######## mips_reg_write_queue ########
mips_reg_write_queue, routed clock nets over the placement:
Scale bar: 50 um.
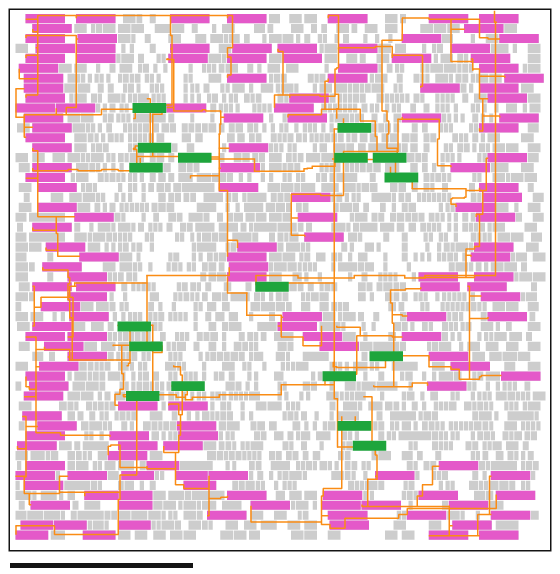

$ cat src/rtl/mips_pkg.sv
// Shared MIPS pipeline definitions used by the register-file writeback path.
// Widths, the hardwired $zero index, and the writeback record passed between producers.
package mips_pkg;

    localparam int REG_ADDR_W = 5;
    localparam int WORD_W     = 32;

    localparam logic [REG_ADDR_W-1:0] REG_ZERO = 5'd0;

    typedef struct packed {
        logic [REG_ADDR_W-1:0] addr;
        logic [WORD_W-1:0]     data;
    } regwrite_t;

endpackage

$ cat src/rtl/mips_fwd_match.sv
// Youngest-match search over the pending writeback entries for one decode read port.
// Entries are visited oldest to youngest so that the last hit found wins.
module mips_fwd_match
    import mips_pkg::*;
#(
    parameter int DEPTH  = 4,
    parameter int DATA_W = WORD_W,
    parameter int ADDR_W = REG_ADDR_W,
    parameter int PTR_W  = $clog2(DEPTH)
) (
    input  logic [DEPTH-1:0]             entry_valid,
    input  logic [DEPTH-1:0][ADDR_W-1:0] entry_addr,
    input  logic [DEPTH-1:0][DATA_W-1:0] entry_data,
    input  logic [PTR_W-1:0]             head,
    input  logic [ADDR_W-1:0]            src_addr,
    output logic                         hit,
    output logic [DATA_W-1:0]            data
);

    always_comb begin : search
        logic [PTR_W-1:0] idx;
        hit  = 1'b0;
        data = '0;
        idx  = head;
        for (int i = 0; i < DEPTH; i++) begin
            idx = head + PTR_W'(i);
            if (src_addr != ADDR_W'(REG_ZERO) && entry_valid[idx] &&
                entry_addr[idx] == src_addr) begin
                hit  = 1'b1;
                data = entry_data[idx];
            end
        end
    end

endmodule

$ cat src/rtl/mips_reg_write_queue.sv
// In-order writeback queue in front of the register-file write port.
// Drains one entry per granted cycle and exposes pending values to decode for bypassing.
module mips_reg_write_queue
    import mips_pkg::*;
#(
    parameter int DEPTH  = 4,
    parameter int DATA_W = WORD_W,
    parameter int ADDR_W = REG_ADDR_W,
    localparam int PTR_W = $clog2(DEPTH),
    localparam int CNT_W = $clog2(DEPTH) + 1
) (
    input  logic              clk,
    input  logic              reset,
    input  logic              in_valid,
    output logic              in_ready,
    input  logic [ADDR_W-1:0] in_addr,
    input  logic [DATA_W-1:0] in_data,
    input  logic              wr_grant,
    output logic              write_enable,
    output logic [ADDR_W-1:0] dst_addr,
    output logic [DATA_W-1:0] write_data,
    input  logic [ADDR_W-1:0] src_addr_1,
    input  logic [ADDR_W-1:0] src_addr_2,
    output logic              fwd_hit_1,
    output logic [DATA_W-1:0] fwd_data_1,
    output logic              fwd_hit_2,
    output logic [DATA_W-1:0] fwd_data_2,
    output logic [CNT_W-1:0]  count,
    output logic              empty
);

    localparam logic [CNT_W-1:0] FULL_COUNT = CNT_W'(DEPTH);

    logic [DEPTH-1:0][ADDR_W-1:0] addr_q;
    logic [DEPTH-1:0][DATA_W-1:0] data_q;
    logic [DEPTH-1:0]             valid_q;
    logic [PTR_W-1:0]             rd_ptr;
    logic [PTR_W-1:0]             wr_ptr;
    logic [CNT_W-1:0]             count_q;
    logic [CNT_W-1:0]             count_next;
    logic                         empty_q;
    logic                         push;
    logic                         pop;

    // Ready comes only from registered count, so a full queue never passes through.
    assign in_ready     = (count_q < FULL_COUNT);
    assign push         = in_valid && in_ready && (in_addr != ADDR_W'(REG_ZERO));
    assign pop          = write_enable;
    assign write_enable = !empty_q && wr_grant;
    assign dst_addr     = empty_q ? '0 : addr_q[rd_ptr];
    assign write_data   = empty_q ? '0 : data_q[rd_ptr];
    assign count        = count_q;
    assign empty        = empty_q;

    always_comb begin
        count_next = count_q;
        case ({push, pop})
            2'b10:   count_next = count_q + CNT_W'(1);
            2'b01:   count_next = count_q - CNT_W'(1);
            default: count_next = count_q;
        endcase
    end

    always_ff @(posedge clk or posedge reset) begin
        if (reset) begin
            rd_ptr  <= '0;
            wr_ptr  <= '0;
            count_q <= '0;
            empty_q <= 1'b1;
            valid_q <= '0;
        end else begin
            if (push) begin
                wr_ptr          <= wr_ptr + PTR_W'(1);
                valid_q[wr_ptr] <= 1'b1;
            end
            if (pop) begin
                rd_ptr          <= rd_ptr + PTR_W'(1);
                valid_q[rd_ptr] <= 1'b0;
            end
            count_q <= count_next;
            empty_q <= (count_next == '0);
        end
    end

    // NOTE: the payload array has no reset; valid_q and empty_q gate every use of it.
    always_ff @(posedge clk) begin
        if (push) begin
            addr_q[wr_ptr] <= in_addr;
            data_q[wr_ptr] <= in_data;
        end
    end

    mips_fwd_match #(
        .DEPTH (DEPTH),
        .DATA_W(DATA_W),
        .ADDR_W(ADDR_W)
    ) u_fwd_1 (
        .entry_valid(valid_q),
        .entry_addr (addr_q),
        .entry_data (data_q),
        .head       (rd_ptr),
        .src_addr   (src_addr_1),
        .hit        (fwd_hit_1),
        .data       (fwd_data_1)
    );

    mips_fwd_match #(
        .DEPTH (DEPTH),
        .DATA_W(DATA_W),
        .ADDR_W(ADDR_W)
    ) u_fwd_2 (
        .entry_valid(valid_q),
        .entry_addr (addr_q),
        .entry_data (data_q),
        .head       (rd_ptr),
        .src_addr   (src_addr_2),
        .hit        (fwd_hit_2),
        .data       (fwd_data_2)
    );

endmodule

$ cat config.mk
export PLATFORM = sky130hd
export DESIGN_NAME = mips_reg_write_queue
export DESIGN_NICKNAME = d
export VERILOG_FILES = /design/src/rtl/mips_pkg.sv /design/src/rtl/mips_fwd_match.sv /design/src/rtl/mips_reg_write_queue.sv
export SDC_FILE = /design/constraint.sdc
export NUM_CORES = 1
export LEC_CHECK = 0
export ABC_AREA = 1
export CAP_MARGIN = 5
export CORE_UTILIZATION = 57
export CTS_CLUSTER_SIZE = 8
export DETAILED_ROUTE_END_ITERATION = 6
export GPL_TIMING_DRIVEN = 0
export PLACE_DENSITY = 0.82
export RECOVER_POWER = 50
export SYNTH_ARGS = -nofsm -noshare
export SYNTH_HDL_FRONTEND = slang
export SYNTH_SLANG_ARGS = --single-unit
export TNS_END_PERCENT = 50
$ cat constraint.sdc
create_clock -name clk -period 3.8 [get_ports clk]
set_input_delay 0.38 -clock clk [delete_from_list [all_inputs] [get_ports clk]]
set_output_delay 0.38 -clock clk [all_outputs]
set_load 0.01 [all_outputs]
######## geofence_feeder_flat ########
[src/rtl/geofence_feeder_if.sv]
// Feeder <-> memory / geofence-stage / result-store signal bundle.
// Latency: none, wires only.
// Backpressure: none; strobes (mem_rd, valid, res_we) are fire-and-forget.
interface geofence_feeder_if;
    logic        start;
    logic        mem_rd;
    logic [8:0]  mem_addr;
    logic [19:0] mem_data;
    logic [9:0]  X;
    logic [9:0]  Y;
    logic        gf_hold;
    logic        valid;
    logic        is_inside;
    logic        res_we;
    logic [5:0]  res_addr;
    logic        res_bit;
    logic [6:0]  inside_cnt;
    logic        busy;
    logic        done;
    logic        overrun;

    // Feeder side.
    modport master (
        input  start, mem_data, valid, is_inside,
        output mem_rd, mem_addr, X, Y, gf_hold, res_we, res_addr, res_bit,
               inside_cnt, busy, done, overrun
    );

    // Environment side: memory, geofence stage, result store, control.
    modport slave (
        output start, mem_data, valid, is_inside,
        input  mem_rd, mem_addr, X, Y, gf_hold, res_we, res_addr, res_bit,
               inside_cnt, busy, done, overrun
    );
endinterface

[src/rtl/geofence_feeder.sv]
// Streams 7-point frames from point memory to the geofence stage, ping-pong buffered.
// Latency: first object point on X/Y 9 cycles after start; next frame 1 cycle after valid.
// Backpressure: none; an early valid is flagged as overrun and the prefetch still completes.
module geofence_feeder #(
    parameter int FRAMES = 64
) (
    input  logic clk,
    input  logic reset,
    geofence_feeder_if.master bus
);
    typedef enum logic [2:0] {IDLE, FETCH0, SEND, WAIT, DONE} state_t;

    localparam logic [5:0] LAST_FRM = 6'(FRAMES - 1);

    state_t      state_q, state_d;

    // Read engine and one-cycle-delayed capture pipeline.
    logic        rd_q;
    logic [8:0]  addr_q;
    logic [2:0]  rd_idx;
    logic        rd_buf;
    logic        cap_vld;
    logic [2:0]  cap_idx;
    logic        cap_buf;

    // Ping-pong point buffers; sbuf is the one being streamed.
    logic [19:0] pbuf [2][7];
    logic        sbuf;
    logic [2:0]  snd_cnt;
    logic [5:0]  frm;
    logic        pf_done;
    logic        got_valid;

    logic [9:0]  x_q, y_q;
    logic        hold_q, we_q, wbit_q, busy_q, done_q, ovr_q;
    logic [5:0]  waddr_q;
    logic [6:0]  cnt_q;

    logic        cap_last, more, start_ok, take, go, valid_bad;
    logic        ld_pt, pt_buf;
    logic [2:0]  pt_idx;
    logic [8:0]  pf_base;

    // Run-control qualifiers shared by the FSM and datapath.
    always_comb begin
        cap_last  = cap_vld && (cap_idx == 3'd6);
        more      = (frm != LAST_FRM);
        start_ok  = bus.start && ((state_q == IDLE) || (state_q == DONE));
        take      = bus.valid && (state_q == WAIT) && !got_valid;
        go        = (take || got_valid) && (pf_done || cap_last);
        valid_bad = bus.valid && ((state_q != WAIT) || got_valid || (more && !pf_done));
        pf_base   = (9'(frm) + 9'd1) * 9'd7;
    end

    // State register.
    always_ff @(posedge clk or posedge reset) begin
        if (reset) state_q <= IDLE;
        else       state_q <= state_d;
    end

    // Next-state logic.
    always_comb begin
        state_d = state_q;
        case (state_q)
            IDLE, DONE: if (start_ok) state_d = FETCH0;
            FETCH0:     if (cap_last) state_d = SEND;
            SEND:       if (snd_cnt == 3'd6) state_d = WAIT;
            WAIT: begin
                if (more) begin
                    if (go) state_d = SEND;
                end else if (take) begin
                    state_d = DONE;
                end
            end
            default:    state_d = IDLE;
        endcase
    end

    // Which buffered point, if any, loads onto X/Y at the next edge.
    always_comb begin
        ld_pt  = 1'b0;
        pt_buf = sbuf;
        pt_idx = 3'd0;
        if (state_q == FETCH0 && cap_last) begin
            ld_pt = 1'b1;
        end else if (state_q == SEND && snd_cnt != 3'd6) begin
            ld_pt  = 1'b1;
            pt_idx = snd_cnt + 3'd1;
        end else if (state_q == WAIT && more && go) begin
            ld_pt  = 1'b1;
            pt_buf = ~sbuf;
        end
    end

    // Seven-read bursts: frame 0 on start, next frame on entry to WAIT.
    always_ff @(posedge clk or posedge reset) begin
        if (reset) begin
            rd_q    <= 1'b0;
            addr_q  <= '0;
            rd_idx  <= '0;
            rd_buf  <= 1'b0;
            cap_vld <= 1'b0;
            cap_idx <= '0;
            cap_buf <= 1'b0;
        end else begin
            cap_vld <= rd_q;
            cap_idx <= rd_idx;
            cap_buf <= rd_buf;
            if (start_ok) begin
                rd_q   <= 1'b1;
                addr_q <= '0;
                rd_idx <= '0;
                rd_buf <= 1'b0;
            end else if (state_q == SEND && state_d == WAIT && more) begin
                rd_q   <= 1'b1;
                addr_q <= pf_base;
                rd_idx <= '0;
                rd_buf <= ~sbuf;
            end else if (rd_q) begin
                if (rd_idx == 3'd6) begin
                    rd_q <= 1'b0;
                end else begin
                    rd_idx <= rd_idx + 3'd1;
                    addr_q <= addr_q + 9'd1;
                end
            end
        end
    end

    // Buffer fill; contents need no reset since every entry is written before use.
    always_ff @(posedge clk) begin
        if (cap_vld) pbuf[cap_buf][cap_idx] <= bus.mem_data;
    end

    // Streaming, result write-back, counters and status.
    always_ff @(posedge clk or posedge reset) begin
        if (reset) begin
            sbuf      <= 1'b0;
            snd_cnt   <= '0;
            frm       <= '0;
            pf_done   <= 1'b0;
            got_valid <= 1'b0;
            x_q       <= '0;
            y_q       <= '0;
            hold_q    <= 1'b1;
            we_q      <= 1'b0;
            waddr_q   <= '0;
            wbit_q    <= 1'b0;
            cnt_q     <= '0;
            busy_q    <= 1'b0;
            done_q    <= 1'b0;
            ovr_q     <= 1'b0;
        end else begin
            we_q   <= 1'b0;
            hold_q <= (state_d == IDLE) || (state_d == FETCH0) || (state_d == DONE);
            busy_q <= (state_d == FETCH0) || (state_d == SEND) || (state_d == WAIT);
            done_q <= (state_d == DONE);

            if (start_ok) begin
                frm     <= '0;
                sbuf    <= 1'b0;
                cnt_q   <= '0;
                waddr_q <= '0;
                ovr_q   <= 1'b0;
            end else if (valid_bad) begin
                ovr_q <= 1'b1;
            end

            if (ld_pt) begin
                x_q <= pbuf[pt_buf][pt_idx][19:10];
                y_q <= pbuf[pt_buf][pt_idx][9:0];
            end

            if (state_q == FETCH0 && cap_last) snd_cnt <= '0;

            if (state_q == SEND) begin
                if (snd_cnt != 3'd6) begin
                    snd_cnt <= snd_cnt + 3'd1;
                end else begin
                    pf_done   <= 1'b0;
                    got_valid <= 1'b0;
                end
            end

            if (state_q == WAIT) begin
                if (cap_last) pf_done <= 1'b1;
                if (take) begin
                    got_valid <= 1'b1;
                    we_q      <= 1'b1;
                    waddr_q   <= frm;
                    wbit_q    <= bus.is_inside;
                    if (bus.is_inside && cnt_q != 7'd64) cnt_q <= cnt_q + 7'd1;
                end
                if (more && go) begin
                    sbuf    <= ~sbuf;
                    frm     <= frm + 6'd1;
                    snd_cnt <= '0;
                end
            end
        end
    end

    assign bus.mem_rd     = rd_q;
    assign bus.mem_addr   = addr_q;
    assign bus.X          = x_q;
    assign bus.Y          = y_q;
    assign bus.gf_hold    = hold_q;
    assign bus.res_we     = we_q;
    assign bus.res_addr   = waddr_q;
    assign bus.res_bit    = wbit_q;
    assign bus.inside_cnt = cnt_q;
    assign bus.busy       = busy_q;
    assign bus.done       = done_q;
    assign bus.overrun    = ovr_q;
endmodule

[src/flat_wrapper.sv]
// flat-port wrapper written by rule: the top's interface ports become plain ports
module geofence_feeder_flat 
#(
    parameter int FRAMES = 64
)
  (clk, reset, bus_start, bus_mem_data, bus_valid, bus_is_inside, bus_mem_rd, bus_mem_addr, bus_X, bus_Y, bus_gf_hold, bus_res_we, bus_res_addr, bus_res_bit, bus_inside_cnt, bus_busy, bus_done, bus_overrun);
  geofence_feeder_if bus_i ();
  input  logic clk;
  input  logic reset;
  input wire logic [$bits(bus_i.start)-1:0] bus_start;
  input wire logic [$bits(bus_i.mem_data)-1:0] bus_mem_data;
  input wire logic [$bits(bus_i.valid)-1:0] bus_valid;
  input wire logic [$bits(bus_i.is_inside)-1:0] bus_is_inside;
  output wire logic [$bits(bus_i.mem_rd)-1:0] bus_mem_rd;
  output wire logic [$bits(bus_i.mem_addr)-1:0] bus_mem_addr;
  output wire logic [$bits(bus_i.X)-1:0] bus_X;
  output wire logic [$bits(bus_i.Y)-1:0] bus_Y;
  output wire logic [$bits(bus_i.gf_hold)-1:0] bus_gf_hold;
  output wire logic [$bits(bus_i.res_we)-1:0] bus_res_we;
  output wire logic [$bits(bus_i.res_addr)-1:0] bus_res_addr;
  output wire logic [$bits(bus_i.res_bit)-1:0] bus_res_bit;
  output wire logic [$bits(bus_i.inside_cnt)-1:0] bus_inside_cnt;
  output wire logic [$bits(bus_i.busy)-1:0] bus_busy;
  output wire logic [$bits(bus_i.done)-1:0] bus_done;
  output wire logic [$bits(bus_i.overrun)-1:0] bus_overrun;
  assign bus_i.start = bus_start;
  assign bus_i.mem_data = bus_mem_data;
  assign bus_i.valid = bus_valid;
  assign bus_i.is_inside = bus_is_inside;
  assign bus_mem_rd = bus_i.mem_rd;
  assign bus_mem_addr = bus_i.mem_addr;
  assign bus_X = bus_i.X;
  assign bus_Y = bus_i.Y;
  assign bus_gf_hold = bus_i.gf_hold;
  assign bus_res_we = bus_i.res_we;
  assign bus_res_addr = bus_i.res_addr;
  assign bus_res_bit = bus_i.res_bit;
  assign bus_inside_cnt = bus_i.inside_cnt;
  assign bus_busy = bus_i.busy;
  assign bus_done = bus_i.done;
  assign bus_overrun = bus_i.overrun;
  geofence_feeder #(.FRAMES(FRAMES)) u_core (.clk(clk), .reset(reset), .bus(bus_i));
endmodule
[config.mk]
export PLATFORM = sky130hd
export DESIGN_NAME = geofence_feeder_flat
export DESIGN_NICKNAME = d
export VERILOG_FILES = /design/src/rtl/geofence_feeder_if.sv /design/src/rtl/geofence_feeder.sv /design/src/flat_wrapper.sv
export SDC_FILE = /design/constraint.sdc
export NUM_CORES = 1
export LEC_CHECK = 0
export CAP_MARGIN = 20
export CORE_ASPECT_RATIO = 0.75
export CORE_UTILIZATION = 29
export CTS_CLUSTER_DIAMETER = 80
export CTS_CLUSTER_SIZE = 10
export DETAILED_ROUTE_END_ITERATION = 16
export DONT_BUFFER_PORTS = 1
export SYNTH_ARGS = -nofsm -noshare
export SYNTH_HDL_FRONTEND = slang
export SYNTH_SLANG_ARGS = --single-unit
[constraint.sdc]
create_clock -name clk -period 4.2 [get_ports clk]
set_input_delay 0.84 -clock clk [delete_from_list [all_inputs] [get_ports clk]]
set_output_delay 0.84 -clock clk [all_outputs]
set_load 0.02 [all_outputs]
geofence_feeder_flat, congestion heat map:
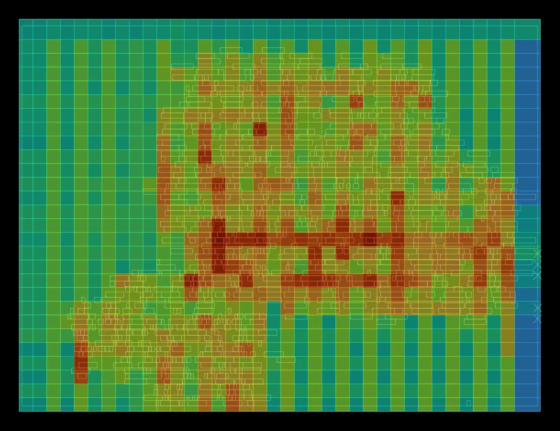
routing usage on met2: 21.0%
layer with the highest usage: met2
GRT met1 Usage: 18.8%
final core utilization: 33.9%
post-DR wirelength/cell: 21.1 um

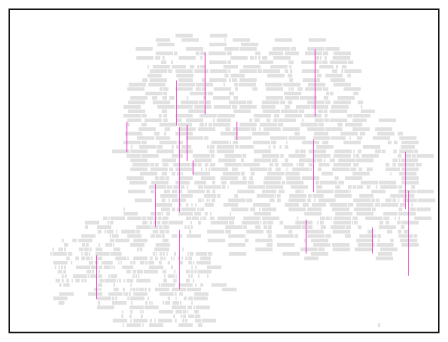
geofence_feeder_flat: M4 wires
Cells faint in the background.
The longest straight run is 51.7 um. The layer holds 1.3% of the routed length. The wires run mostly vertical. 8 nets have wire on it.
Total Routed Length: 34600 um
DR vias: 8207

==> job_summary.md, geofence_feeder_flat <==
### Yosys + OpenROAD results

| Metric | Value |
|---|---|
| Mapped Avg Cell Area | between 15 and 20 um^2 |
| Final hold violations | 0 |
| Worst skew pair latency | ~0.54 ns |
| Pleak | a little under 6 nW |
| Violated checks | design-rule violations |
| Top cells by count, synth | edfxtp_1 (280), dfrtp_1 (72), mux2i_1 (70) |
| Status | finished with violations |
| CP top delay family | adder cells |
| CTS tree | yes |
| Combinational Power | 0.131 mW |
| Critical Path RT | about 4.6 ns |
| Sequential Power Share | a little over half |
| Most common reg cell | edfxtp_1 |
| Gate Count Post-Synth | about 940 |
| Net load switching power | roughly 1.4 mW |
| Final setup margin | between 0.8 and 0.9 ns |
| Pwr dens | between 400 and 500 nW/um^2 |
| Residual DRC | 5 |
| Max_cap viols | 0 |
| Most frequent cells in the layout | edfxtp_1 (280), dfrtp_1 (72), mux2i_1 (70) |
| Number of synthesis warnings | 0 |
| Setup TNS | 0 ns |
| Dominant cell area share | ~57% |
| WP depth | 11 |
| Final #Nets | about 1000 |
| Root Driver | clkbuf_16 |
| Crit. End Element | flip-flop |
| Worst Path Buf+Inv | 1 |
| Most used logic cell in the final layout | edfxtp_1 |
## geofence_feeder_flat: per-layer routing
layer,up-vias,routed length [um]
li1,3713,-
met1,4220,15500
met2,236,15800
met3,38,2890
met4,0,459
met5,-,0
## geofence_feeder_flat: sequential cells by signal, summed over array words and instances (netlist names), 3 cells and up
signal,flops
u_core.cap_idx,3
u_core.bus.res_addr,6
u_core.pbuf,280
u_core.frm,6
u_core.bus.X,10
u_core.snd_cnt,3
u_core.state_q,3
u_core.bus.Y,10
u_core.rd_idx,3
u_core.bus.inside_cnt,7
u_core.bus.mem_addr,9
## geofence_feeder_flat: kinds of logic after synthesis
| kind of cell | count (synthesis) | share of synthesized area, % |
|---|---|---|
| buffers and inverters | 75 | 2.99 |
| multiplexers | 104 | 7.41 |
| adder cells (fa/ha/maj) | 21 | 2.05 |
| flip-flops | 353 | 70.0 |
| XOR/XNOR | 25 | 1.50 |
| AND-OR/OR-AND | 210 | 10.3 |
| AND/OR/NAND/NOR | 155 | 5.72 |
## geofence_feeder_flat: final cells by class
type	instances	area, um^2
fillers	4734	32500
clock inverters	5	76.3
well taps	648	811
inverters	23	87.6
clock buffers	67	1120
multi-input cells	515	4040
repair buffers	33	310
flip-flops and latches	353	10200
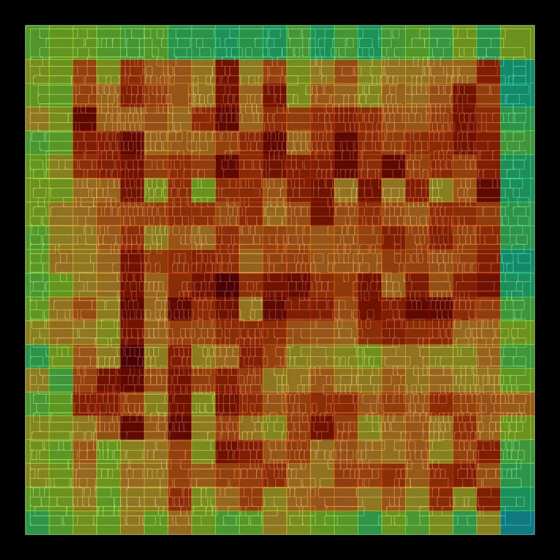
mips_reg_write_queue: congestion heat map
met3 GRT Util: 9.75%
routing usage on met2: 63.7%
GRT Total Usage: 42.2%
final core utilization: 73.5%
layer with the highest usage: met2

Notes on 'routed clock nets over the placement' of mips_reg_write_queue above:
Key: green = cells driving clock nets [count 17]; magenta = flip-flops [count 160]; orange = clock wires [length 2490 um]
Position of the flops: spread over the die. There are 18 routed clock nets.

==> job_summary.md, mips_reg_write_queue <==
### Yosys + OpenROAD results

| Metric | Value |
|---|---|
| Tap Cells | 275 |
| Yosys aoi share | 6.79% |
| Multi-input gates | between 1000 and 1500 |
| Slew @ Worst Pin | roughly 1.4 ns |
| Pre-CTS setup slack | -1.49 ns |
| Tightest Hold Check Type | in2async |
| Critical path endpoint | fwd_data_2[28] |
| Violated checks | negative setup slack |
| Area post-placement | between 10000 and 15000 um^2 |
| Final setup margin | -0.0344 ns |
| DP HPWL | approximately 33000 um |
| Worst vdd ir | between 0.5 and 0.6 mV |
| Max Clk Rate | roughly 0.26 GHz |
| Biggest register | data_q |
| Overflow after GRT | 0 |
| Setup violations, final | 9 |
| Status | finished with violations |
| Setup crit start kind | flip-flop |
| Final worst path period need | approximately 3.8 ns |
| R2R setup slack | 1.04 ns |
| FF-to-FF Start | count[2] |
| Critical Path RT | 3.42 ns |
| Yosys cell count | roughly 1700 |
| Hold WS | 0.377 ns |
| Met3 routed WL | 6450 um |
==> mips_reg_write_queue: what timing repair did <==
action | CTS | global route
pin swaps | 14 | 32
resized | 180 | 109
cloned | 0 | 2
hold endpoints to repair | 0 | 0
setup buffers | 30 | 11
setup endpoints to repair | 66 | 65
==> mips_reg_write_queue: worst min-delay path by stage <==
stage | startpoint | to | slack (ns) | cells after the start
floorplan | reset | count[0] | 0.24 | 1
global placement | count[0] | count[0] | 0.52 | 1
detailed placement | count[0] | count[0] | 0.52 | 1
CTS | reset | count[1] | 0.25 | 2
global route | reset | count[1] | 0.45 | 2
finish | reset | count[2] | 0.38 | 2
==> mips_reg_write_queue: report_power, final <==
part	switching [mW]	internal [mW]
Clock	0.917	0.928
Combinational	7.06	3.79
Sequential	0.141	2.22
Total	8.12	6.94
==> mips_reg_write_queue: critical path: stages, from the launching register on <==
cell	delay, ns
dfrtp_2	0.45
inv_4	0.06
clkbuf_16	0.16
clkbuf_16	0.14
ha_4	0.33
buf_8	0.16
buf_4	0.21
clkbuf_1	0.53
nand2_1	0.10
o21ai_0	0.16
nand4_1	0.14
nand3_1	0.12
nand2_1	0.06
nand2_1	0.09
dlygate4sd2_1	0.28

######## branch_predictor_bht ########
branch_predictor_bht, M4 wires:
Cells faint in the background.
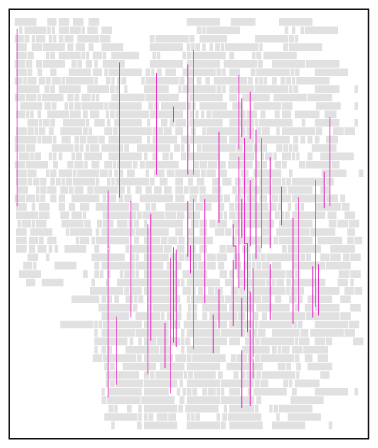

`src/rtl/branch_predictor_bht.sv`:
```
// rtl/branch_predictor_bht.sv - BHT of saturating counters with optional gshare indexing (BHT_GSHARE_EN)
module branch_predictor_bht #(
    parameter int ENTRIES  = 64,
    parameter int CTR_W    = 2,
    parameter int INIT_CTR = 1,
    parameter int IDX_W    = $clog2(ENTRIES)
) (
    input  logic             clk,
    input  logic             rst,
    input  logic [31:0]      pred_pc,
    input  logic [6:0]       pred_opcode,
    output logic             pred_branch,
    output logic             pred_taken,
    output logic [CTR_W-1:0] pred_ctr,
    output logic [IDX_W-1:0] pred_ghr,
    input  logic             upd_valid,
    input  logic [31:0]      upd_pc,
    input  logic             upd_taken,
    input  logic             upd_pred,
    input  logic [IDX_W-1:0] upd_ghr,
    output logic             upd_mispredict,
    output logic [31:0]      mispred_cnt
);

    localparam logic [6:0]       OPC_BRANCH = 7'b1100011;
    localparam logic [CTR_W-1:0] CTR_RESET  = CTR_W'(INIT_CTR);

    logic [CTR_W-1:0] ctr_table [ENTRIES];
    logic [IDX_W-1:0] lookup_idx;
    logic [IDX_W-1:0] update_idx;
    logic [CTR_W-1:0] lookup_val;

`ifdef BHT_GSHARE_EN
    logic [IDX_W-1:0] ghr;

    // Global history shifts in every resolved outcome; oldest bit falls off the top
    always_ff @(posedge clk) begin
        if (rst) begin
            ghr <= '0;
        end else if (upd_valid) begin
            ghr <= (ghr << 1) | IDX_W'(upd_taken);
        end
    end

    assign lookup_idx = pred_pc[IDX_W+1:2] ^ ghr;
    assign update_idx = upd_pc[IDX_W+1:2] ^ upd_ghr;
    assign pred_ghr   = ghr;
`else
    logic unused_upd_ghr;

    assign unused_upd_ghr = ^upd_ghr;
    assign lookup_idx     = pred_pc[IDX_W+1:2];
    assign update_idx     = upd_pc[IDX_W+1:2];
    assign pred_ghr       = '0;
`endif

    // Only the word-index bits of the PCs select an entry
    logic unused_pc_bits;
    assign unused_pc_bits = ^{pred_pc[31:IDX_W+2], pred_pc[1:0], upd_pc[31:IDX_W+2], upd_pc[1:0]};

    // Lookup reads the array as it stands this cycle; a same-cycle update shows up next cycle
    always_comb begin
        lookup_val     = ctr_table[lookup_idx];
        pred_branch    = (pred_opcode == OPC_BRANCH);
        pred_ctr       = pred_branch ? lookup_val : '0;
        pred_taken     = pred_branch & lookup_val[CTR_W-1];
        upd_mispredict = upd_valid & (upd_pred != upd_taken);
    end

    // Saturating counter update of the resolved entry; reset restores every entry
    always_ff @(posedge clk) begin
        if (rst) begin
            for (int i = 0; i < ENTRIES; i++) begin
                ctr_table[i] <= CTR_RESET;
            end
        end else if (upd_valid) begin
            if (upd_taken) begin
                if (ctr_table[update_idx] != '1) begin
                    ctr_table[update_idx] <= ctr_table[update_idx] + 1'b1;
                end
            end else begin
                if (ctr_table[update_idx] != '0) begin
                    ctr_table[update_idx] <= ctr_table[update_idx] - 1'b1;
                end
            end
        end
    end

    // Mispredict statistics, held at all-ones once full
    always_ff @(posedge clk) begin
        if (rst) begin
            mispred_cnt <= '0;
        end else if (upd_mispredict && (mispred_cnt != 32'hFFFF_FFFF)) begin
            mispred_cnt <= mispred_cnt + 32'd1;
        end
    end

endmodule

```
`config.mk`:
```
export PLATFORM = sky130hd
export DESIGN_NAME = branch_predictor_bht
export DESIGN_NICKNAME = d
export VERILOG_FILES = /design/src/rtl/branch_predictor_bht.sv
export SDC_FILE = /design/constraint.sdc
export NUM_CORES = 1
export LEC_CHECK = 0
export CORE_ASPECT_RATIO = 1.2
export CORE_MARGIN = 1
export CORE_UTILIZATION = 60
export DETAILED_ROUTE_END_ITERATION = 12
export PLACE_DENSITY = 0.86
export SYNTH_ARGS = -nofsm -noshare
export SYNTH_HDL_FRONTEND = slang
export SYNTH_SLANG_ARGS = --single-unit
```
`constraint.sdc`:
```
create_clock -name clk -period 5.52 [get_ports clk]
set_input_delay 0.828 -clock clk [delete_from_list [all_inputs] [get_ports clk]]
set_output_delay 0.828 -clock clk [all_outputs]
set_load 0.1 [all_outputs]
```
######## mux_arb_nto1 ########
## config.mk

```make
export PLATFORM = sky130hd
export DESIGN_NAME = mux_arb_nto1
export DESIGN_NICKNAME = d
export VERILOG_FILES = /design/src/rtl/mux_arb_nto1_rr_pick.sv /design/src/rtl/mux_arb_nto1.sv
export SDC_FILE = /design/constraint.sdc
export NUM_CORES = 1
export LEC_CHECK = 0
export CORE_MARGIN = 4
export CORE_UTILIZATION = 38
export DETAILED_ROUTE_END_ITERATION = 12
export PLACE_DENSITY = 0.79
export SETUP_SLACK_MARGIN = 0.1
export SLEW_MARGIN = 20
export SYNTH_ARGS = -nofsm -noshare
export SYNTH_HDL_FRONTEND = slang
export SYNTH_SLANG_ARGS = --single-unit
```

## constraint.sdc

```tcl
create_clock -name clk -period 5.3 [get_ports clk]
set_clock_uncertainty 0.15 [all_clocks]
set_input_delay 1.325 -clock clk [delete_from_list [all_inputs] [get_ports clk]]
set_output_delay 1.325 -clock clk [all_outputs]
set_load 0.03 [all_outputs]
```

## src/rtl/mux_arb_nto1_rr_pick.sv

```systemverilog
// Rotating priority encoder: first set req bit at or after base, wrapping modulo N.
// Purely combinational; no state, no handshake.
module rr_pick #(
  parameter  int N     = 8,
  localparam int SEL_W = (N > 1) ? $clog2(N) : 1
) (
  input  logic [N-1:0]     req,
  input  logic [SEL_W-1:0] base,
  output logic             found,
  output logic [SEL_W-1:0] idx
);

  always_comb begin
    int b;
    int j;
    found = 1'b0;
    idx   = '0;
    // Reduce base first so an out-of-range pointer still scans every requester once.
    b = int'(base) % N;
    for (int k = 0; k < N; k++) begin
      j = b + k;
      if (j >= N) j = j - N;
      if (!found && req[SEL_W'(j)]) begin
        found = 1'b1;
        idx   = SEL_W'(j);
      end
    end
  end

endmodule

```

## src/rtl/mux_arb_nto1.sv

```systemverilog
// Registered N:1 selector, direct or round-robin grant; one cycle latency.
// A held word that is not taken stalls all inputs (in_ready all zero) until out_ready.
module mux_arb_nto1 #(
  parameter  int WIDTH    = 16,
  parameter  int CHANNELS = 8,
  localparam int SEL_W    = $clog2(CHANNELS)
) (
  input  logic                      clk,
  input  logic                      rst,
  input  logic                      mode,
  input  logic [SEL_W-1:0]          sel,
  input  logic [CHANNELS-1:0]       in_valid,
  input  logic [CHANNELS*WIDTH-1:0] in_data,
  output logic [CHANNELS-1:0]       in_ready,
  output logic                      out_valid,
  output logic [WIDTH-1:0]          out_data,
  output logic [SEL_W-1:0]          out_sel,
  input  logic                      out_ready
);

  localparam int PAD = 1 << SEL_W;

  logic             r_out_valid;
  logic [WIDTH-1:0] r_out_data;
  logic [SEL_W-1:0] r_out_sel;
  logic [SEL_W-1:0] r_rr_ptr;

  logic [WIDTH-1:0]    w_ch [CHANNELS];
  logic [PAD-1:0]      w_valid_pad;
  logic                w_rr_found;
  logic [SEL_W-1:0]    w_rr_idx;
  logic                w_gnt_vld;
  logic [SEL_W-1:0]    w_gnt_idx;
  logic                w_slot_free;
  logic                w_accept;
  logic [SEL_W-1:0]    w_rr_next;

  for (genvar i = 0; i < CHANNELS; i++) begin : g_unpack
    assign w_ch[i] = in_data[i*WIDTH +: WIDTH];
  end

  // Zero padding up to 2**SEL_W makes any out-of-range sel read a 0 request.
  assign w_valid_pad = PAD'(in_valid);

  rr_pick #(.N(CHANNELS)) u_rr_pick (
    .req   (in_valid),
    .base  (r_rr_ptr),
    .found (w_rr_found),
    .idx   (w_rr_idx)
  );

  always_comb begin
    w_gnt_vld = 1'b0;
    w_gnt_idx = '0;
    if (mode) begin
      w_gnt_vld = w_rr_found;
      w_gnt_idx = w_rr_idx;
    end else begin
      w_gnt_vld = w_valid_pad[sel];
      w_gnt_idx = sel;
    end
  end

  assign w_slot_free = !r_out_valid || out_ready;
  assign w_accept    = w_gnt_vld && w_slot_free && !rst;
  assign in_ready    = w_accept ? (CHANNELS'(1) << w_gnt_idx) : '0;
  assign w_rr_next   = (w_gnt_idx == SEL_W'(CHANNELS - 1)) ? '0 : w_gnt_idx + 1'b1;

  always_ff @(posedge clk) begin
    if (rst) begin
      r_out_valid <= 1'b0;
      r_out_data  <= '0;
      r_out_sel   <= '0;
      r_rr_ptr    <= '0;
    end else if (w_accept) begin
      r_out_valid <= 1'b1;
      r_out_data  <= w_ch[w_gnt_idx];
      r_out_sel   <= w_gnt_idx;
      if (mode) r_rr_ptr <= w_rr_next;
    end else if (out_ready) begin
      r_out_valid <= 1'b0;
    end
  end

  assign out_valid = r_out_valid;
  assign out_data  = r_out_data;
  assign out_sel   = r_out_sel;

endmodule

```

######## split_reg_flat ########
**src/rtl/split_reg_if.sv**
```systemverilog
// rtl/split_reg_if.sv - native-bus bundle between the merge stage, split_reg and its slaves
//
// Purpose: groups the upstream request/response pair, the per-slave request/response
// vectors and the decode-error pulse of one split_reg instance.
// Signals:
//   m_req   REQ_W            {valid, address, wdata, wstrb} from the merge stage
//   m_resp  RESP_W           {rdata, ready} back to the merge stage
//   s_req   N_SLAVES*REQ_W   slot k = request to slave k
//   s_resp  N_SLAVES*RESP_W  slot k = response from slave k
//   err     1                one-cycle pulse on an unmapped access
// Modports:
//   slave   the split_reg side (consumes m_req / s_resp)
//   master  the environment side (merge stage plus slaves)
interface split_reg_if #(
    parameter int N_SLAVES = 2,
    parameter int DATA_W   = 32,
    parameter int ADDR_W   = 32
);
    localparam int REQ_W  = 1 + ADDR_W + DATA_W + DATA_W / 8;
    localparam int RESP_W = DATA_W + 1;

    logic [REQ_W-1:0]           m_req;
    logic [RESP_W-1:0]          m_resp;
    logic [N_SLAVES*REQ_W-1:0]  s_req;
    logic [N_SLAVES*RESP_W-1:0] s_resp;
    logic                       err;

    modport slave (
        input  m_req,
        input  s_resp,
        output m_resp,
        output s_req,
        output err
    );

    modport master (
        output m_req,
        output s_resp,
        input  m_resp,
        input  s_req,
        input  err
    );
endinterface

```
**src/rtl/split_reg.sv**
```systemverilog
// rtl/split_reg.sv - registered address-decoding demultiplexer for the native bus
//
// Purpose: takes the single request of the upstream merge stage, decodes the slave
// index from address[P_SLAVES -: clog2(N_SLAVES)], forwards a registered copy of the
// request to that slave, and returns the slave's rdata through a register. Indices
// >= N_SLAVES are answered locally with {rdata=0, ready=1} and an err pulse.
// One transaction is outstanding at a time.
// Ports:
//   clk   in  rising-edge clock
//   rst   in  asynchronous, active-low reset
//   bus   split_reg_if.slave: m_req/m_resp (upstream), s_req/s_resp (slaves), err
module split_reg #(
    parameter int N_SLAVES = 2,
    parameter int DATA_W   = 32,
    parameter int ADDR_W   = 32,
    parameter int P_SLAVES = ADDR_W - 1
) (
    input  logic        clk,
    input  logic        rst,
    split_reg_if.slave  bus
);
    localparam int STRB_W = DATA_W / 8;
    localparam int REQ_W  = 1 + ADDR_W + DATA_W + STRB_W;
    localparam int RESP_W = DATA_W + 1;
    localparam int SEL_W  = $clog2(N_SLAVES);

    // One extra bit so the "index < N_SLAVES" test also works when N_SLAVES is a
    // power of two (every index then maps).
    localparam logic [SEL_W:0] SEL_LIM = (SEL_W + 1)'(N_SLAVES);

    typedef enum logic [1:0] {
        ST_IDLE,
        ST_REQ,
        ST_RESP,
        ST_ERR
    } state_t;

    state_t state;
    state_t state_nxt;

    // Upstream request fields.
    logic              m_valid;
    logic [ADDR_W-1:0] m_addr;
    logic [DATA_W-1:0] m_wdata;
    logic [STRB_W-1:0] m_wstrb;
    logic [SEL_W-1:0]  m_idx;
    logic              m_mapped;

    assign m_valid  = bus.m_req[REQ_W-1];
    assign m_addr   = bus.m_req[REQ_W-2 -: ADDR_W];
    assign m_wdata  = bus.m_req[STRB_W +: DATA_W];
    assign m_wstrb  = bus.m_req[STRB_W-1:0];
    assign m_idx    = m_addr[P_SLAVES -: SEL_W];
    assign m_mapped = ({1'b0, m_idx} < SEL_LIM);

    // Captured transaction.
    logic [ADDR_W-1:0] addr_q;
    logic [DATA_W-1:0] wdata_q;
    logic [STRB_W-1:0] wstrb_q;
    logic [SEL_W-1:0]  sel_q;
    logic [DATA_W-1:0] rdata_q;

    logic capture;
    logic load_rdata;

    // Response of the selected slave; every other slot's ready is ignored.
    logic              sel_ready;
    logic [DATA_W-1:0] sel_rdata;

    always_comb begin
        sel_ready = 1'b0;
        sel_rdata = '0;
        for (int k = 0; k < N_SLAVES; k++) begin
            if (sel_q == SEL_W'(k)) begin
                sel_ready = bus.s_resp[k*RESP_W];
                sel_rdata = bus.s_resp[k*RESP_W+1 +: DATA_W];
            end
        end
    end

    // Next-state logic.
    always_comb begin
        state_nxt  = state;
        capture    = 1'b0;
        load_rdata = 1'b0;
        unique case (state)
            ST_IDLE: begin
                if (m_valid) begin
                    if (m_mapped) begin
                        capture   = 1'b1;
                        state_nxt = ST_REQ;
                    end else begin
                        state_nxt = ST_ERR;
                    end
                end
            end
            ST_REQ: begin
                if (sel_ready) begin
                    load_rdata = 1'b1;
                    state_nxt  = ST_RESP;
                end
            end
            ST_RESP: state_nxt = ST_IDLE;
            ST_ERR:  state_nxt = ST_IDLE;
            default: state_nxt = ST_IDLE;
        endcase
    end

    // Outputs are decoded from state and registers only, so an asynchronous reset
    // clears them (including a slave valid mid-REQ) without waiting for a clock.
    logic [REQ_W-1:0]           req_word;
    logic [N_SLAVES*REQ_W-1:0]  s_req_c;
    logic [RESP_W-1:0]          m_resp_c;
    logic                       err_c;

    assign req_word = {1'b1, addr_q, wdata_q, wstrb_q};

    always_comb begin
        s_req_c  = '0;
        m_resp_c = '0;
        err_c    = 1'b0;
        unique case (state)
            ST_REQ: begin
                for (int k = 0; k < N_SLAVES; k++) begin
                    if (sel_q == SEL_W'(k)) begin
                        s_req_c[k*REQ_W +: REQ_W] = req_word;
                    end
                end
            end
            ST_RESP: m_resp_c = {rdata_q, 1'b1};
            ST_ERR: begin
                m_resp_c = {{DATA_W{1'b0}}, 1'b1};
                err_c    = 1'b1;
            end
            default: ;
        endcase
    end

    assign bus.s_req  = s_req_c;
    assign bus.m_resp = m_resp_c;
    assign bus.err    = err_c;

    always_ff @(posedge clk or negedge rst) begin
        if (!rst) begin
            state   <= ST_IDLE;
            addr_q  <= '0;
            wdata_q <= '0;
            wstrb_q <= '0;
            sel_q   <= '0;
            rdata_q <= '0;
        end else begin
            state <= state_nxt;
            if (capture) begin
                addr_q  <= m_addr;
                wdata_q <= m_wdata;
                wstrb_q <= m_wstrb;
                sel_q   <= m_idx;
            end
            if (load_rdata) begin
                rdata_q <= sel_rdata;
            end
        end
    end
endmodule

```
**src/flat_wrapper.sv**
```systemverilog
// flat-port wrapper written by rule: the top's interface ports become plain ports
module split_reg_flat 
#(
    parameter int N_SLAVES = 2,
    parameter int DATA_W   = 32,
    parameter int ADDR_W   = 32,
    parameter int P_SLAVES = ADDR_W - 1
)
  (clk, rst, bus_m_req, bus_s_resp, bus_m_resp, bus_s_req, bus_err);
  split_reg_if #(.N_SLAVES(N_SLAVES), .DATA_W(DATA_W), .ADDR_W(ADDR_W)) bus_i ();
  input  logic clk;
  input  logic rst;
  input wire logic [$bits(bus_i.m_req)-1:0] bus_m_req;
  input wire logic [$bits(bus_i.s_resp)-1:0] bus_s_resp;
  output wire logic [$bits(bus_i.m_resp)-1:0] bus_m_resp;
  output wire logic [$bits(bus_i.s_req)-1:0] bus_s_req;
  output wire logic [$bits(bus_i.err)-1:0] bus_err;
  assign bus_i.m_req = bus_m_req;
  assign bus_i.s_resp = bus_s_resp;
  assign bus_m_resp = bus_i.m_resp;
  assign bus_s_req = bus_i.s_req;
  assign bus_err = bus_i.err;
  split_reg #(.N_SLAVES(N_SLAVES), .DATA_W(DATA_W), .ADDR_W(ADDR_W), .P_SLAVES(P_SLAVES)) u_core (.clk(clk), .rst(rst), .bus(bus_i));
endmodule
```
**config.mk**
```make
export PLATFORM = sky130hd
export DESIGN_NAME = split_reg_flat
export DESIGN_NICKNAME = d
export VERILOG_FILES = /design/src/rtl/split_reg_if.sv /design/src/rtl/split_reg.sv /design/src/flat_wrapper.sv
export SDC_FILE = /design/constraint.sdc
export NUM_CORES = 1
export LEC_CHECK = 0
export CAP_MARGIN = 20
export CORE_MARGIN = 2
export CORE_UTILIZATION = 42
export DETAILED_ROUTE_END_ITERATION = 10
export HOLD_SLACK_MARGIN = 0.12
export PLACE_DENSITY = 0.83
export SYNTH_ARGS = -nofsm -noshare
export SYNTH_HDL_FRONTEND = slang
export SYNTH_SLANG_ARGS = --single-unit
```
**constraint.sdc**
```tcl
create_clock -name clk -period 3.95 [get_ports clk]
set_input_delay 0.9875 -clock clk [delete_from_list [all_inputs] [get_ports clk]]
set_output_delay 0.9875 -clock clk [all_outputs]
set_load 0.005 [all_outputs]
```
######## ext_mem_ctrl ########
==> config.mk <==
export PLATFORM = sky130hd
export DESIGN_NAME = ext_mem_ctrl
export DESIGN_NICKNAME = d
export VERILOG_FILES = /design/src/rtl/ext_mem_ctrl.sv
export SDC_FILE = /design/constraint.sdc
export NUM_CORES = 1
export LEC_CHECK = 0
export CAP_MARGIN = 20
export CELL_PAD_IN_SITES_DETAIL_PLACEMENT = 1
export CELL_PAD_IN_SITES_GLOBAL_PLACEMENT = 1
export CORE_MARGIN = 2
export CORE_UTILIZATION = 40
export CTS_CLUSTER_DIAMETER = 200
export DETAILED_ROUTE_END_ITERATION = 16
export GPL_TIMING_DRIVEN = 0
export MAX_ROUTING_LAYER = met4
export PLACE_DENSITY_LB_ADDON = 0.1
export SLEW_MARGIN = 20
export SYNTH_ARGS = -nofsm -noshare
export SYNTH_HDL_FRONTEND = slang
export SYNTH_SLANG_ARGS = --single-unit
export TNS_END_PERCENT = 50
==> constraint.sdc <==
create_clock -name clk -period 6.5 [get_ports clk]
set_clock_uncertainty 0.15 [all_clocks]
set_input_delay 1.3 -clock clk [delete_from_list [all_inputs] [get_ports clk]]
set_output_delay 1.3 -clock clk [all_outputs]
set_load 0.02 [all_outputs]
==> src/rtl/ext_mem_ctrl.sv <==
// Single-outstanding word server between a DMA master port and a synchronous single-port SRAM.
// Latency: valid_extmem pulses RD_LAT (read) / WR_LAT (write) cycles after the request is accepted.
// Backpressure: none; one transaction at a time, inputs sampled only in IDLE (busy=1 while in flight).
//
// Ports:
//   clk, rst                  clock, asynchronous active-low reset
//   request_extmem, write_extmem, addr_extmem, w_data    DMA request side (held by requester)
//   valid_extmem, data_extmem                            completion pulse and registered read data
//   mem_en, mem_we, mem_addr, mem_wdata, mem_rdata       SRAM side, read data one cycle after mem_en
//   cnt_clr, busy, err_oob, rd_cnt, wr_cnt               status and saturating transaction counters
module ext_mem_ctrl #(
  parameter int          DATA_W    = 32,
  parameter int          MEM_DEPTH = 65536,
  parameter logic [31:0] BASE_ADDR = 32'h0,
  parameter int          RD_LAT    = 4,
  parameter int          WR_LAT    = 2,
  localparam int         AW        = $clog2(MEM_DEPTH)
) (
  input  logic              clk,
  input  logic              rst,
  input  logic              request_extmem,
  input  logic              write_extmem,
  input  logic [31:0]       addr_extmem,
  input  logic [DATA_W-1:0] w_data,
  output logic              valid_extmem,
  output logic [DATA_W-1:0] data_extmem,
  output logic              mem_en,
  output logic              mem_we,
  output logic [AW-1:0]     mem_addr,
  output logic [DATA_W-1:0] mem_wdata,
  input  logic [DATA_W-1:0] mem_rdata,
  input  logic              cnt_clr,
  output logic              busy,
  output logic              err_oob,
  output logic [31:0]       rd_cnt,
  output logic [31:0]       wr_cnt
);

  localparam logic [1:0] IDLE  = 2'd0;
  localparam logic [1:0] ISSUE = 2'd1;
  localparam logic [1:0] WAIT  = 2'd2;
  localparam logic [1:0] RESP  = 2'd3;

  localparam logic [DATA_W-1:0] OOB_WORD = DATA_W'(32'hDEADBEEF);

  logic [1:0]        state;
  logic              wr_q;
  logic              oob_q;
  logic [AW-1:0]     idx_q;
  logic [DATA_W-1:0] wdata_q;
  logic [3:0]        lat_cnt;
  logic [DATA_W-1:0] hold_q;
  logic              hold_vld;
  logic [DATA_W-1:0] data_q;
  logic              err_q;
  logic [31:0]       rd_cnt_q;
  logic [31:0]       wr_cnt_q;

  logic [31:0]       off_in;
  logic              oob_in;
  logic              issue;
  logic              resp_now;
  logic [DATA_W-1:0] rsp_word;

  // Offset is computed full-width so the range test cannot wrap.
  always_comb begin
    off_in = addr_extmem - BASE_ADDR;
    oob_in = (addr_extmem < BASE_ADDR) || (off_in >= 32'(MEM_DEPTH));
  end

  always_comb begin
    issue    = (state == ISSUE);
    // A latency of 1 completes in the ISSUE cycle itself (writes only).
    resp_now = (state == RESP) || (issue && (lat_cnt == 4'd0));
    // With RD_LAT=2 there is no WAIT cycle, so the SRAM output is forwarded directly.
    rsp_word = oob_q ? OOB_WORD : (hold_vld ? hold_q : mem_rdata);

    mem_en       = issue && !oob_q;
    mem_we       = mem_en && wr_q;
    mem_addr     = mem_en ? idx_q : '0;
    mem_wdata    = mem_we ? wdata_q : '0;
    valid_extmem = resp_now;
    data_extmem  = (resp_now && !wr_q) ? rsp_word : data_q;
    busy         = (state != IDLE);
    err_oob      = err_q;
    rd_cnt       = rd_cnt_q;
    wr_cnt       = wr_cnt_q;
  end

  always_ff @(posedge clk or negedge rst) begin
    if (!rst) begin
      state    <= IDLE;
      wr_q     <= 1'b0;
      oob_q    <= 1'b0;
      idx_q    <= '0;
      wdata_q  <= '0;
      lat_cnt  <= 4'd0;
      hold_q   <= '0;
      hold_vld <= 1'b0;
      data_q   <= '0;
      err_q    <= 1'b0;
    end else begin
      case (state)
        IDLE: begin
          hold_vld <= 1'b0;
          if (request_extmem) begin
            wr_q    <= write_extmem;
            oob_q   <= oob_in;
            idx_q   <= off_in[AW-1:0];
            wdata_q <= w_data;
            lat_cnt <= write_extmem ? 4'(WR_LAT - 1) : 4'(RD_LAT - 1);
            state   <= ISSUE;
          end
        end
        ISSUE: begin
          if (oob_q) err_q <= 1'b1;
          if (lat_cnt == 4'd0) begin
            state <= IDLE;
          end else if (lat_cnt == 4'd1) begin
            state <= RESP;
          end else begin
            lat_cnt <= lat_cnt - 4'd1;
            state   <= WAIT;
          end
        end
        WAIT: begin
          // SRAM data is only valid in the first cycle after the access.
          if (!wr_q && !hold_vld) begin
            hold_q   <= mem_rdata;
            hold_vld <= 1'b1;
          end
          if (lat_cnt == 4'd1) state <= RESP;
          else lat_cnt <= lat_cnt - 4'd1;
        end
        RESP: begin
          if (!wr_q) data_q <= rsp_word;
          state <= IDLE;
        end
        default: state <= IDLE;
      endcase
    end
  end

  // Clear takes priority over a same-cycle increment.
  always_ff @(posedge clk or negedge rst) begin
    if (!rst) begin
      rd_cnt_q <= '0;
      wr_cnt_q <= '0;
    end else if (cnt_clr) begin
      rd_cnt_q <= '0;
      wr_cnt_q <= '0;
    end else if (resp_now) begin
      if (!wr_q && (rd_cnt_q != 32'hFFFF_FFFF)) rd_cnt_q <= rd_cnt_q + 32'd1;
      if (wr_q && (wr_cnt_q != 32'hFFFF_FFFF)) wr_cnt_q <= wr_cnt_q + 32'd1;
    end
  end

endmodule
######## nabp_mapper_sequencer ########
### config.mk
export PLATFORM = sky130hd
export DESIGN_NAME = nabp_mapper_sequencer
export DESIGN_NICKNAME = d
export VERILOG_FILES = /design/src/rtl/nabp_mapper_sequencer.sv
export SDC_FILE = /design/constraint.sdc
export NUM_CORES = 1
export LEC_CHECK = 0
export ABC_AREA = 1
export CAP_MARGIN = 30
export CORE_UTILIZATION = 48
export CTS_CLUSTER_SIZE = 25
export DETAILED_ROUTE_END_ITERATION = 16
export PLACE_DENSITY = 0.92
export SYNTH_ARGS = -nofsm -noshare
export SYNTH_HDL_FRONTEND = slang
export SYNTH_SLANG_ARGS = --single-unit
### constraint.sdc
create_clock -name clk -period 4.1 [get_ports clk]
set_input_delay 0.41 -clock clk [delete_from_list [all_inputs] [get_ports clk]]
set_output_delay 0.41 -clock clk [all_outputs]
set_load 0.01 [all_outputs]
### src/rtl/nabp_mapper_sequencer.sv
// Steps the projection-line mapper through every angle: fetch LUT words,
// load them, kick the mapper, then issue one line of shifts per angle.
module nabp_mapper_sequencer #(
    parameter int LINE_SIZE   = 256,
    parameter int NUM_ANGLES  = 180,
    parameter int ANGLE_WIDTH = 8,
    parameter int ACCU_WIDTH  = 24
) (
    input  logic                   clk,
    input  logic                   reset_n,
    input  logic                   start,
    input  logic                   abort,
    input  logic                   hold,
    output logic [ANGLE_WIDTH-1:0] lut_addr,
    input  logic [ACCU_WIDTH-1:0]  lut_init,
    input  logic [ACCU_WIDTH-1:0]  lut_base,
    output logic [ACCU_WIDTH-1:0]  mp_accu_init,
    output logic [ACCU_WIDTH-1:0]  mp_accu_base,
    output logic                   sh_kick,
    output logic                   sh_shift_en,
    output logic                   sh_done,
    output logic [ANGLE_WIDTH-1:0] angle,
    output logic                   busy,
    output logic                   done
);

    localparam int CNT_W = $clog2(LINE_SIZE) + 1;
    localparam logic [CNT_W-1:0] LAST_CNT = CNT_W'(LINE_SIZE - 1);
    localparam logic [ANGLE_WIDTH-1:0] LAST_ANG = ANGLE_WIDTH'(NUM_ANGLES - 1);

    typedef enum logic [2:0] {
        S_IDLE,
        S_FETCH,
        S_LOAD,
        S_KICK,
        S_SHIFT,
        S_LDONE
    } state_t;

    state_t                 state_q;
    logic [ANGLE_WIDTH-1:0] angle_q;
    logic [CNT_W-1:0]       cnt_q;
    logic [ACCU_WIDTH-1:0]  init_q;
    logic [ACCU_WIDTH-1:0]  base_q;
    logic                   kick_q;
    logic                   ldone_q;
    logic                   done_q;
    logic                   busy_q;
    logic                   abort_q;

    always_ff @(posedge clk or negedge reset_n) begin
        if (!reset_n) begin
            state_q <= S_IDLE;
            angle_q <= '0;
            cnt_q   <= '0;
            init_q  <= '0;
            base_q  <= '0;
            kick_q  <= 1'b0;
            ldone_q <= 1'b0;
            done_q  <= 1'b0;
            busy_q  <= 1'b0;
            abort_q <= 1'b0;
        end else begin
            kick_q  <= 1'b0;
            ldone_q <= 1'b0;
            done_q  <= 1'b0;
            unique case (state_q)
                S_IDLE: begin
                    if (start) begin
                        state_q <= S_FETCH;
                        angle_q <= '0;
                        busy_q  <= 1'b1;
                    end
                end
                S_FETCH: begin
                    if (abort) begin
                        state_q <= S_IDLE;
                        busy_q  <= 1'b0;
                    end else begin
                        state_q <= S_LOAD;
                    end
                end
                S_LOAD: begin
                    if (abort) begin
                        state_q <= S_IDLE;
                        busy_q  <= 1'b0;
                    end else begin
                        state_q <= S_KICK;
                        init_q  <= lut_init;
                        base_q  <= lut_base;
                        kick_q  <= 1'b1;
                        cnt_q   <= '0;
                    end
                end
                S_KICK: begin
                    // The kick is already visible, so close the line properly
                    if (abort) begin
                        state_q <= S_LDONE;
                        ldone_q <= 1'b1;
                        abort_q <= 1'b1;
                    end else begin
                        state_q <= S_SHIFT;
                    end
                end
                S_SHIFT: begin
                    if (abort) begin
                        state_q <= S_LDONE;
                        ldone_q <= 1'b1;
                        abort_q <= 1'b1;
                        cnt_q   <= '0;
                    end else if (!hold) begin
                        if (cnt_q == LAST_CNT) begin
                            state_q <= S_LDONE;
                            ldone_q <= 1'b1;
                            done_q  <= (angle_q == LAST_ANG);
                            cnt_q   <= '0;
                        end else begin
                            cnt_q <= cnt_q + CNT_W'(1);
                        end
                    end
                end
                S_LDONE: begin
                    abort_q <= 1'b0;
                    if (abort_q || abort || angle_q == LAST_ANG) begin
                        state_q <= S_IDLE;
                        busy_q  <= 1'b0;
                    end else begin
                        state_q <= S_FETCH;
                        angle_q <= angle_q + ANGLE_WIDTH'(1);
                    end
                end
                default: begin
                    state_q <= S_IDLE;
                    busy_q  <= 1'b0;
                end
            endcase
        end
    end

    assign lut_addr     = angle_q;
    assign angle        = angle_q;
    assign mp_accu_init = init_q;
    assign mp_accu_base = base_q;
    assign sh_kick      = kick_q;
    assign sh_done      = ldone_q;
    assign done         = done_q;
    assign busy         = busy_q;
    assign sh_shift_en  = (state_q == S_SHIFT) && !hold;

endmodule

nabp_mapper_sequencer, ports around the boundary:
Pins as bars across the die edge, other pins in gray.
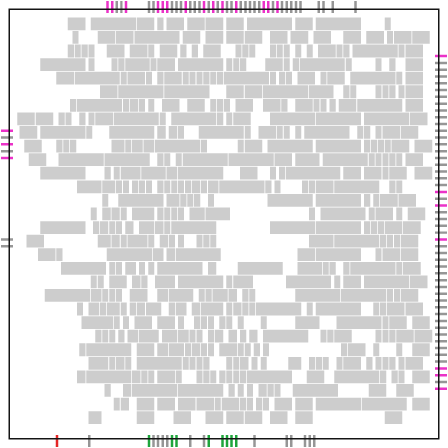
Key: green = `angle` [pins 8, direction output, edge bottom]; magenta = `lut_base` [pins 24, direction input, edge 14 top, 7 right, 3 left]; red = `clk` [pins 1, direction input, edge bottom]
All pins by edge: 50 right, 43 top, 22 bottom, 7 left.

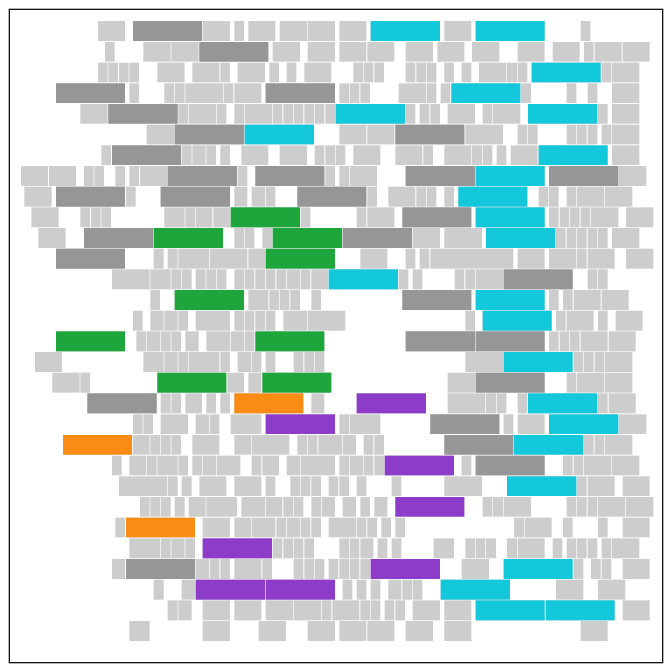
nabp_mapper_sequencer: sequential cells grouped by signal name
Other sequential cells in the stronger gray, the rest of the logic in the fainter gray.
Key: cyan = `mp_accu_init` [flops 24]; purple = `angle` [flops 8, where bottom center]; orange = `state_q` [flops 3]; green = `cnt_q` [flops 9, where center]
register area: 1830 um^2
final core utilization: 70.4%
Seq power: 1.11 mW
sequential portion of the cell area: 38.2%

==> job_summary.md, nabp_mapper_sequencer <==
### Yosys + OpenROAD results

| Metric | Value |
|---|---|
| Comb area share | between 20% and 30% |
| Synthesized area | approximately 3400 um^2 |
| Status | complete, no violations |
| Layout Cells excl Fill | 634 |
| Residual DRC | 0 |
| Worst Path Buf+Inv | 1 |
| Design Area, Final | around 4800 um^2 |
| Worst vdd ir | approximately 0.28 mV |
| Worst skew pair latency | ~0.35 ns |
| Post-DR wirelength/cell | 13.2 um |
| Largest cell class by area | sequential cells |
| Final hold violations | 0 |
| Dominant kind of combinational cell | simple AND/OR/NAND/NOR gates |
| Clk cell area share | roughly 4.3% |
| Setup crit start kind | flip-flop |
| CP max-delay cell | clkdlybuf4s50_1 |
| WP data arrival | ~1.9 ns |
| Largest net degree at the start of global routing | ~74 |
## nabp_mapper_sequencer: path summary, 6_finish.rpt
path                                         end  depth (start not counted)
worst max register to register          cnt_q[1]                          8
max in group asynchronous       mp_accu_init[21]                          1
worst max-delay path                 sh_shift_en                          4
worst min-delay path                        busy                          1
worst min register to register  mp_accu_base[17]                          2
min in group clk                mp_accu_base[17]                          2
## nabp_mapper_sequencer: power breakdown
group	total, mW	leakage (nW)	internal [mW]	switching (mW)
combinational	1.18	1.25	0.590	0.586
sequential	1.11	0.950	0.958	0.155
clock	0.576	0.0985	0.299	0.277
total	2.86	2.30	1.85	1.02
## nabp_mapper_sequencer: flip-flops by register name, indices dropped and copies added, names as in the netlist
| register | cells |
|---|---|
| sh_kick | 1 |
| sh_done | 1 |
| cnt_q | 9 |
| busy | 1 |
| mp_accu_base | 24 |
| done | 1 |
| angle | 8 |
| state_q | 3 |
| abort_q | 1 |
| mp_accu_init | 24 |
## nabp_mapper_sequencer: per-layer routing
metal	global-route usage, %	wire, um
met1	29.0	3600
met2	40.4	4090
met3	4.43	463
met4	13.2	231
met5	0	0
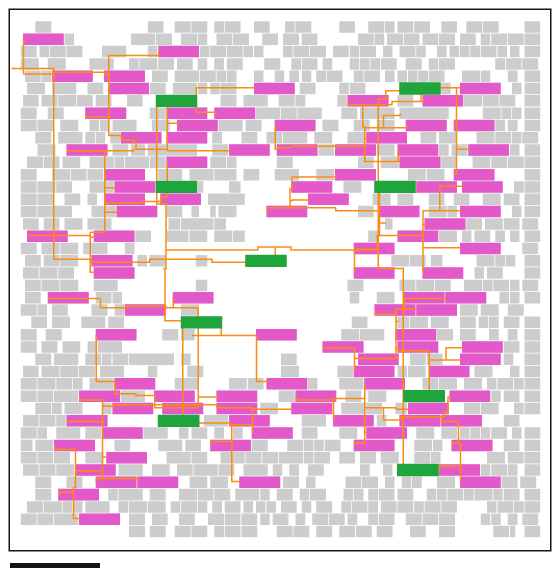
split_reg_flat: routed clock nets over the placement
Scale bar: 20 um.
Key: orange = clock wires [length 1270 um]; green = cells driving clock nets [count 9]; magenta = flip-flops [count 102]
Position of the flops: spread over the die. There are 10 routed clock nets.

==> job_summary.md, split_reg_flat <==
### Yosys + OpenROAD results

| Metric | Value |
|---|---|
| Number of non-clock buffers in the layout | around 310 |
| Die Y | 119 um |
| Status | complete, no violations |
| Critical path cell sequence | and2b_1 -> and2_1 -> clkdlybuf4s50_1 |
| Log Warnings | 26 |
| Max Slew Vio Count | 0 |
| Most used logic cell in the final layout | clkdlybuf4s50_1 |
| Clk. pwr | between 0.9 and 1 mW |
| Register area | roughly 2600 um^2 |
| Largest net degree at the start of global routing | between 90 and 100 |
| Horiz. Die Dim | about 120 um |
| FF-to-FF Start | u_core.addr_q[31] |
| Sequential Power Share | between 30% and 40% |
| Hold endpoint | u_core.rdata_q[6] |
| Overflow after GRT | 0 |
| DR vias | 4351 |
| R2R setup slack | between 1.5 and 2 ns |
| Combinational Power | 3.07 mW |
| Resized Gates After CTS | 0 |
| WP depth | 3 |
| Setup TNS | 0 ns |
| Largest cell class by area | buffers |
| Hold wc startpoint | u_core.rdata_q[6] |
| CP max-delay cell | and2b_1 |
| Total Routed Length | 15800 um |
| Reg2Reg Depth | 4 |
| Comb pwr share | around 51% |
[split_reg_flat: routing by layer]
metal / share of wire (%) / track usage [%] / vias up
met5: 0 / 0 / -
met4: 2.3 / 8.60 / 0
met3: 7.6 / 6.18 / 28
met2: 51 / 38.3 / 190
met1: 39 / 26.5 / 2090
li1: - / - / 2043
[split_reg_flat: through the flow]
step                cells  hold slack [ns]  worst slack (ns)  utilization, %
floorplan             447            0.472              1.75               -
global placement      902            0.483             0.995            66.5
detailed placement    902            0.488             0.957            66.5
CTS                   918            0.510             0.564            68.9
global route          920            0.523             0.463            69.1
finish                920            0.507             0.628            69.1
[split_reg_flat: worst max path at each step]
stage,slack [ns],to
2_1_floorplan,1.75,bus_s_req[38]
3_3_place_gp,1.0,bus_m_resp[26]
3_5_place_dp,0.96,bus_s_req[63]
4_1_cts,0.56,bus_m_resp[6]
5_1_grt,0.46,bus_m_resp[26]
6_report,0.63,bus_m_resp[6]
[split_reg_flat: flip-flops by register name, summed over array words and instances (netlist names)]
signal / count
u_core.wdata_q: 32
u_core.wstrb_q: 4
u_core.rdata_q: 32
u_core.state: 2
u_core.addr_q: 32
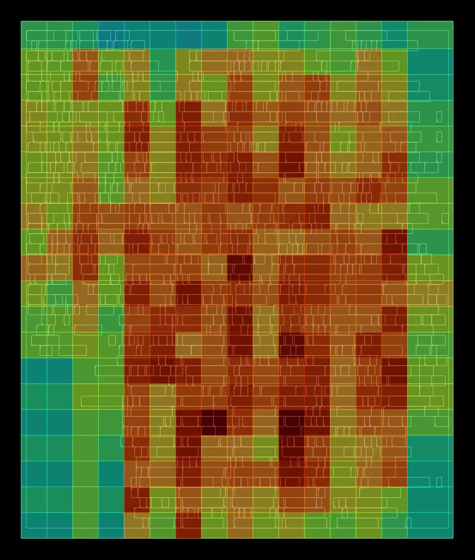
branch_predictor_bht: congestion heat map
final core utilization: 70.0%
GRT met1 Usage: 41.3%
post-DR wirelength/cell: 22.5 um
layer with the highest usage: met2
GRT Total Usage: 33.1%

About 'M4 wires' of branch_predictor_bht:
The wires run mostly vertical. 42 nets have wire on it. The layer carries 1370 um of wire. The longest straight run is 57.1 um.
DR vias: 7646
Total Routed Length: 25300 um

==> job_summary.md, branch_predictor_bht <==
### Yosys + OpenROAD results

| Metric | Value |
|---|---|
| Most used logic cell in the final layout | edfxtp_1 |
| Most frequent cells in the layout | edfxtp_1 (128), nor2_1 (92), nand3_1 (85) |
| Logic area | 4370 um^2 |
| Reg2Reg Depth | 9 |
| Placer Congestion | ~0.9 |
| Worst vdd ir | roughly 0.18 mV |
| Final period util | approximately four fifths |
| Mapped Avg Cell Area | 10.5 um^2 |
| Status | complete, no violations |
| Fa+ha+maj area frac | less than 1% |
| Std cell rows | around 49 |
| Number of global-route vias before repair | ~7400 |
| Flip-flops | ~160 |
| Cts hold-fix bufs | 0 |
| Mux frac, synth | between 10% and 20% |
| Comb area share | 41.4% |
| Max Slew Vio Count | 0 |
| Area post-placement | around 10000 um^2 |
| Largest net degree at the start of global routing | around 59 |
| CP max-delay cell | mux4_2 |
| Reg2reg end | ctr_table[59][1] |
| Hold wc startpoint | mispred_cnt[6] |
| Final setup margin | roughly 1.1 ns |
| FF-to-FF Start | ctr_table[24][0] |
| CLK BUF | 25 |
branch_predictor_bht: through the flow:
stage	utilization, %	total power, mW
2_1_floorplan	-	1.61
3_3_place_gp	66.1	1.70
3_5_place_dp	66.1	1.71
4_1_cts	70.0	2.83
5_1_grt	70.0	2.91
6_report	70.0	2.84
branch_predictor_bht: tightest hold or removal path, delay by kind of cell (launching register included):
family	cells	cell delay, ns
flip-flops	1	0.32
AND-OR/OR-AND	2	0.14
branch_predictor_bht: synth_stat cells, types with 18 or more instances:
library cell and n:
nand2_1 84, mux4_2 46, buf_2 23, a21oi_1 19, edfxtp_1 128, nand3_1 85, nor3_1 19, dfxtp_1 32
clkbuf_1 44, and3_1 18, o21ai_0 65, nor2_1 92
branch_predictor_bht: report_power, final:
part / switching, mW / total [mW] / internal, mW
logic: 0.245 / 0.363 / 0.117
registers: 0.0142 / 1.33 / 1.32
clock network: 0.470 / 1.14 / 0.672
total: 0.730 / 2.84 / 2.11
branch_predictor_bht: kinds of logic after synthesis:
group | count (synthesis)
xor gates and xnor gates | 27
DFF | 160
AOI/OAI and AO/OA | 141
buffers and inverters | 103
and+or+nand+nor | 379
muxes | 71
adders and majority gates | 1
other | 1
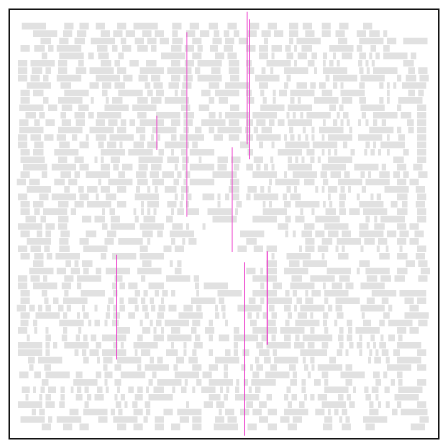
ext_mem_ctrl: M4 wires
Cells faint in the background.
The layer carries 352 um of wire. The wires run mostly vertical. The layer holds 1.3% of the routed length. The longest straight run is 67.3 um.
DR vias: 8131
Total Routed Length: 28200 um

==> job_summary.md, ext_mem_ctrl <==
### Yosys + OpenROAD results

| Metric | Value |
|---|---|
| Status | complete, no violations |
| Final worst path period need | around 5.2 ns |
| Comb area share | roughly 34% |
| GRT Total Usage | between 20% and 30% |
| Clk cell area share | approximately 4.6% |
| Ys flops | 186 |
| Antenna violations before repair | 1 |
| Cell count after placement | approximately 1500 |
| Resized Gates After CTS | 0 |
| Chip area | 24600 um^2 |
| Setup violations, final | 0 |
| Std cell rows | 55 |
| Root Driver | clkbuf_16 |
| Final #Nets | roughly 1300 |
| Overflow after GRT | 0 |
| Hold wc startpoint | data_q[30] |
| Slew @ Worst Pin | just over 0.8 ns |
| Placer Congestion | around 0.77 |
| Flip-flops | between 150 and 200 |
| CTS Buffer Depth | 2 |
| Simple-Gate Area Share | 18.9% |
| Post-DR wirelength/cell | about 19 um |
| Worst slew margin | a little under half |
| Synth cell types | ~45 |
| Largest net degree at the start of global routing | roughly 73 |
| Hold Path Depth | 2 |
| # H-tree levels | 4 |
| Vias per cell | ~5.4 |
| Register area | 4650 um^2 |
==> ext_mem_ctrl: power breakdown <==
part	switching, mW	internal, mW	total [mW]
sequential	0.197	1.54	1.74
combinational	1.17	1.02	2.19
clock	0.506	0.558	1.06
==> ext_mem_ctrl: registers in the layout (all words and copies together) (netlist names), named ones only <==
register and flops:
hold_vld 1, wdata_q 32, oob_q 1, wr_q 1, idx_q 16, data_q 32
wr_cnt 32, hold_q 32, err_oob 1, rd_cnt 32, lat_cnt 4, state 1
==> ext_mem_ctrl: per-layer routing <==
layer | vias to the layer above | track usage [%] | share of wire (%)
li1 | 3866 | - | -
met1 | 4083 | 29.9 | 44
met2 | 160 | 40.4 | 50
met3 | 22 | 5.68 | 4.8
met4 | 0 | 5.33 | 1.2
met5 | - | - | 0
==> ext_mem_ctrl: worst max-delay path: cells and delay by family, from the launching register on <==
kind            cells  cell delay (ns)
fa+ha+maj           1             0.28
compound gates      2             0.70
flops               1             0.42
buf+inv             4             1.65
simple gates        1             0.24
==> ext_mem_ctrl: per-stage QoR <==
stage	cell area, um^2	hold WS [ns]
after floorplan	9350	0.301
after global placement	12200	0.290
after detailed placement	12300	0.322
after CTS	12900	0.338
after global routing	12900	0.365
final	12900	0.335
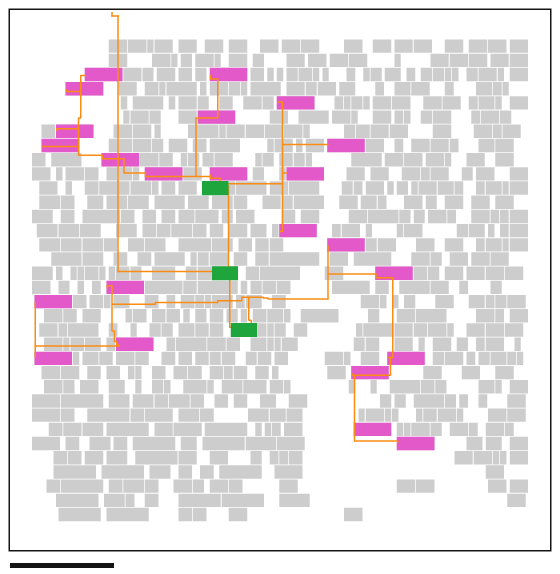
mux_arb_nto1: routed clock nets over the placement
Scale bar: 20 um.
Key: orange = clock wires [length 402 um]; green = cells driving clock nets [count 3]; magenta = flip-flops [count 23]
There are 4 routed clock nets.

==> job_summary.md, mux_arb_nto1 <==
### Yosys + OpenROAD results

| Metric | Value |
|---|---|
| Yosys Chip Area | between 3000 and 4000 um^2 |
| Ys flops | 23 |
| Dominant cell area share | approximately an eighth |
| Final setup margin | -0.158 ns |
| Met3 routed WL | 1230 um |
| CP top delay family | simple AND/OR/NAND/NOR gates |
| Placer Congestion | between 0.9 and 1 |
| Final hold violations | 0 |
| Pre-CTS setup slack | -0.603 ns |
| RSZ-0062 raised after global routing | true |
| Total Routed Length | approximately 16000 um |
| Design Area, Final | between 6000 and 7000 um^2 |
| Violated checks | negative setup slack |
| FFs w/ async S/R, synth | 0% |
| Net load switching power | around 0.56 mW |
| Port bufs | 170 |
| Critical path class | in2out |
| Most used logic cell in the final layout | clkdlybuf4s50_1 |
| Status | finished with violations |
| Sw Ratio | 43.8% |
| Core Box Area | about 8800 um^2 |
| Setup violations, final | 8 |
| Gate Count Post-Synth | 438 |
| Residual DRC | 0 |
| CTS Buffer Depth | 2 |
| Total power | ~1.3 mW |
| Overflow after GRT | 0 |
| Std cell rows | 34 |
| Crit. End Element | output port |
mux_arb_nto1: logic make-up (layout without fill, tap and decap cells):
kind of cell / count (synthesis) / in the layout / share of synthesized area [%]
buf+inv: 66 / 282 / 8.63
compound gates: 130 / 130 / 33.8
fa+ha+maj: 2 / 2 / 0.722
mux: 36 / 36 / 16.4
xor+xnor: 5 / 5 / 1.48
flops: 23 / 23 / 13.3
simple gates: 176 / 176 / 25.6
mux_arb_nto1: final cells by class:
| cell class | instances | area [um^2] |
|---|---|---|
| clock buffers | 3 | 41.3 |
| clock inverters | 1 | 5.00 |
| fillers | 693 | 2730 |
| inverters | 23 | 86.3 |
| multi-input cells | 349 | 2910 |
| flip-flops and latches | 23 | 460 |
| well taps | 108 | 135 |
| repair buffers | 255 | 2430 |
mux_arb_nto1: final timing paths:
| path | cells past startpoint | slack [ns] | from | endpoint |
|---|---|---|---|---|
| setup / recovery | 11 | -0.16 | in_valid[0] | in_ready[2] |
| hold / removal | 2 | 0.31 | out_data[2] | out_data[2] |
| setup reg to reg | 14 | 0.84 | r_rr_ptr[1] | out_data[4] |
| hold reg to reg | 2 | 0.31 | out_data[2] | out_data[2] |

######## yarp_ctrl_pipe ########
yarp_ctrl_pipe, M4 wires:
Cells faint in the background.
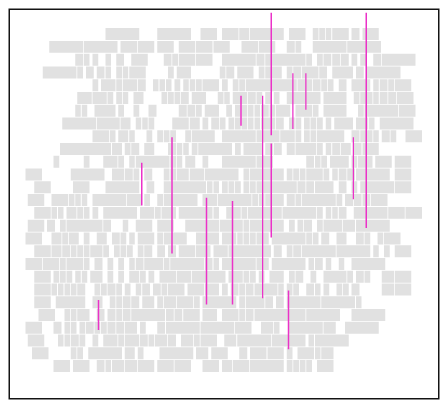

[config.mk]
export PLATFORM = sky130hd
export DESIGN_NAME = yarp_ctrl_pipe
export DESIGN_NICKNAME = d
export VERILOG_FILES = /design/src/rtl/yarp_pkg.sv /design/src/rtl/yarp_ctrl_decode.sv /design/src/rtl/yarp_ctrl_pipe.sv
export SDC_FILE = /design/constraint.sdc
export NUM_CORES = 1
export LEC_CHECK = 0
export ABC_AREA = 1
export CAP_MARGIN = 5
export CORE_ASPECT_RATIO = 0.9
export CORE_MARGIN = 3
export CORE_UTILIZATION = 56
export DETAILED_ROUTE_END_ITERATION = 7
export GPL_TIMING_DRIVEN = 0
export PLACE_DENSITY = 0.95
export SYNTH_ARGS = -nofsm -noshare
export SYNTH_HDL_FRONTEND = slang
export SYNTH_SLANG_ARGS = --single-unit
[constraint.sdc]
create_clock -name clk -period 2.7 [get_ports clk]
set_input_delay 0.81 -clock clk [delete_from_list [all_inputs] [get_ports clk]]
set_output_delay 0.81 -clock clk [all_outputs]
set_load 0.01 [all_outputs]
[src/rtl/yarp_pkg.sv]
// yarp_pkg: control-word types, ALU/write-source/access-size encodings and opcodes for the YARP control path.
package yarp_pkg;

  typedef enum logic [3:0] {
    OP_ADD, OP_SUB, OP_SLL, OP_SRL, OP_SRA, OP_OR, OP_AND, OP_XOR, OP_SLTU, OP_SLT
  } alu_op_t;

  typedef enum logic [1:0] {
    RF_ALU = 2'b00,
    RF_MEM = 2'b01,
    RF_IMM = 2'b10,
    RF_PC  = 2'b11
  } rf_src_t;

  typedef enum logic [1:0] {
    BYTE = 2'b00,
    HALF = 2'b01,
    WORD = 2'b11
  } mem_size_t;

  localparam logic [6:0] OPC_R     = 7'b0110011;
  localparam logic [6:0] OPC_LOAD  = 7'b0000011;
  localparam logic [6:0] OPC_ALUI  = 7'b0010011;
  localparam logic [6:0] OPC_JALR  = 7'b1100111;
  localparam logic [6:0] OPC_S     = 7'b0100011;
  localparam logic [6:0] OPC_B     = 7'b1100011;
  localparam logic [6:0] OPC_LUI   = 7'b0110111;
  localparam logic [6:0] OPC_AUIPC = 7'b0010111;
  localparam logic [6:0] OPC_J     = 7'b1101111;

  typedef struct packed {
    logic      valid;
    logic      illegal;
    logic      op1sel;
    logic      op2sel;
    alu_op_t   alu_func;
    logic      pc_sel;
    logic      data_req;
    logic      data_wr;
    mem_size_t data_byte;
    logic      zero_extnd;
    logic      rf_wr_en;
    rf_src_t   rf_wr_data;
  } control_t;

  // funct3[1:0] of loads and stores encodes the access size
  function automatic mem_size_t size_of(input logic [1:0] f);
    return f == 2'b00 ? BYTE : f == 2'b01 ? HALF : WORD;
  endfunction

endpackage

[src/rtl/yarp_ctrl_decode.sv]
// yarp_ctrl_decode: combinational decode of type flags and opcode/funct fields into one control word.
module yarp_ctrl_decode
  import yarp_pkg::*;
(
  input  logic       is_r_type_i,
  input  logic       is_i_type_i,
  input  logic       is_s_type_i,
  input  logic       is_b_type_i,
  input  logic       is_u_type_i,
  input  logic       is_j_type_i,
  input  logic [2:0] instr_funct3_i,
  input  logic       instr_funct7_bit5_i,
  input  logic [6:0] instr_opcode_i,
  output control_t   ctrl_o
);

  control_t w_c;
  logic     w_ok;

  always_comb begin
    w_c = '0;
    w_ok = 1'b0;
    if (is_r_type_i && instr_opcode_i == OPC_R) begin
      w_ok = 1'b1;
      w_c.rf_wr_en = 1'b1;
      case ({instr_funct7_bit5_i, instr_funct3_i})
        4'b0000: w_c.alu_func = OP_ADD;
        4'b1000: w_c.alu_func = OP_SUB;
        4'b0001: w_c.alu_func = OP_SLL;
        4'b0010: w_c.alu_func = OP_SLT;
        4'b0011: w_c.alu_func = OP_SLTU;
        4'b0100: w_c.alu_func = OP_XOR;
        4'b0101: w_c.alu_func = OP_SRL;
        4'b1101: w_c.alu_func = OP_SRA;
        4'b0110: w_c.alu_func = OP_OR;
        4'b0111: w_c.alu_func = OP_AND;
        default: w_ok = 1'b0;
      endcase
    end else if (is_i_type_i && instr_opcode_i == OPC_ALUI) begin
      w_ok = 1'b1;
      w_c.op2sel = 1'b1;
      w_c.rf_wr_en = 1'b1;
      case (instr_funct3_i)
        3'b000:  w_c.alu_func = OP_ADD;
        3'b001:  w_c.alu_func = OP_SLL;
        3'b010:  w_c.alu_func = OP_SLT;
        3'b011:  w_c.alu_func = OP_SLTU;
        3'b100:  w_c.alu_func = OP_XOR;
        3'b101:  w_c.alu_func = instr_funct7_bit5_i ? OP_SRA : OP_SRL;
        3'b110:  w_c.alu_func = OP_OR;
        default: w_c.alu_func = OP_AND;
      endcase
    end else if (is_i_type_i && instr_opcode_i == OPC_LOAD) begin
      w_ok = instr_funct3_i inside {3'b000, 3'b001, 3'b010, 3'b100, 3'b101};
      w_c.op2sel = 1'b1;
      w_c.data_req = 1'b1;
      w_c.rf_wr_en = 1'b1;
      w_c.rf_wr_data = RF_MEM;
      w_c.data_byte = size_of(instr_funct3_i[1:0]);
      w_c.zero_extnd = instr_funct3_i[2];
    end else if (is_i_type_i && instr_opcode_i == OPC_JALR) begin
      w_ok = instr_funct3_i == 3'b000;
      w_c.op2sel = 1'b1;
      w_c.pc_sel = 1'b1;
      w_c.rf_wr_en = 1'b1;
      w_c.rf_wr_data = RF_PC;
    end else if (is_s_type_i && instr_opcode_i == OPC_S) begin
      w_ok = instr_funct3_i inside {3'b000, 3'b001, 3'b010};
      w_c.op2sel = 1'b1;
      w_c.data_req = 1'b1;
      w_c.data_wr = 1'b1;
      w_c.data_byte = size_of(instr_funct3_i[1:0]);
    end else if (is_b_type_i && instr_opcode_i == OPC_B) begin
      w_ok = instr_funct3_i[2:1] != 2'b01;
      w_c.op1sel = 1'b1;
      w_c.op2sel = 1'b1;
    end else if (is_u_type_i && instr_opcode_i == OPC_LUI) begin
      w_ok = 1'b1;
      w_c.rf_wr_en = 1'b1;
      w_c.rf_wr_data = RF_IMM;
    end else if (is_u_type_i && instr_opcode_i == OPC_AUIPC) begin
      w_ok = 1'b1;
      w_c.op1sel = 1'b1;
      w_c.op2sel = 1'b1;
      w_c.rf_wr_en = 1'b1;
    end else if (is_j_type_i && instr_opcode_i == OPC_J) begin
      w_ok = 1'b1;
      w_c.op1sel = 1'b1;
      w_c.op2sel = 1'b1;
      w_c.pc_sel = 1'b1;
      w_c.rf_wr_en = 1'b1;
      w_c.rf_wr_data = RF_PC;
    end
    // an undecodable word carries no side effects, only the flag
    if (!w_ok) w_c = '0;
    w_c.illegal = !w_ok;
  end

  assign ctrl_o = w_c;

endmodule

[src/rtl/yarp_ctrl_pipe.sv]
// yarp_ctrl_pipe: decoded control word carried through WB_STAGE stage registers with EX/MEM/WB taps.
// Flush kills both the decode slot and the word leaving EX; stall freezes every stage.
module yarp_ctrl_pipe
  import yarp_pkg::*;
#(
  parameter int MEM_STAGE = 2,
  parameter int WB_STAGE  = 3,
  parameter int CNT_W     = 32
) (
  input  logic             clk,
  input  logic             reset_n,
  input  logic             id_valid_i,
  input  logic             is_r_type_i,
  input  logic             is_i_type_i,
  input  logic             is_s_type_i,
  input  logic             is_b_type_i,
  input  logic             is_u_type_i,
  input  logic             is_j_type_i,
  input  logic [2:0]       instr_funct3_i,
  input  logic             instr_funct7_bit5_i,
  input  logic [6:0]       instr_opcode_i,
  input  logic             stall_i,
  input  logic             flush_i,
  output logic             ex_valid_o,
  output logic             op1sel_o,
  output logic             op2sel_o,
  output logic [3:0]       alu_func_o,
  output logic             pc_sel_o,
  output logic             data_req_o,
  output logic             data_wr_o,
  output logic [1:0]       data_byte_o,
  output logic             zero_extnd_o,
  output logic [1:0]       rf_wr_data_o,
  output logic             rf_wr_en_o,
  output logic             illegal_o,
  output logic [CNT_W-1:0] instret_o
);

  control_t         w_dec;
  control_t         w_tap [0:WB_STAGE];
  logic             w_adv;
  logic [CNT_W-1:0] r_instret;

  yarp_ctrl_decode u_decode (
    .is_r_type_i        (is_r_type_i),
    .is_i_type_i        (is_i_type_i),
    .is_s_type_i        (is_s_type_i),
    .is_b_type_i        (is_b_type_i),
    .is_u_type_i        (is_u_type_i),
    .is_j_type_i        (is_j_type_i),
    .instr_funct3_i     (instr_funct3_i),
    .instr_funct7_bit5_i(instr_funct7_bit5_i),
    .instr_opcode_i     (instr_opcode_i),
    .ctrl_o             (w_dec)
  );

  assign w_adv = !stall_i || flush_i;

  always_comb begin
    w_tap[0] = '0;
    if (id_valid_i && !flush_i) begin
      w_tap[0] = w_dec;
      w_tap[0].valid = 1'b1;
    end
  end

  for (genvar k = 1; k <= WB_STAGE; k++) begin : g_st
    control_t r_q;
    always_ff @(posedge clk)
      if (!reset_n) r_q <= '0;
      else if (w_adv) r_q <= (k == 2 && flush_i) ? '0 : w_tap[k-1];
    assign w_tap[k] = r_q;
  end

  always_ff @(posedge clk)
    if (!reset_n) r_instret <= '0;
    else if (w_adv && w_tap[WB_STAGE].valid && !w_tap[WB_STAGE].illegal) r_instret <= r_instret + 1'b1;

  assign ex_valid_o   = w_tap[1].valid;
  assign op1sel_o     = w_tap[1].op1sel;
  assign op2sel_o     = w_tap[1].op2sel;
  assign alu_func_o   = w_tap[1].alu_func;
  assign pc_sel_o     = w_tap[1].pc_sel && w_tap[1].valid;
  assign illegal_o    = w_tap[1].illegal;
  assign data_req_o   = w_tap[MEM_STAGE].data_req && w_tap[MEM_STAGE].valid;
  assign data_wr_o    = w_tap[MEM_STAGE].data_wr && w_tap[MEM_STAGE].valid;
  assign data_byte_o  = w_tap[MEM_STAGE].data_byte;
  assign zero_extnd_o = w_tap[MEM_STAGE].zero_extnd;
  assign rf_wr_data_o = w_tap[WB_STAGE].rf_wr_data;
  assign rf_wr_en_o   = w_tap[WB_STAGE].rf_wr_en && w_tap[WB_STAGE].valid;
  assign instret_o    = r_instret;

endmodule

######## sync_stable_capture ########
File: config.mk
export PLATFORM = sky130hd
export DESIGN_NAME = sync_stable_capture
export DESIGN_NICKNAME = d
export VERILOG_FILES = /design/src/rtl/sync_stable_capture.sv
export SDC_FILE = /design/constraint.sdc
export NUM_CORES = 1
export LEC_CHECK = 0
export CAP_MARGIN = 20
export CORE_MARGIN = 2
export CORE_UTILIZATION = 40
export CTS_CLUSTER_DIAMETER = 50
export DETAILED_ROUTE_END_ITERATION = 16
export SLEW_MARGIN = 30
export SYNTH_ARGS = -nofsm -noshare
export SYNTH_HDL_FRONTEND = slang
export SYNTH_SLANG_ARGS = --single-unit
File: constraint.sdc
create_clock -name clk -period 2.41 [get_ports clk]
set_clock_uncertainty 0.1 [all_clocks]
set_input_delay 0.241 -clock clk [delete_from_list [all_inputs] [get_ports clk]]
set_output_delay 0.241 -clock clk [all_outputs]
set_load 0.01 [all_outputs]
File: src/rtl/sync_stable_capture.sv
// sync_stable_capture: commits a synchronized bus value only after it has been
// seen unchanged for STABLE_CYCLES further edges, then offers it to a consumer
// through a valid/ready handshake. Candidates abandoned before becoming stable
// are counted as glitches; overwriting an unaccepted value sets a sticky flag.
module sync_stable_capture #(
  parameter int unsigned WIDTH         = 8,
  parameter int unsigned STABLE_CYCLES = 2
) (
  input  logic             clk,
  input  logic             rst,
  input  logic [WIDTH-1:0] sync_in,
  output logic [WIDTH-1:0] out_data,
  output logic             out_valid,
  input  logic             out_ready,
  output logic [15:0]      glitch_count,
  output logic             overrun
);

  localparam logic [3:0] STAB_MAX = 4'(STABLE_CYCLES);
  localparam logic [3:0] STAB_PRE = 4'(STABLE_CYCLES - 1);

  logic [WIDTH-1:0] cand;
  logic [WIDTH-1:0] committed;
  logic [3:0]       stab_cnt;
  logic             same;
  logic             commit;
  logic             glitch;

  // Classify the current edge: repeat sample, commit point, or abandoned candidate
  always_comb begin
    same   = (sync_in == cand);
    commit = same && (stab_cnt == STAB_PRE) && (cand != committed);
    glitch = !same && (stab_cnt < STAB_MAX);
  end

  // Track the current candidate and how many repeat samples it has collected
  always_ff @(posedge clk) begin
    if (rst) begin
      cand     <= '0;
      stab_cnt <= STAB_MAX;
    end else if (!same) begin
      cand     <= sync_in;
      stab_cnt <= '0;
    end else if (stab_cnt < STAB_MAX) begin
      stab_cnt <= stab_cnt + 4'd1;
    end
  end

  // Count candidates that changed before reaching stability, saturating
  always_ff @(posedge clk) begin
    if (rst) begin
      glitch_count <= '0;
    end else if (glitch && (glitch_count != 16'hFFFF)) begin
      glitch_count <= glitch_count + 16'd1;
    end
  end

  // Commit stable values and run the consumer handshake; latest commit wins
  always_ff @(posedge clk) begin
    if (rst) begin
      committed <= '0;
      out_data  <= '0;
      out_valid <= 1'b0;
      overrun   <= 1'b0;
    end else if (commit) begin
      committed <= cand;
      out_data  <= cand;
      out_valid <= 1'b1;
      if (out_valid && !out_ready) begin
        overrun <= 1'b1;
      end
    end else if (out_valid && out_ready) begin
      out_valid <= 1'b0;
    end
  end

endmodule

######## fetch_unit ########
File: config.mk
export PLATFORM = sky130hd
export DESIGN_NAME = fetch_unit
export DESIGN_NICKNAME = d
export VERILOG_FILES = /design/src/rtl/fetch_unit.sv
export SDC_FILE = /design/constraint.sdc
export NUM_CORES = 1
export LEC_CHECK = 0
export CAP_MARGIN = 20
export CORE_UTILIZATION = 45
export CTS_CLUSTER_DIAMETER = 50
export DETAILED_ROUTE_END_ITERATION = 7
export HOLD_SLACK_MARGIN = 0.12
export PLACE_DENSITY = 0.76
export SLEW_MARGIN = 0
export SYNTH_ARGS = -nofsm -noshare
export SYNTH_HDL_FRONTEND = slang
export SYNTH_SLANG_ARGS = --single-unit
File: constraint.sdc
create_clock -name clk -period 3.7 [get_ports clk]
set_input_delay 0.37 -clock clk [delete_from_list [all_inputs] [get_ports clk]]
set_output_delay 0.37 -clock clk [all_outputs]
set_load 0.03 [all_outputs]
File: src/rtl/fetch_unit.sv
// Instruction-fetch stage: owns the fetch PC, drives imem over req/gnt/rvalid,
// queues returned {pc, instr} pairs for decode and applies execute redirects.
module fetch_unit #(
  parameter int unsigned  N        = 32,
  parameter int unsigned  DEPTH    = 4,
  parameter logic [N-1:0] RESET_PC = '0
) (
  input  logic         clk,
  input  logic         reset,
  output logic         imem_req,
  output logic [N-1:0] imem_addr,
  input  logic         imem_gnt,
  input  logic         imem_rvalid,
  input  logic [N-1:0] imem_rdata,
  output logic         if_valid,
  output logic [N-1:0] if_pc,
  output logic [N-1:0] if_instr,
  input  logic         id_ready,
  input  logic [6:0]   opcode,
  input  logic         and_out,
  input  logic [N-1:0] ex_pc,
  input  logic [N-1:0] ex_rs1,
  input  logic [N-1:0] pc_signed_offset,
  output logic         redirect,
  output logic [N-1:0] pc_new
);

  localparam int unsigned AW = $clog2(DEPTH);
  localparam int unsigned CW = AW + 1;
  localparam logic [CW:0]  DEPTH_C = (CW+1)'(DEPTH);
  localparam logic [N-1:0] PC_STEP = N'(4);
  localparam logic [N-1:0] LSB_CLR = ~(N'(1));
  localparam logic [6:0]   OP_JAL  = 7'b1101111;
  localparam logic [6:0]   OP_JALR = 7'b1100111;
  localparam logic [6:0]   OP_BR   = 7'b1100011;

  typedef enum logic [1:0] {S_RUN, S_WAIT, S_DROP} state_e;

  state_e         state_q, state_d;
  logic [N-1:0]   pc_q, pc_d;
  logic [N-1:0]   req_pc_q, req_pc_d;
  logic [AW-1:0]  rd_ptr_q, rd_ptr_d;
  logic [AW-1:0]  wr_ptr_q, wr_ptr_d;
  logic [CW-1:0]  count_q, count_d;
  logic [N-1:0]   mem_pc_q    [DEPTH];
  logic [N-1:0]   mem_instr_q [DEPTH];

  logic [N-1:0]   target;
  logic [N-1:0]   jalr_sum;
  logic [CW:0]    occ;
  logic           space, grant, push, pop;

  always_comb begin
    redirect = (opcode == OP_JAL) || (opcode == OP_JALR) ||
               ((opcode == OP_BR) && and_out);
    jalr_sum = ex_rs1 + pc_signed_offset;
    target   = (opcode == OP_JALR) ? (jalr_sum & LSB_CLR) : (ex_pc + pc_signed_offset);
    pc_new   = ex_pc + PC_STEP;
  end

  // An outstanding request already owns one queue slot; pops never free one early.
  always_comb begin
    occ      = {1'b0, count_q} + {{CW{1'b0}}, (state_q != S_RUN)};
    space    = occ < DEPTH_C;
    imem_req = !reset && !redirect && space &&
               ((state_q == S_RUN) || ((state_q == S_WAIT) && imem_rvalid));
    grant    = imem_req && imem_gnt;
    push     = !reset && !redirect && (state_q == S_WAIT) && imem_rvalid;
    pop      = !redirect && if_valid && id_ready;
  end

  assign imem_addr = pc_q;
  assign if_valid  = (count_q != '0);
  assign if_pc     = if_valid ? mem_pc_q[rd_ptr_q]    : '0;
  assign if_instr  = if_valid ? mem_instr_q[rd_ptr_q] : '0;

  always_comb begin
    state_d  = state_q;
    pc_d     = pc_q;
    req_pc_d = req_pc_q;
    rd_ptr_d = rd_ptr_q;
    wr_ptr_d = wr_ptr_q;
    count_d  = count_q;
    if (redirect) begin
      pc_d     = target;
      rd_ptr_d = '0;
      wr_ptr_d = '0;
      count_d  = '0;
      // A granted request still in flight must have its response swallowed.
      state_d  = ((state_q == S_RUN) || imem_rvalid) ? S_RUN : S_DROP;
    end else begin
      if (grant) begin
        pc_d     = pc_q + PC_STEP;
        req_pc_d = pc_q;
        state_d  = S_WAIT;
      end else if (imem_rvalid && (state_q != S_RUN)) begin
        state_d  = S_RUN;
      end
      if (push) wr_ptr_d = wr_ptr_q + 1'b1;
      if (pop)  rd_ptr_d = rd_ptr_q + 1'b1;
      count_d = count_q + CW'(push) - CW'(pop);
    end
  end

  always_ff @(posedge clk) begin
    if (reset) begin
      state_q  <= S_RUN;
      pc_q     <= RESET_PC;
      req_pc_q <= RESET_PC;
      rd_ptr_q <= '0;
      wr_ptr_q <= '0;
      count_q  <= '0;
    end else begin
      state_q  <= state_d;
      pc_q     <= pc_d;
      req_pc_q <= req_pc_d;
      rd_ptr_q <= rd_ptr_d;
      wr_ptr_q <= wr_ptr_d;
      count_q  <= count_d;
    end
  end

  // Storage needs no reset: entries are only visible while count is non-zero.
  always_ff @(posedge clk) begin
    if (push) begin
      mem_pc_q[wr_ptr_q]    <= req_pc_q;
      mem_instr_q[wr_ptr_q] <= imem_rdata;
    end
  end

endmodule

######## fetch_queue ########
[src/rtl/fetch_queue.sv]
// Instruction-fetch front end: owns the PC, reads imem, and queues {pc, insn} pairs for decode.
// One fetch per cycle when there is room; redirect flushes the queue and reloads the PC.
module fetch_queue #(
  parameter int              AWIDTH   = 32,
  parameter int              DWIDTH   = 32,
  parameter logic [AWIDTH-1:0] BASEADDR = 32'h01000000,
  parameter int              DEPTH    = 4
) (
  input  logic                       clk,
  input  logic                       rst,
  output logic [AWIDTH-1:0]          imem_addr_o,
  output logic                       imem_read_en_o,
  input  logic [DWIDTH-1:0]          imem_rdata_i,
  input  logic                       redirect_i,
  input  logic [AWIDTH-1:0]          redirect_pc_i,
  output logic                       insn_valid_o,
  input  logic                       insn_ready_i,
  output logic [AWIDTH-1:0]          pc_o,
  output logic [DWIDTH-1:0]          insn_o,
  output logic [$clog2(DEPTH):0]     count_o
);

  localparam int PW = $clog2(DEPTH);
  localparam int CW = PW + 1;
  localparam logic [CW-1:0] FULL_CNT = CW'(DEPTH);

  logic [AWIDTH-1:0] r_pc;
  logic [PW-1:0]     r_wr_ptr;
  logic [PW-1:0]     r_rd_ptr;
  logic [CW-1:0]     r_count;
  logic [AWIDTH-1:0] r_mem_pc   [DEPTH];
  logic [DWIDTH-1:0] r_mem_insn [DEPTH];

  logic w_pop;
  logic w_push;

  assign insn_valid_o = (r_count != '0);
  assign w_pop        = insn_valid_o & insn_ready_i;
  // A full queue may still accept a fetch when the head leaves in the same cycle.
  assign w_push       = !rst & !redirect_i & ((r_count < FULL_CNT) | w_pop);

  assign imem_read_en_o = w_push;
  assign imem_addr_o    = r_pc;
  assign count_o        = r_count;
  assign pc_o           = insn_valid_o ? r_mem_pc[r_rd_ptr]   : '0;
  assign insn_o         = insn_valid_o ? r_mem_insn[r_rd_ptr] : '0;

  always_ff @(posedge clk) begin
    if (rst) begin
      r_pc     <= BASEADDR;
      r_wr_ptr <= '0;
      r_rd_ptr <= '0;
      r_count  <= '0;
    end else if (redirect_i) begin
      // A simultaneous pop still reaches decode; only its bookkeeping is dropped.
      r_pc     <= {redirect_pc_i[AWIDTH-1:2], 2'b00};
      r_wr_ptr <= '0;
      r_rd_ptr <= '0;
      r_count  <= '0;
    end else begin
      if (w_push) begin
        r_pc     <= r_pc + AWIDTH'(4);
        r_wr_ptr <= r_wr_ptr + PW'(1);
      end
      if (w_pop) begin
        r_rd_ptr <= r_rd_ptr + PW'(1);
      end
      case ({w_push, w_pop})
        2'b10:   r_count <= r_count + CW'(1);
        2'b01:   r_count <= r_count - CW'(1);
        default: r_count <= r_count;
      endcase
    end
  end

  always_ff @(posedge clk) begin
    if (w_push) begin
      r_mem_pc[r_wr_ptr]   <= r_pc;
      r_mem_insn[r_wr_ptr] <= imem_rdata_i;
    end
  end

endmodule
[config.mk]
export PLATFORM = sky130hd
export DESIGN_NAME = fetch_queue
export DESIGN_NICKNAME = d
export VERILOG_FILES = /design/src/rtl/fetch_queue.sv
export SDC_FILE = /design/constraint.sdc
export NUM_CORES = 1
export LEC_CHECK = 0
export CORE_UTILIZATION = 49
export CTS_CLUSTER_DIAMETER = 150
export DETAILED_ROUTE_END_ITERATION = 8
export GPL_TIMING_DRIVEN = 0
export HOLD_SLACK_MARGIN = 0.1
export PLACE_DENSITY_LB_ADDON = 0.12
export REMOVE_ABC_BUFFERS = 1
export SKIP_LAST_GASP = 1
export SYNTH_ARGS = -nofsm -noshare
export SYNTH_HDL_FRONTEND = slang
export SYNTH_SLANG_ARGS = --single-unit
export TNS_END_PERCENT = 30
[constraint.sdc]
create_clock -name clk -period 3.1 [get_ports clk]
set_input_delay 0.62 -clock clk [delete_from_list [all_inputs] [get_ports clk]]
set_output_delay 0.62 -clock clk [all_outputs]
set_load 0.02 [all_outputs]
######## traf_req ########
## src/rtl/traf_req.sv

```systemverilog
// traf_req: request front-end for the traffic controller.
// Three identical channels (MS walk, SS walk, left-turn loop) each run
// raw input -> 2-flop synchronizer -> saturating debounce -> call FSM.
// Each call is held while ARMED. It is withdrawn when the controller's lamp
// shows the phase being served, or when the hold timer runs out.
module traf_req #(
    parameter int DB_CYCLES = 3,
    parameter int HOLD_MAX  = 60,
    parameter int CNT_W     = 8
) (
    input  logic       CLK,
    input  logic       RST,
    input  logic       BTN_MS,
    input  logic       BTN_SS,
    input  logic       LOOP_TURN,
    input  logic       WALK_MAIN,
    input  logic       WALK_SIDE,
    input  logic [4:0] MAIN_1,
    output logic       WALK_MS_SENSOR,
    output logic       WALK_SS_SENSOR,
    output logic       TURN_SENSOR,
    output logic [2:0] CALL_DROP
);

    typedef enum logic [1:0] {
        IDLE    = 2'd0,
        ARMED   = 2'd1,
        SERVING = 2'd2
    } state_t;

    localparam logic [CNT_W-1:0] DB_MAX    = CNT_W'(DB_CYCLES);
    localparam logic [CNT_W-1:0] HOLD_LAST = CNT_W'(HOLD_MAX - 1);
    localparam int               TURN_CH   = 2;

    // Channel order everywhere is {TURN, SS, MS}.
    logic [2:0]       raw;
    logic [2:0]       svc;
    logic [2:0]       sync_p0;
    logic [2:0]       sync_p1;
    logic [CNT_W-1:0] db_cnt [3];
    logic [2:0]       db_level;
    logic [2:0]       db_prev;
    logic [2:0]       press;
    state_t           state      [3];
    state_t           state_next [3];
    logic [CNT_W-1:0] hold_cnt   [3];
    logic [CNT_W-1:0] hold_next  [3];
    logic [2:0]       sensor;
    logic [2:0]       sensor_next;
    logic [2:0]       drop;
    logic             unused_main;

    assign raw = {LOOP_TURN, BTN_SS, BTN_MS};
    assign svc = {MAIN_1[4], WALK_SIDE, WALK_MAIN};

    // Only the left-turn arrow of the main-north lamp vector matters here.
    assign unused_main = ^MAIN_1[3:0];

    // Stage p0/p1: synchronize the asynchronous raw inputs, then debounce
    always_ff @(posedge CLK) begin
        if (RST) begin
            sync_p0 <= '0;
            sync_p1 <= '0;
            db_prev <= '0;
            for (int ch = 0; ch < 3; ch++) begin
                db_cnt[ch] <= '0;
            end
        end else begin
            sync_p0 <= raw;
            sync_p1 <= sync_p0;
            db_prev <= db_level;
            for (int ch = 0; ch < 3; ch++) begin
                if (!sync_p1[ch]) begin
                    db_cnt[ch] <= '0;
                end else if (db_cnt[ch] != DB_MAX) begin
                    db_cnt[ch] <= db_cnt[ch] + CNT_W'(1);
                end
            end
        end
    end

    // Debounced level and its rising edge (the press event)
    always_comb begin
        db_level = '0;
        press    = '0;
        for (int ch = 0; ch < 3; ch++) begin
            db_level[ch] = (db_cnt[ch] == DB_MAX);
            press[ch]    = db_level[ch] & ~db_prev[ch];
        end
    end

    // Per-channel call FSM: next state, hold counter and timeout pulse
    always_comb begin
        sensor_next = '0;
        drop        = '0;
        for (int ch = 0; ch < 3; ch++) begin
            state_next[ch] = state[ch];
            hold_next[ch]  = hold_cnt[ch];
            case (state[ch])
                IDLE: begin
                    // The service indicator is ignored until the call is armed.
                    if (press[ch]) begin
                        state_next[ch] = ARMED;
                        hold_next[ch]  = '0;
                    end
                end
                ARMED: begin
                    if (svc[ch]) begin
                        state_next[ch] = SERVING;
                    end else if (hold_cnt[ch] == HOLD_LAST) begin
                        state_next[ch] = IDLE;
                        drop[ch]       = 1'b1;
                    end else if (ch == TURN_CH && !db_level[ch]) begin
                        // Vehicle left the loop: cancel silently.
                        state_next[ch] = IDLE;
                    end else begin
                        hold_next[ch] = hold_cnt[ch] + CNT_W'(1);
                    end
                end
                SERVING: begin
                    if (!svc[ch]) begin
                        state_next[ch] = IDLE;
                    end
                end
                default: begin
                    state_next[ch] = IDLE;
                end
            endcase
            sensor_next[ch] = (state_next[ch] == ARMED);
        end
    end

    // Stage p2: state, hold counters and registered call outputs
    always_ff @(posedge CLK) begin
        if (RST) begin
            sensor <= '0;
            for (int ch = 0; ch < 3; ch++) begin
                state[ch]    <= IDLE;
                hold_cnt[ch] <= '0;
            end
        end else begin
            sensor <= sensor_next;
            for (int ch = 0; ch < 3; ch++) begin
                state[ch]    <= state_next[ch];
                hold_cnt[ch] <= hold_next[ch];
            end
        end
    end

    assign WALK_MS_SENSOR = sensor[0];
    assign WALK_SS_SENSOR = sensor[1];
    assign TURN_SENSOR    = sensor[2];
    assign CALL_DROP      = drop;

endmodule

```

## config.mk

```make
export PLATFORM = sky130hd
export DESIGN_NAME = traf_req
export DESIGN_NICKNAME = d
export VERILOG_FILES = /design/src/rtl/traf_req.sv
export SDC_FILE = /design/constraint.sdc
export NUM_CORES = 1
export LEC_CHECK = 0
export CELL_PAD_IN_SITES_DETAIL_PLACEMENT = 1
export CELL_PAD_IN_SITES_GLOBAL_PLACEMENT = 2
export CORE_AREA = 2 2 92 103
export CTS_BUF_LIST = sky130_fd_sc_hd__clkbuf_4 sky130_fd_sc_hd__clkbuf_8
export CTS_CLUSTER_DIAMETER = 150
export CTS_CLUSTER_SIZE = 8
export DETAILED_ROUTE_END_ITERATION = 6
export DIE_AREA = 0 0 94 105
export MAX_ROUTING_LAYER = met4
export PLACE_DENSITY_LB_ADDON = 0.25
export SYNTH_ARGS = -nofsm -noshare
export SYNTH_HDL_FRONTEND = slang
export SYNTH_SLANG_ARGS = --single-unit
```

## constraint.sdc

```tcl
create_clock -name CLK -period 3 [get_ports CLK]
set_clock_uncertainty 0.2 [all_clocks]
set_input_delay 0.45 -clock CLK [delete_from_list [all_inputs] [get_ports CLK]]
set_output_delay 0.45 -clock CLK [all_outputs]
set_load 0.005 [all_outputs]
```

sync_stable_capture, metal layers overlaid:
Scale bar: 20 um.
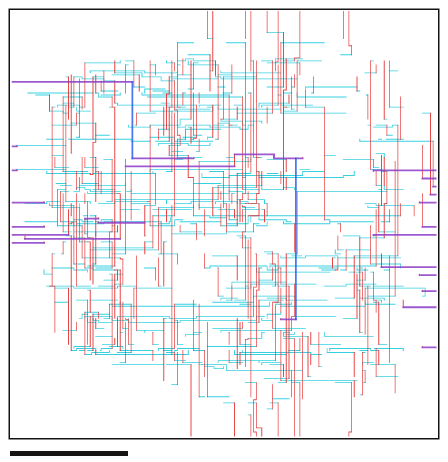
Key: cyan = met1 [wire length 1840 um]; red = met2 [wire length 1930 um]; blue = met4 [wire length 40.1 um]; purple = met3 [wire length 168 um]

==> job_summary.md, sync_stable_capture <==
### Yosys + OpenROAD results

| Metric | Value |
|---|---|
| Crit. End Element | flip-flop |
| Hold WS | 0.388 ns |
| Met3 routed WL | roughly 170 um |
| Flip-flops | 38 |
| Final worst path period need | 2.11 ns |
| Setup violations, final | 0 |
| Hold Path Depth | 1 |
| Status | complete, no violations |
| Routed Antenna Nets | 0 |
| Largest net degree at the start of global routing | 28 |
| Log Warnings | 27 |
| Synth Net Count | 203 |
| Top cells, area | dfxtp_1 (41%), nor2b_1 (4.4%), mux2i_1 (4.3%) |
| Layout Cells excl Fill | 283 |
| First-pass GRT wire length | 6640 um |
sync_stable_capture: cells by family after synthesis:
logic type | after synthesis | share of synthesized area, %
AND-OR/OR-AND | 29 | 10.7
XOR/XNOR | 17 | 7.97
adder cells (fa/ha/maj) | 3 | 2.01
buffers and inverters | 13 | 3.95
flip-flops | 38 | 40.7
multiplexers | 13 | 8.31
AND/OR/NAND/NOR | 76 | 26.4
sync_stable_capture: placed cells by master, fill, tap and decap left out, types with 8 or more instances in the layout:
| master | netlist | routed |
|---|---|---|
| dfxtp_1 | 38 | 38 |
| clkdlybuf4s50_1 | 0 | 36 |
| nor2_1 | 16 | 16 |
| nor2b_1 | 13 | 13 |
| a21oi_1 | 11 | 11 |
| xnor2_1 | 9 | 9 |
| xor2_1 | 8 | 8 |
| or4_1 | 8 | 8 |
| mux2i_1 | 8 | 8 |
sync_stable_capture: power by group:
group / internal [mW] / total (mW) / switching (mW)
Clock: 0.231 / 0.442 / 0.211
Sequential: 0.639 / 0.651 / 0.0127
Combinational: 0.0473 / 0.0940 / 0.0467
Total: 0.917 / 1.19 / 0.270
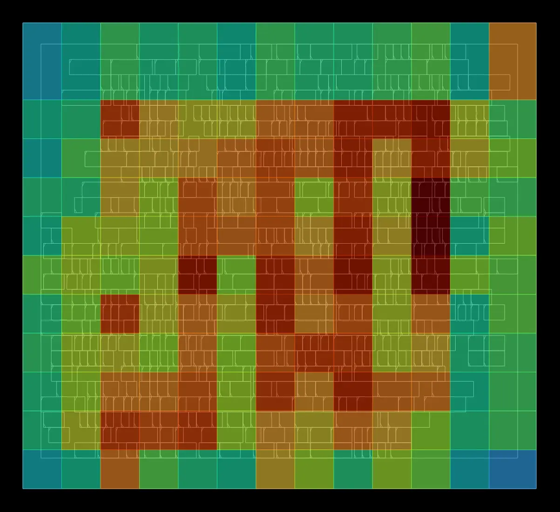
yarp_ctrl_pipe: congestion heat map
GRT met1 Usage: 31.9%
met3 GRT Util: 7.88%
GRT Total Usage: 27.6%
routing usage on met2: 49.0%
layer with the highest usage: met2

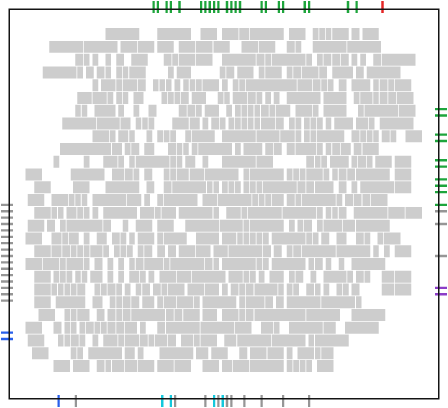
yarp_ctrl_pipe: ports around the boundary
Pins as bars across the die edge, other pins in gray.
Key: green = `instret_o` [pins 32, direction output, edge 22 top, 10 right]; blue = `instr_funct3_i` [pins 3, direction input, edge 2 left, 1 bottom]; purple = `rf_wr_data_o` [pins 2, direction output, edge right]; red = `clk` [pins 1, direction input, edge top]; cyan = `alu_func_o` [pins 4, direction output, edge bottom]
All pins by edge: 23 top, 18 left, 15 bottom, 15 right.
Die Y: 82.7 um
port bufs: 70

## Picture notes: 'M4 wires' of yarp_ctrl_pipe
The wires run mostly vertical. The layer holds 2.6% of the routed length.
Total Routed Length: 10400 um
DR vias: 3874

==> job_summary.md, yarp_ctrl_pipe <==
### Yosys + OpenROAD results

| Metric | Value |
|---|---|
| Comb pwr share | 7.8% |
| Final period util | between 80% and 90% |
| Seq power | between 0.9 and 1 mW |
| Sequential Power Share | between 40 and 50% |
| Most frequent cells in the layout | nand2_1 (123), nor2_1 (82), clkdlybuf4s50_1 (70) |
| Clock skew | approximately 0.014 ns |
| Logic area | between 2000 and 2500 um^2 |
| Crit. End Element | flip-flop |
| Status | complete, no violations |
| Critical Path RT | just under 3 ns |
| Tightest Hold Check Type | reg2reg |
| Tap Cells | ~87 |
| CTS clock-pin slew for the worst setup and hold paths | approximately 0.070 ns |
| Residual DRC | 0 |
| Total power | around 2.2 mW |
| Layout fillers | about 460 |
| Hold endpoint | alu_func_o[3] |
| Sequential area share after synthesis | 35.0% |
| DP HPWL | 7460 um |
## yarp_ctrl_pipe: cell families (layout without fill, tap and decap cells)
| kind of cell | Yosys count | in the layout | synth area share, % |
|---|---|---|---|
| adder cells (fa/ha/maj) | 1 | 1 | 0.342 |
| XOR/XNOR | 15 | 15 | 3.59 |
| buffers and inverters | 72 | 158 | 8.76 |
| AND-OR/OR-AND | 89 | 89 | 14.1 |
| flip-flops | 64 | 64 | 35.0 |
| AND/OR/NAND/NOR | 287 | 287 | 38.2 |
## yarp_ctrl_pipe: per-layer routing
| metal | up-vias | track usage, % | routed length (um) | share of wire (%) |
|---|---|---|---|---|
| met2 | 200 | 49.0 | 5040 | 48 |
| li1 | 1863 | - | - | - |
| met1 | 1779 | 31.9 | 4240 | 41 |
| met4 | 0 | 10.5 | 267 | 2.6 |
| met3 | 32 | 7.88 | 858 | 8.2 |
| met5 | - | 0 | 0 | 0 |
## yarp_ctrl_pipe: state kept, by name, summed over array words and instances (netlist names)
name and cells:
ex_valid_o 1, zero_extnd_o 1, rf_wr_data_o 2, data_byte_o 2, g_st.r_q 19, op2sel_o 1, illegal_o 1, alu_func_o 4
instret_o 32, op1sel_o 1
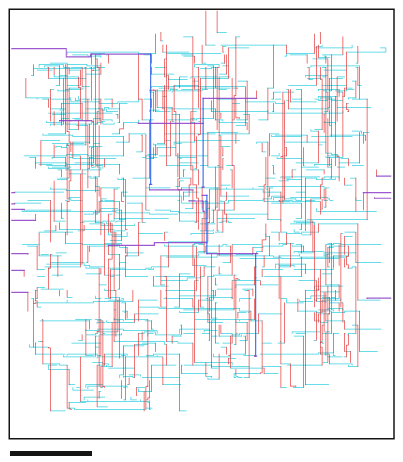
traf_req: metal layers overlaid
Scale bar: 20 um.
Key: cyan = met1 [wire length 3050 um]; red = met2 [wire length 2900 um]; blue = met4 [wire length 93.2 um]; purple = met3 [wire length 170 um]
DR vias: 2255
post-DR wirelength/cell: 14.0 um

==> job_summary.md, traf_req <==
### Yosys + OpenROAD results

| Metric | Value |
|---|---|
| Vias per cell | slightly above 5 |
| Total Routed Length | 6220 um |
| Most numerous cell in the Yosys netlist | dfxtp_1 |
| Most used logic cell in the final layout | dfxtp_1 |
| WP data arrival | 2.19 ns |
| Layout fillers | 992 |
| Combinational Power | ~0.034 mW |
| GRT Total Usage | 13.9% |
| Fa+ha+maj area frac | 2.47% |
| Std cell rows | 36 |
| Postcts setup bufs | 0 |
| Final worst path period need | between 2 and 3 ns |
| Pleak | 1.29 nW |
| Max Clk Rate | about 0.35 GHz |
| Synth-to-Final Area Change | 18.2% |
| Status | complete, no violations |
| Routing usage on met2 | between 20% and 30% |
| # H-tree levels | 3 |
| Final hold violations | 0 |
| Yosys Chip Area | approximately 3000 um^2 |
| Hold wc startpoint | sync_p0[2] |
| Largest net degree at the start of global routing | 19 |
| Net load switching power | approximately 0.37 mW |
| R2R setup slack | around 0.50 ns |
| Final period util | around 95% |
| DP HPWL | 4390 um |
| Comb pwr share | under 10% |
| CTS clock-pin slew for the worst setup and hold paths | roughly 0.080 ns |
-- traf_req: worst max-delay path: stages (launching register included) --
cell	delay [ns]
dfxtp_2	0.36
ha_4	0.15
or4b_2	0.63
nor2_1	0.10
and2_1	0.12
clkdlybuf4s50_1	0.49
-- traf_req: final cells by class --
class	count	share of cell area, %
clock buffers	12	4.41
clock inverters	4	2.05
inverters	5	0.521
multi-input cells	225	40.7
flip-flops and latches	66	43.4
well taps	114	3.96
repair buffers	19	4.87
-- traf_req: stage by stage --
step / instances / util, % / setup slack, ns / hold slack, ns / cell area [um^2]
2_1_floorplan: 299 / - / 0.945 / 0.214 / 3050
3_3_place_gp: 429 / 38.2 / 0.322 / 0.219 / 3350
3_5_place_dp: 429 / 38.2 / 0.317 / 0.229 / 3350
4_1_cts: 445 / 40.8 / 0.0515 / 0.249 / 3580
5_1_grt: 445 / 41.0 / 0.0489 / 0.268 / 3600
6_report: 445 / 41.0 / 0.163 / 0.240 / 3600
-- traf_req: kinds of logic (layout without fill, tap and decap cells) --
logic type                 after synthesis  after routing
AOI/OAI and AO/OA                       39             39
xor gates and xnor gates                29             29
and+or+nand+nor                        149            149
DFF                                     66             66
buffers and inverters                    8             40
muxes                                    2              2
adders and majority gates                6              6
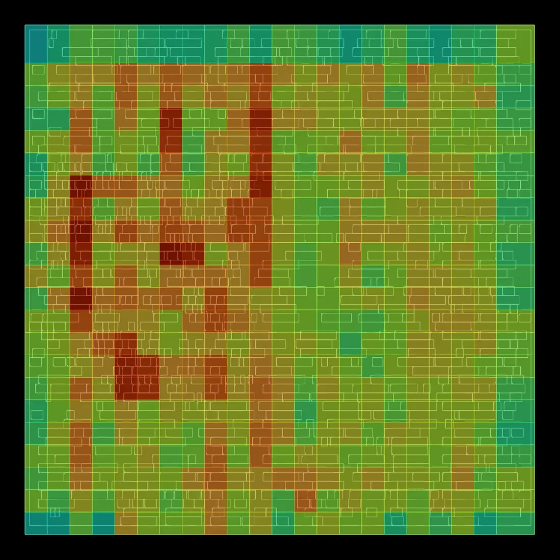
fetch_queue: congestion heat map
GRT met1 Usage: 29.0%
routing usage on met2: 35.5%
post-DR wirelength/cell: 21.4 um

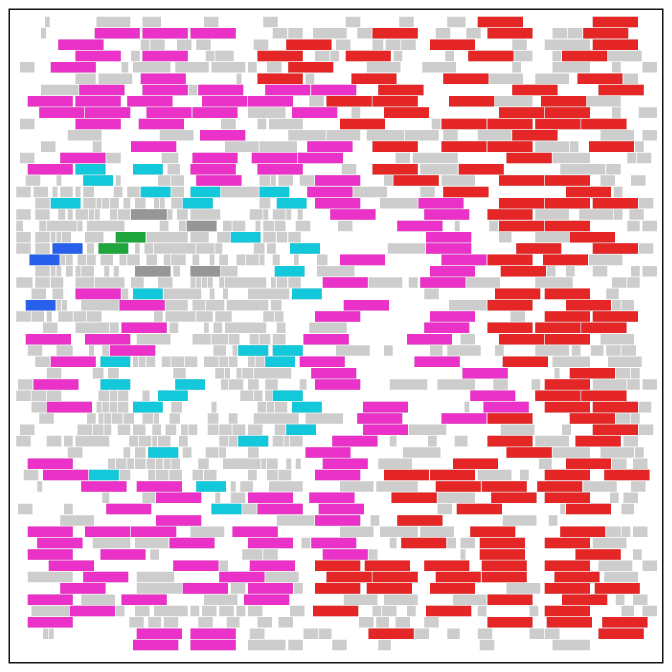
fetch_queue: sequential cells grouped by signal name
Other sequential cells in the stronger gray, the rest of the logic in the fainter gray.
Key: magenta = `r_mem_pc` [flops 120]; green = `r_rd_ptr` [flops 2]; blue = `count_o` [flops 3]; cyan = `imem_addr_o` [flops 30]; red = `r_mem_insn` [flops 128]
Another 4 sequential cells are not colored.

==> job_summary.md, fetch_queue <==
### Yosys + OpenROAD results

| Metric | Value |
|---|---|
| Clock skew | 0.0191 ns |
| Initial DRC count | 496 |
| Area post-placement | 13700 um^2 |
| Vias per cell | 5.71 |
| GRT Total Usage | 21.7% |
| EDFF count, synth | around 250 |
| Sinks on Clock Net | between 200 and 300 |
| Pre-CTS setup slack | -1.29 ns |
| Hold WS | 0.511 ns |
| Status | complete, no violations |
| WP depth | 5 |
| RSZ-0062 raised after global routing | true |
| Critical path cell sequence | buf_12 -> buf_8 -> mux4_2 -> and2_1 -> clkdlybuf4s50_1 |
| Yosys aoi share | ~3.7% |
| Internal power | roughly 7.3 mW |
==> fetch_queue: timing repair <==
action | 4_1_cts | 5_1_grt
gates cloned | 1 | 0
buffers inserted | 4 | 0
resized | 33 | 6
endpoints found under the setup margin | 337 | 30
==> fetch_queue: layer usage <==
layer  vias up  part of all wire, %
met4         0                  2.2
li1       3078                    -
met5         -                    0
met3        46                  6.5
met1      3462                   42
met2       271                   49
==> fetch_queue: sequential cells by signal, indices dropped and copies added, names as in the netlist, named ones only <==
name,flops
count_o,3
r_mem_insn,128
r_rd_ptr,2
r_mem_pc,120
imem_addr_o,30
r_wr_ptr,2
==> fetch_queue: power groups by stage <==
stage / logic [mW] / registers (mW) / clock network, mW
2_1_floorplan: 0.229 / 4.49 / 0
6_report: 0.580 / 4.40 / 4.19
5_1_grt: 0.622 / 4.41 / 4.43
3_3_place_gp: 0.557 / 4.48 / 0
4_1_cts: 0.587 / 4.40 / 4.29
3_5_place_dp: 0.584 / 4.48 / 0
==> fetch_queue: tightest hold or removal path, cell delays in order, from the launching register on <==
cell and delay [ns]:
dfxtp_1 0.34, nand2_1 0.07, a21oi_1 0.05
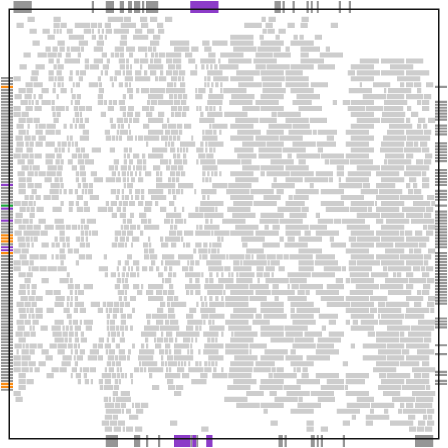
fetch_unit: ports around the boundary
Pins as bars across the die edge, other pins in gray.
Key: purple = `imem_addr` [pins 32, direction output, edge 14 top, 13 bottom, 5 left]; orange = `opcode` [pins 7, direction input, edge left]; green = `reset` [pins 1, direction input, edge left]

==> job_summary.md, fetch_unit <==
### Yosys + OpenROAD results

| Metric | Value |
|---|---|
| Status | complete, no violations |
| RSZ-0062 raised after global routing | false |
| Synth-to-Final Area Change | 28.1% |
| Residual DRC | 0 |
| Comb area share | 34.1% |
| Synthesized area | roughly 17000 um^2 |
| FF-to-FF Start | imem_addr[4] |
| Routed Antenna Nets | 0 |
| CLK BUF | between 40 and 50 |
| Worst slew margin | 55.2% |
| Slew @ Worst Pin | approximately 0.67 ns |
| Antenna violations before repair | 1 |
| Setup crit start kind | input port |
| Tightest Hold Check Type | in2reg |
| Reg2Reg Depth | 8 |
| Synth cell types | ~76 |
| Setup TNS | 0 ns |
| Layout cells sized above 1 | 12.2% |
| Resized Gates After CTS | 0 |
| Final #Nets | between 1500 and 2000 |
| Number of global-route vias before repair | about 12000 |
| Net load switching power | 3.69 mW |
| Yosys Chip Area | roughly 17000 um^2 |
| Final core utilization | 58.9% |
| Critical path endpoint | imem_addr[28] |
| Pleak | between 7 and 8 nW |
==> fetch_unit: logic make-up (layout without fill, tap and decap cells) <==
| kind of cell | Yosys count | in the layout |
|---|---|---|
| muxes | 69 | 69 |
| AOI/OAI and AO/OA | 313 | 313 |
| xor gates and xnor gates | 91 | 91 |
| adders and majority gates | 73 | 73 |
| DFF | 331 | 331 |
| and+or+nand+nor | 426 | 426 |
| buffers and inverters | 90 | 414 |
==> fetch_unit: power by group through the flow <==
stage / Sequential [mW] / Clock (mW) / Combinational (mW)
floorplan: 4.24 / 0 / 2.51
global placement: 4.29 / 0 / 4.00
detailed placement: 4.29 / 0 / 4.02
CTS: 4.22 / 3.39 / 4.04
global route: 4.23 / 3.53 / 4.27
finish: 4.21 / 3.32 / 4.00
==> fetch_unit: critical path, cell delays in order <==
cell and delay, ns:
clkdlybuf4s50_1 0.48, ha_1 0.18, inv_1 0.06, fa_1 0.39
nor2b_1 0.17, o2111ai_1 0.15, a21boi_0 0.22, buf_4 0.15
a31o_2 0.24, a311oi_1 0.17, o41a_1 0.50, nor2_1 0.17
mux2_2 0.35, a221oi_1 0.23


==> screenshots <==
Routed clock nets over the placement.
shot_01.png
Scale bar: 50 um.
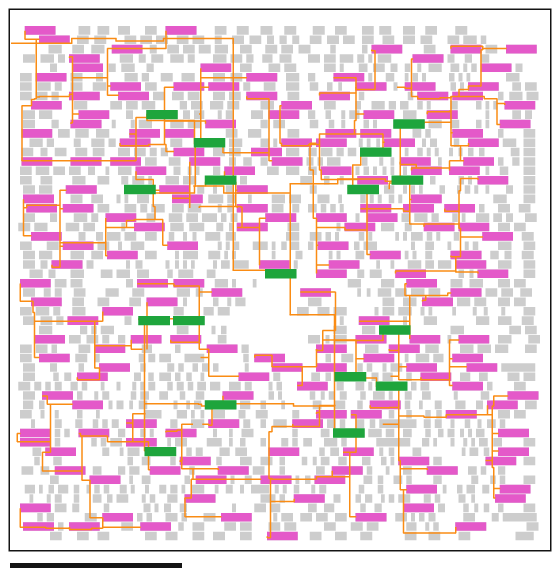
shot_02.png
Scale bar: 50 um.
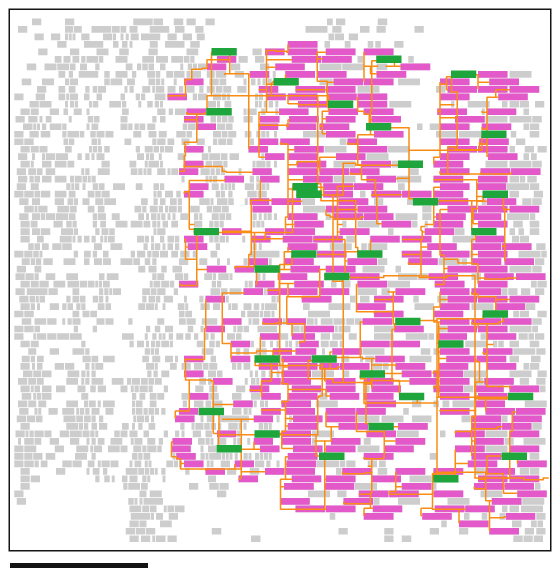
shot_03.png
Scale bar: 20 um.
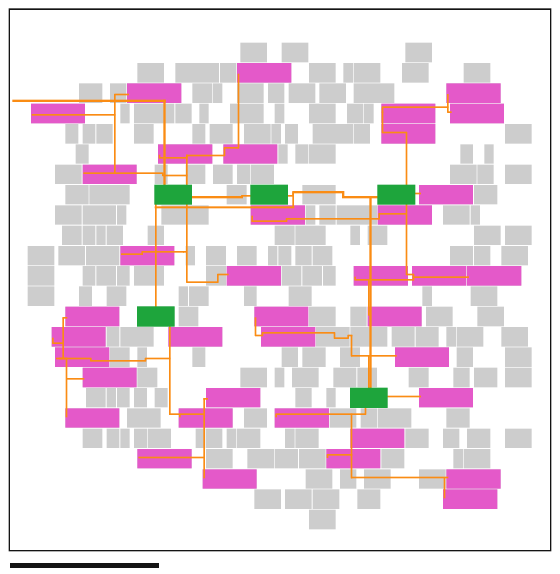
shot_04.png
Scale bar: 20 um.
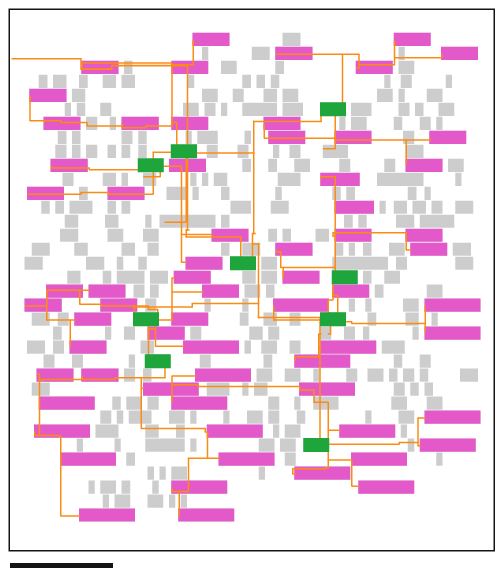
shot_05.png
Scale bar: 50 um.
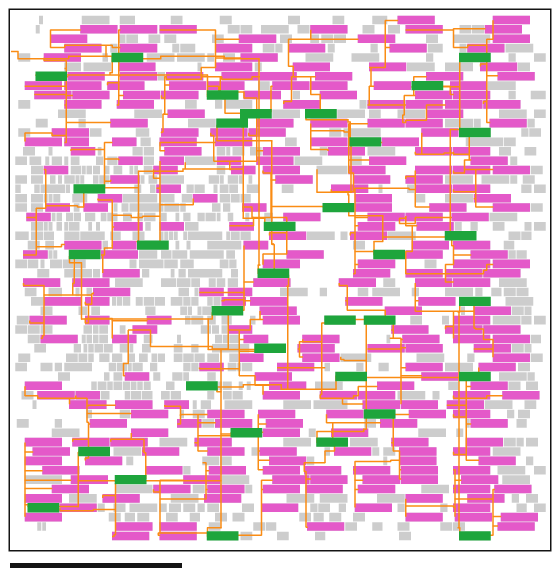
shot_06.png
Scale bar: 20 um.
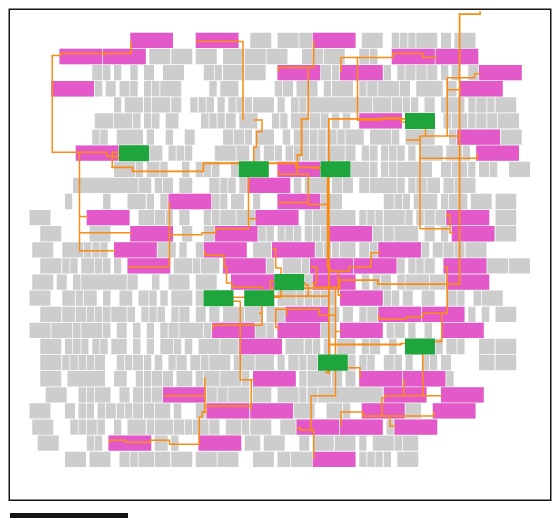
| from | picture |
|---|---|
| yarp_ctrl_pipe | shot_06.png |
| fetch_unit | shot_02.png |
| fetch_queue | shot_05.png |
| ext_mem_ctrl | shot_01.png |
| traf_req | shot_04.png |
| sync_stable_capture | shot_03.png |
The one with the fewest sequential cells is shot_03.png.
The one with the largest die is shot_02.png.

Key to shot_03.png:
Key: green = cells driving clock nets [count 5]; magenta = flip-flops [count 38]; orange = clock wires [length 456 um]
Position of the flops: spread over the die. There are 6 routed clock nets.


## Gallery

Routed clock nets over the placement.
image #1
Scale bar: 20 um.
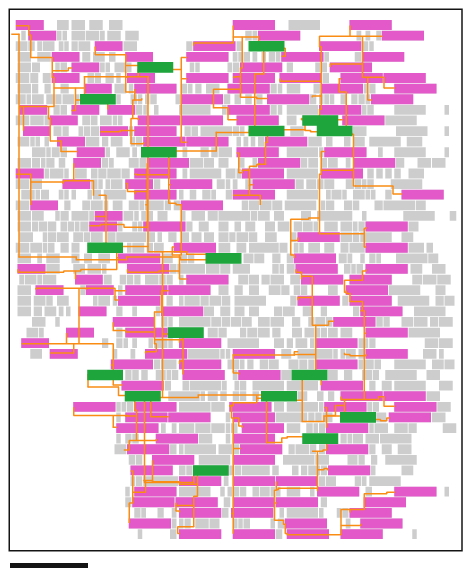
image #2
Scale bar: 20 um.
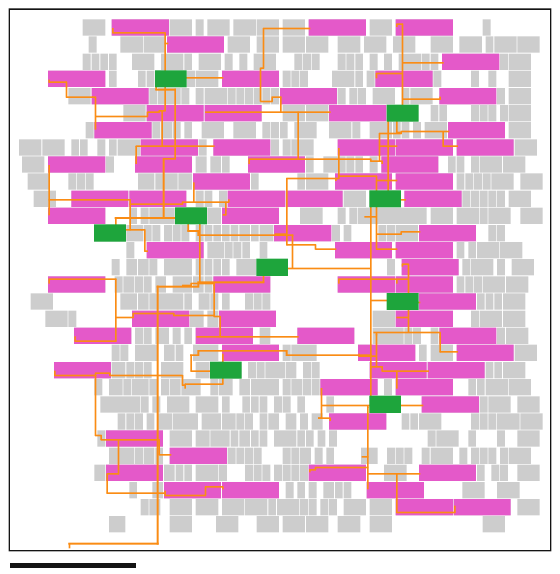
image #3
Scale bar: 100 um.
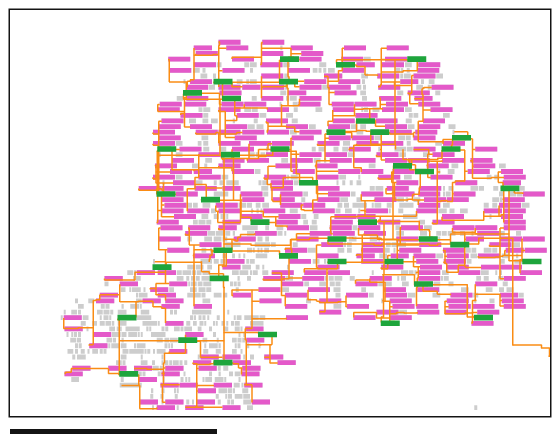
image #1 -> branch_predictor_bht
image #2 -> nabp_mapper_sequencer
image #3 -> geofence_feeder_flat
Of these, fewest sequential cells: image #2
Of these, most sequential cells: image #3

Key to image #1:
Key: green = cells driving clock nets [count 17]; orange = clock wires [length 1820 um]; magenta = flip-flops [count 160]
Position of the flops: spread over the die.

Power and IR drop assume default switching activity.
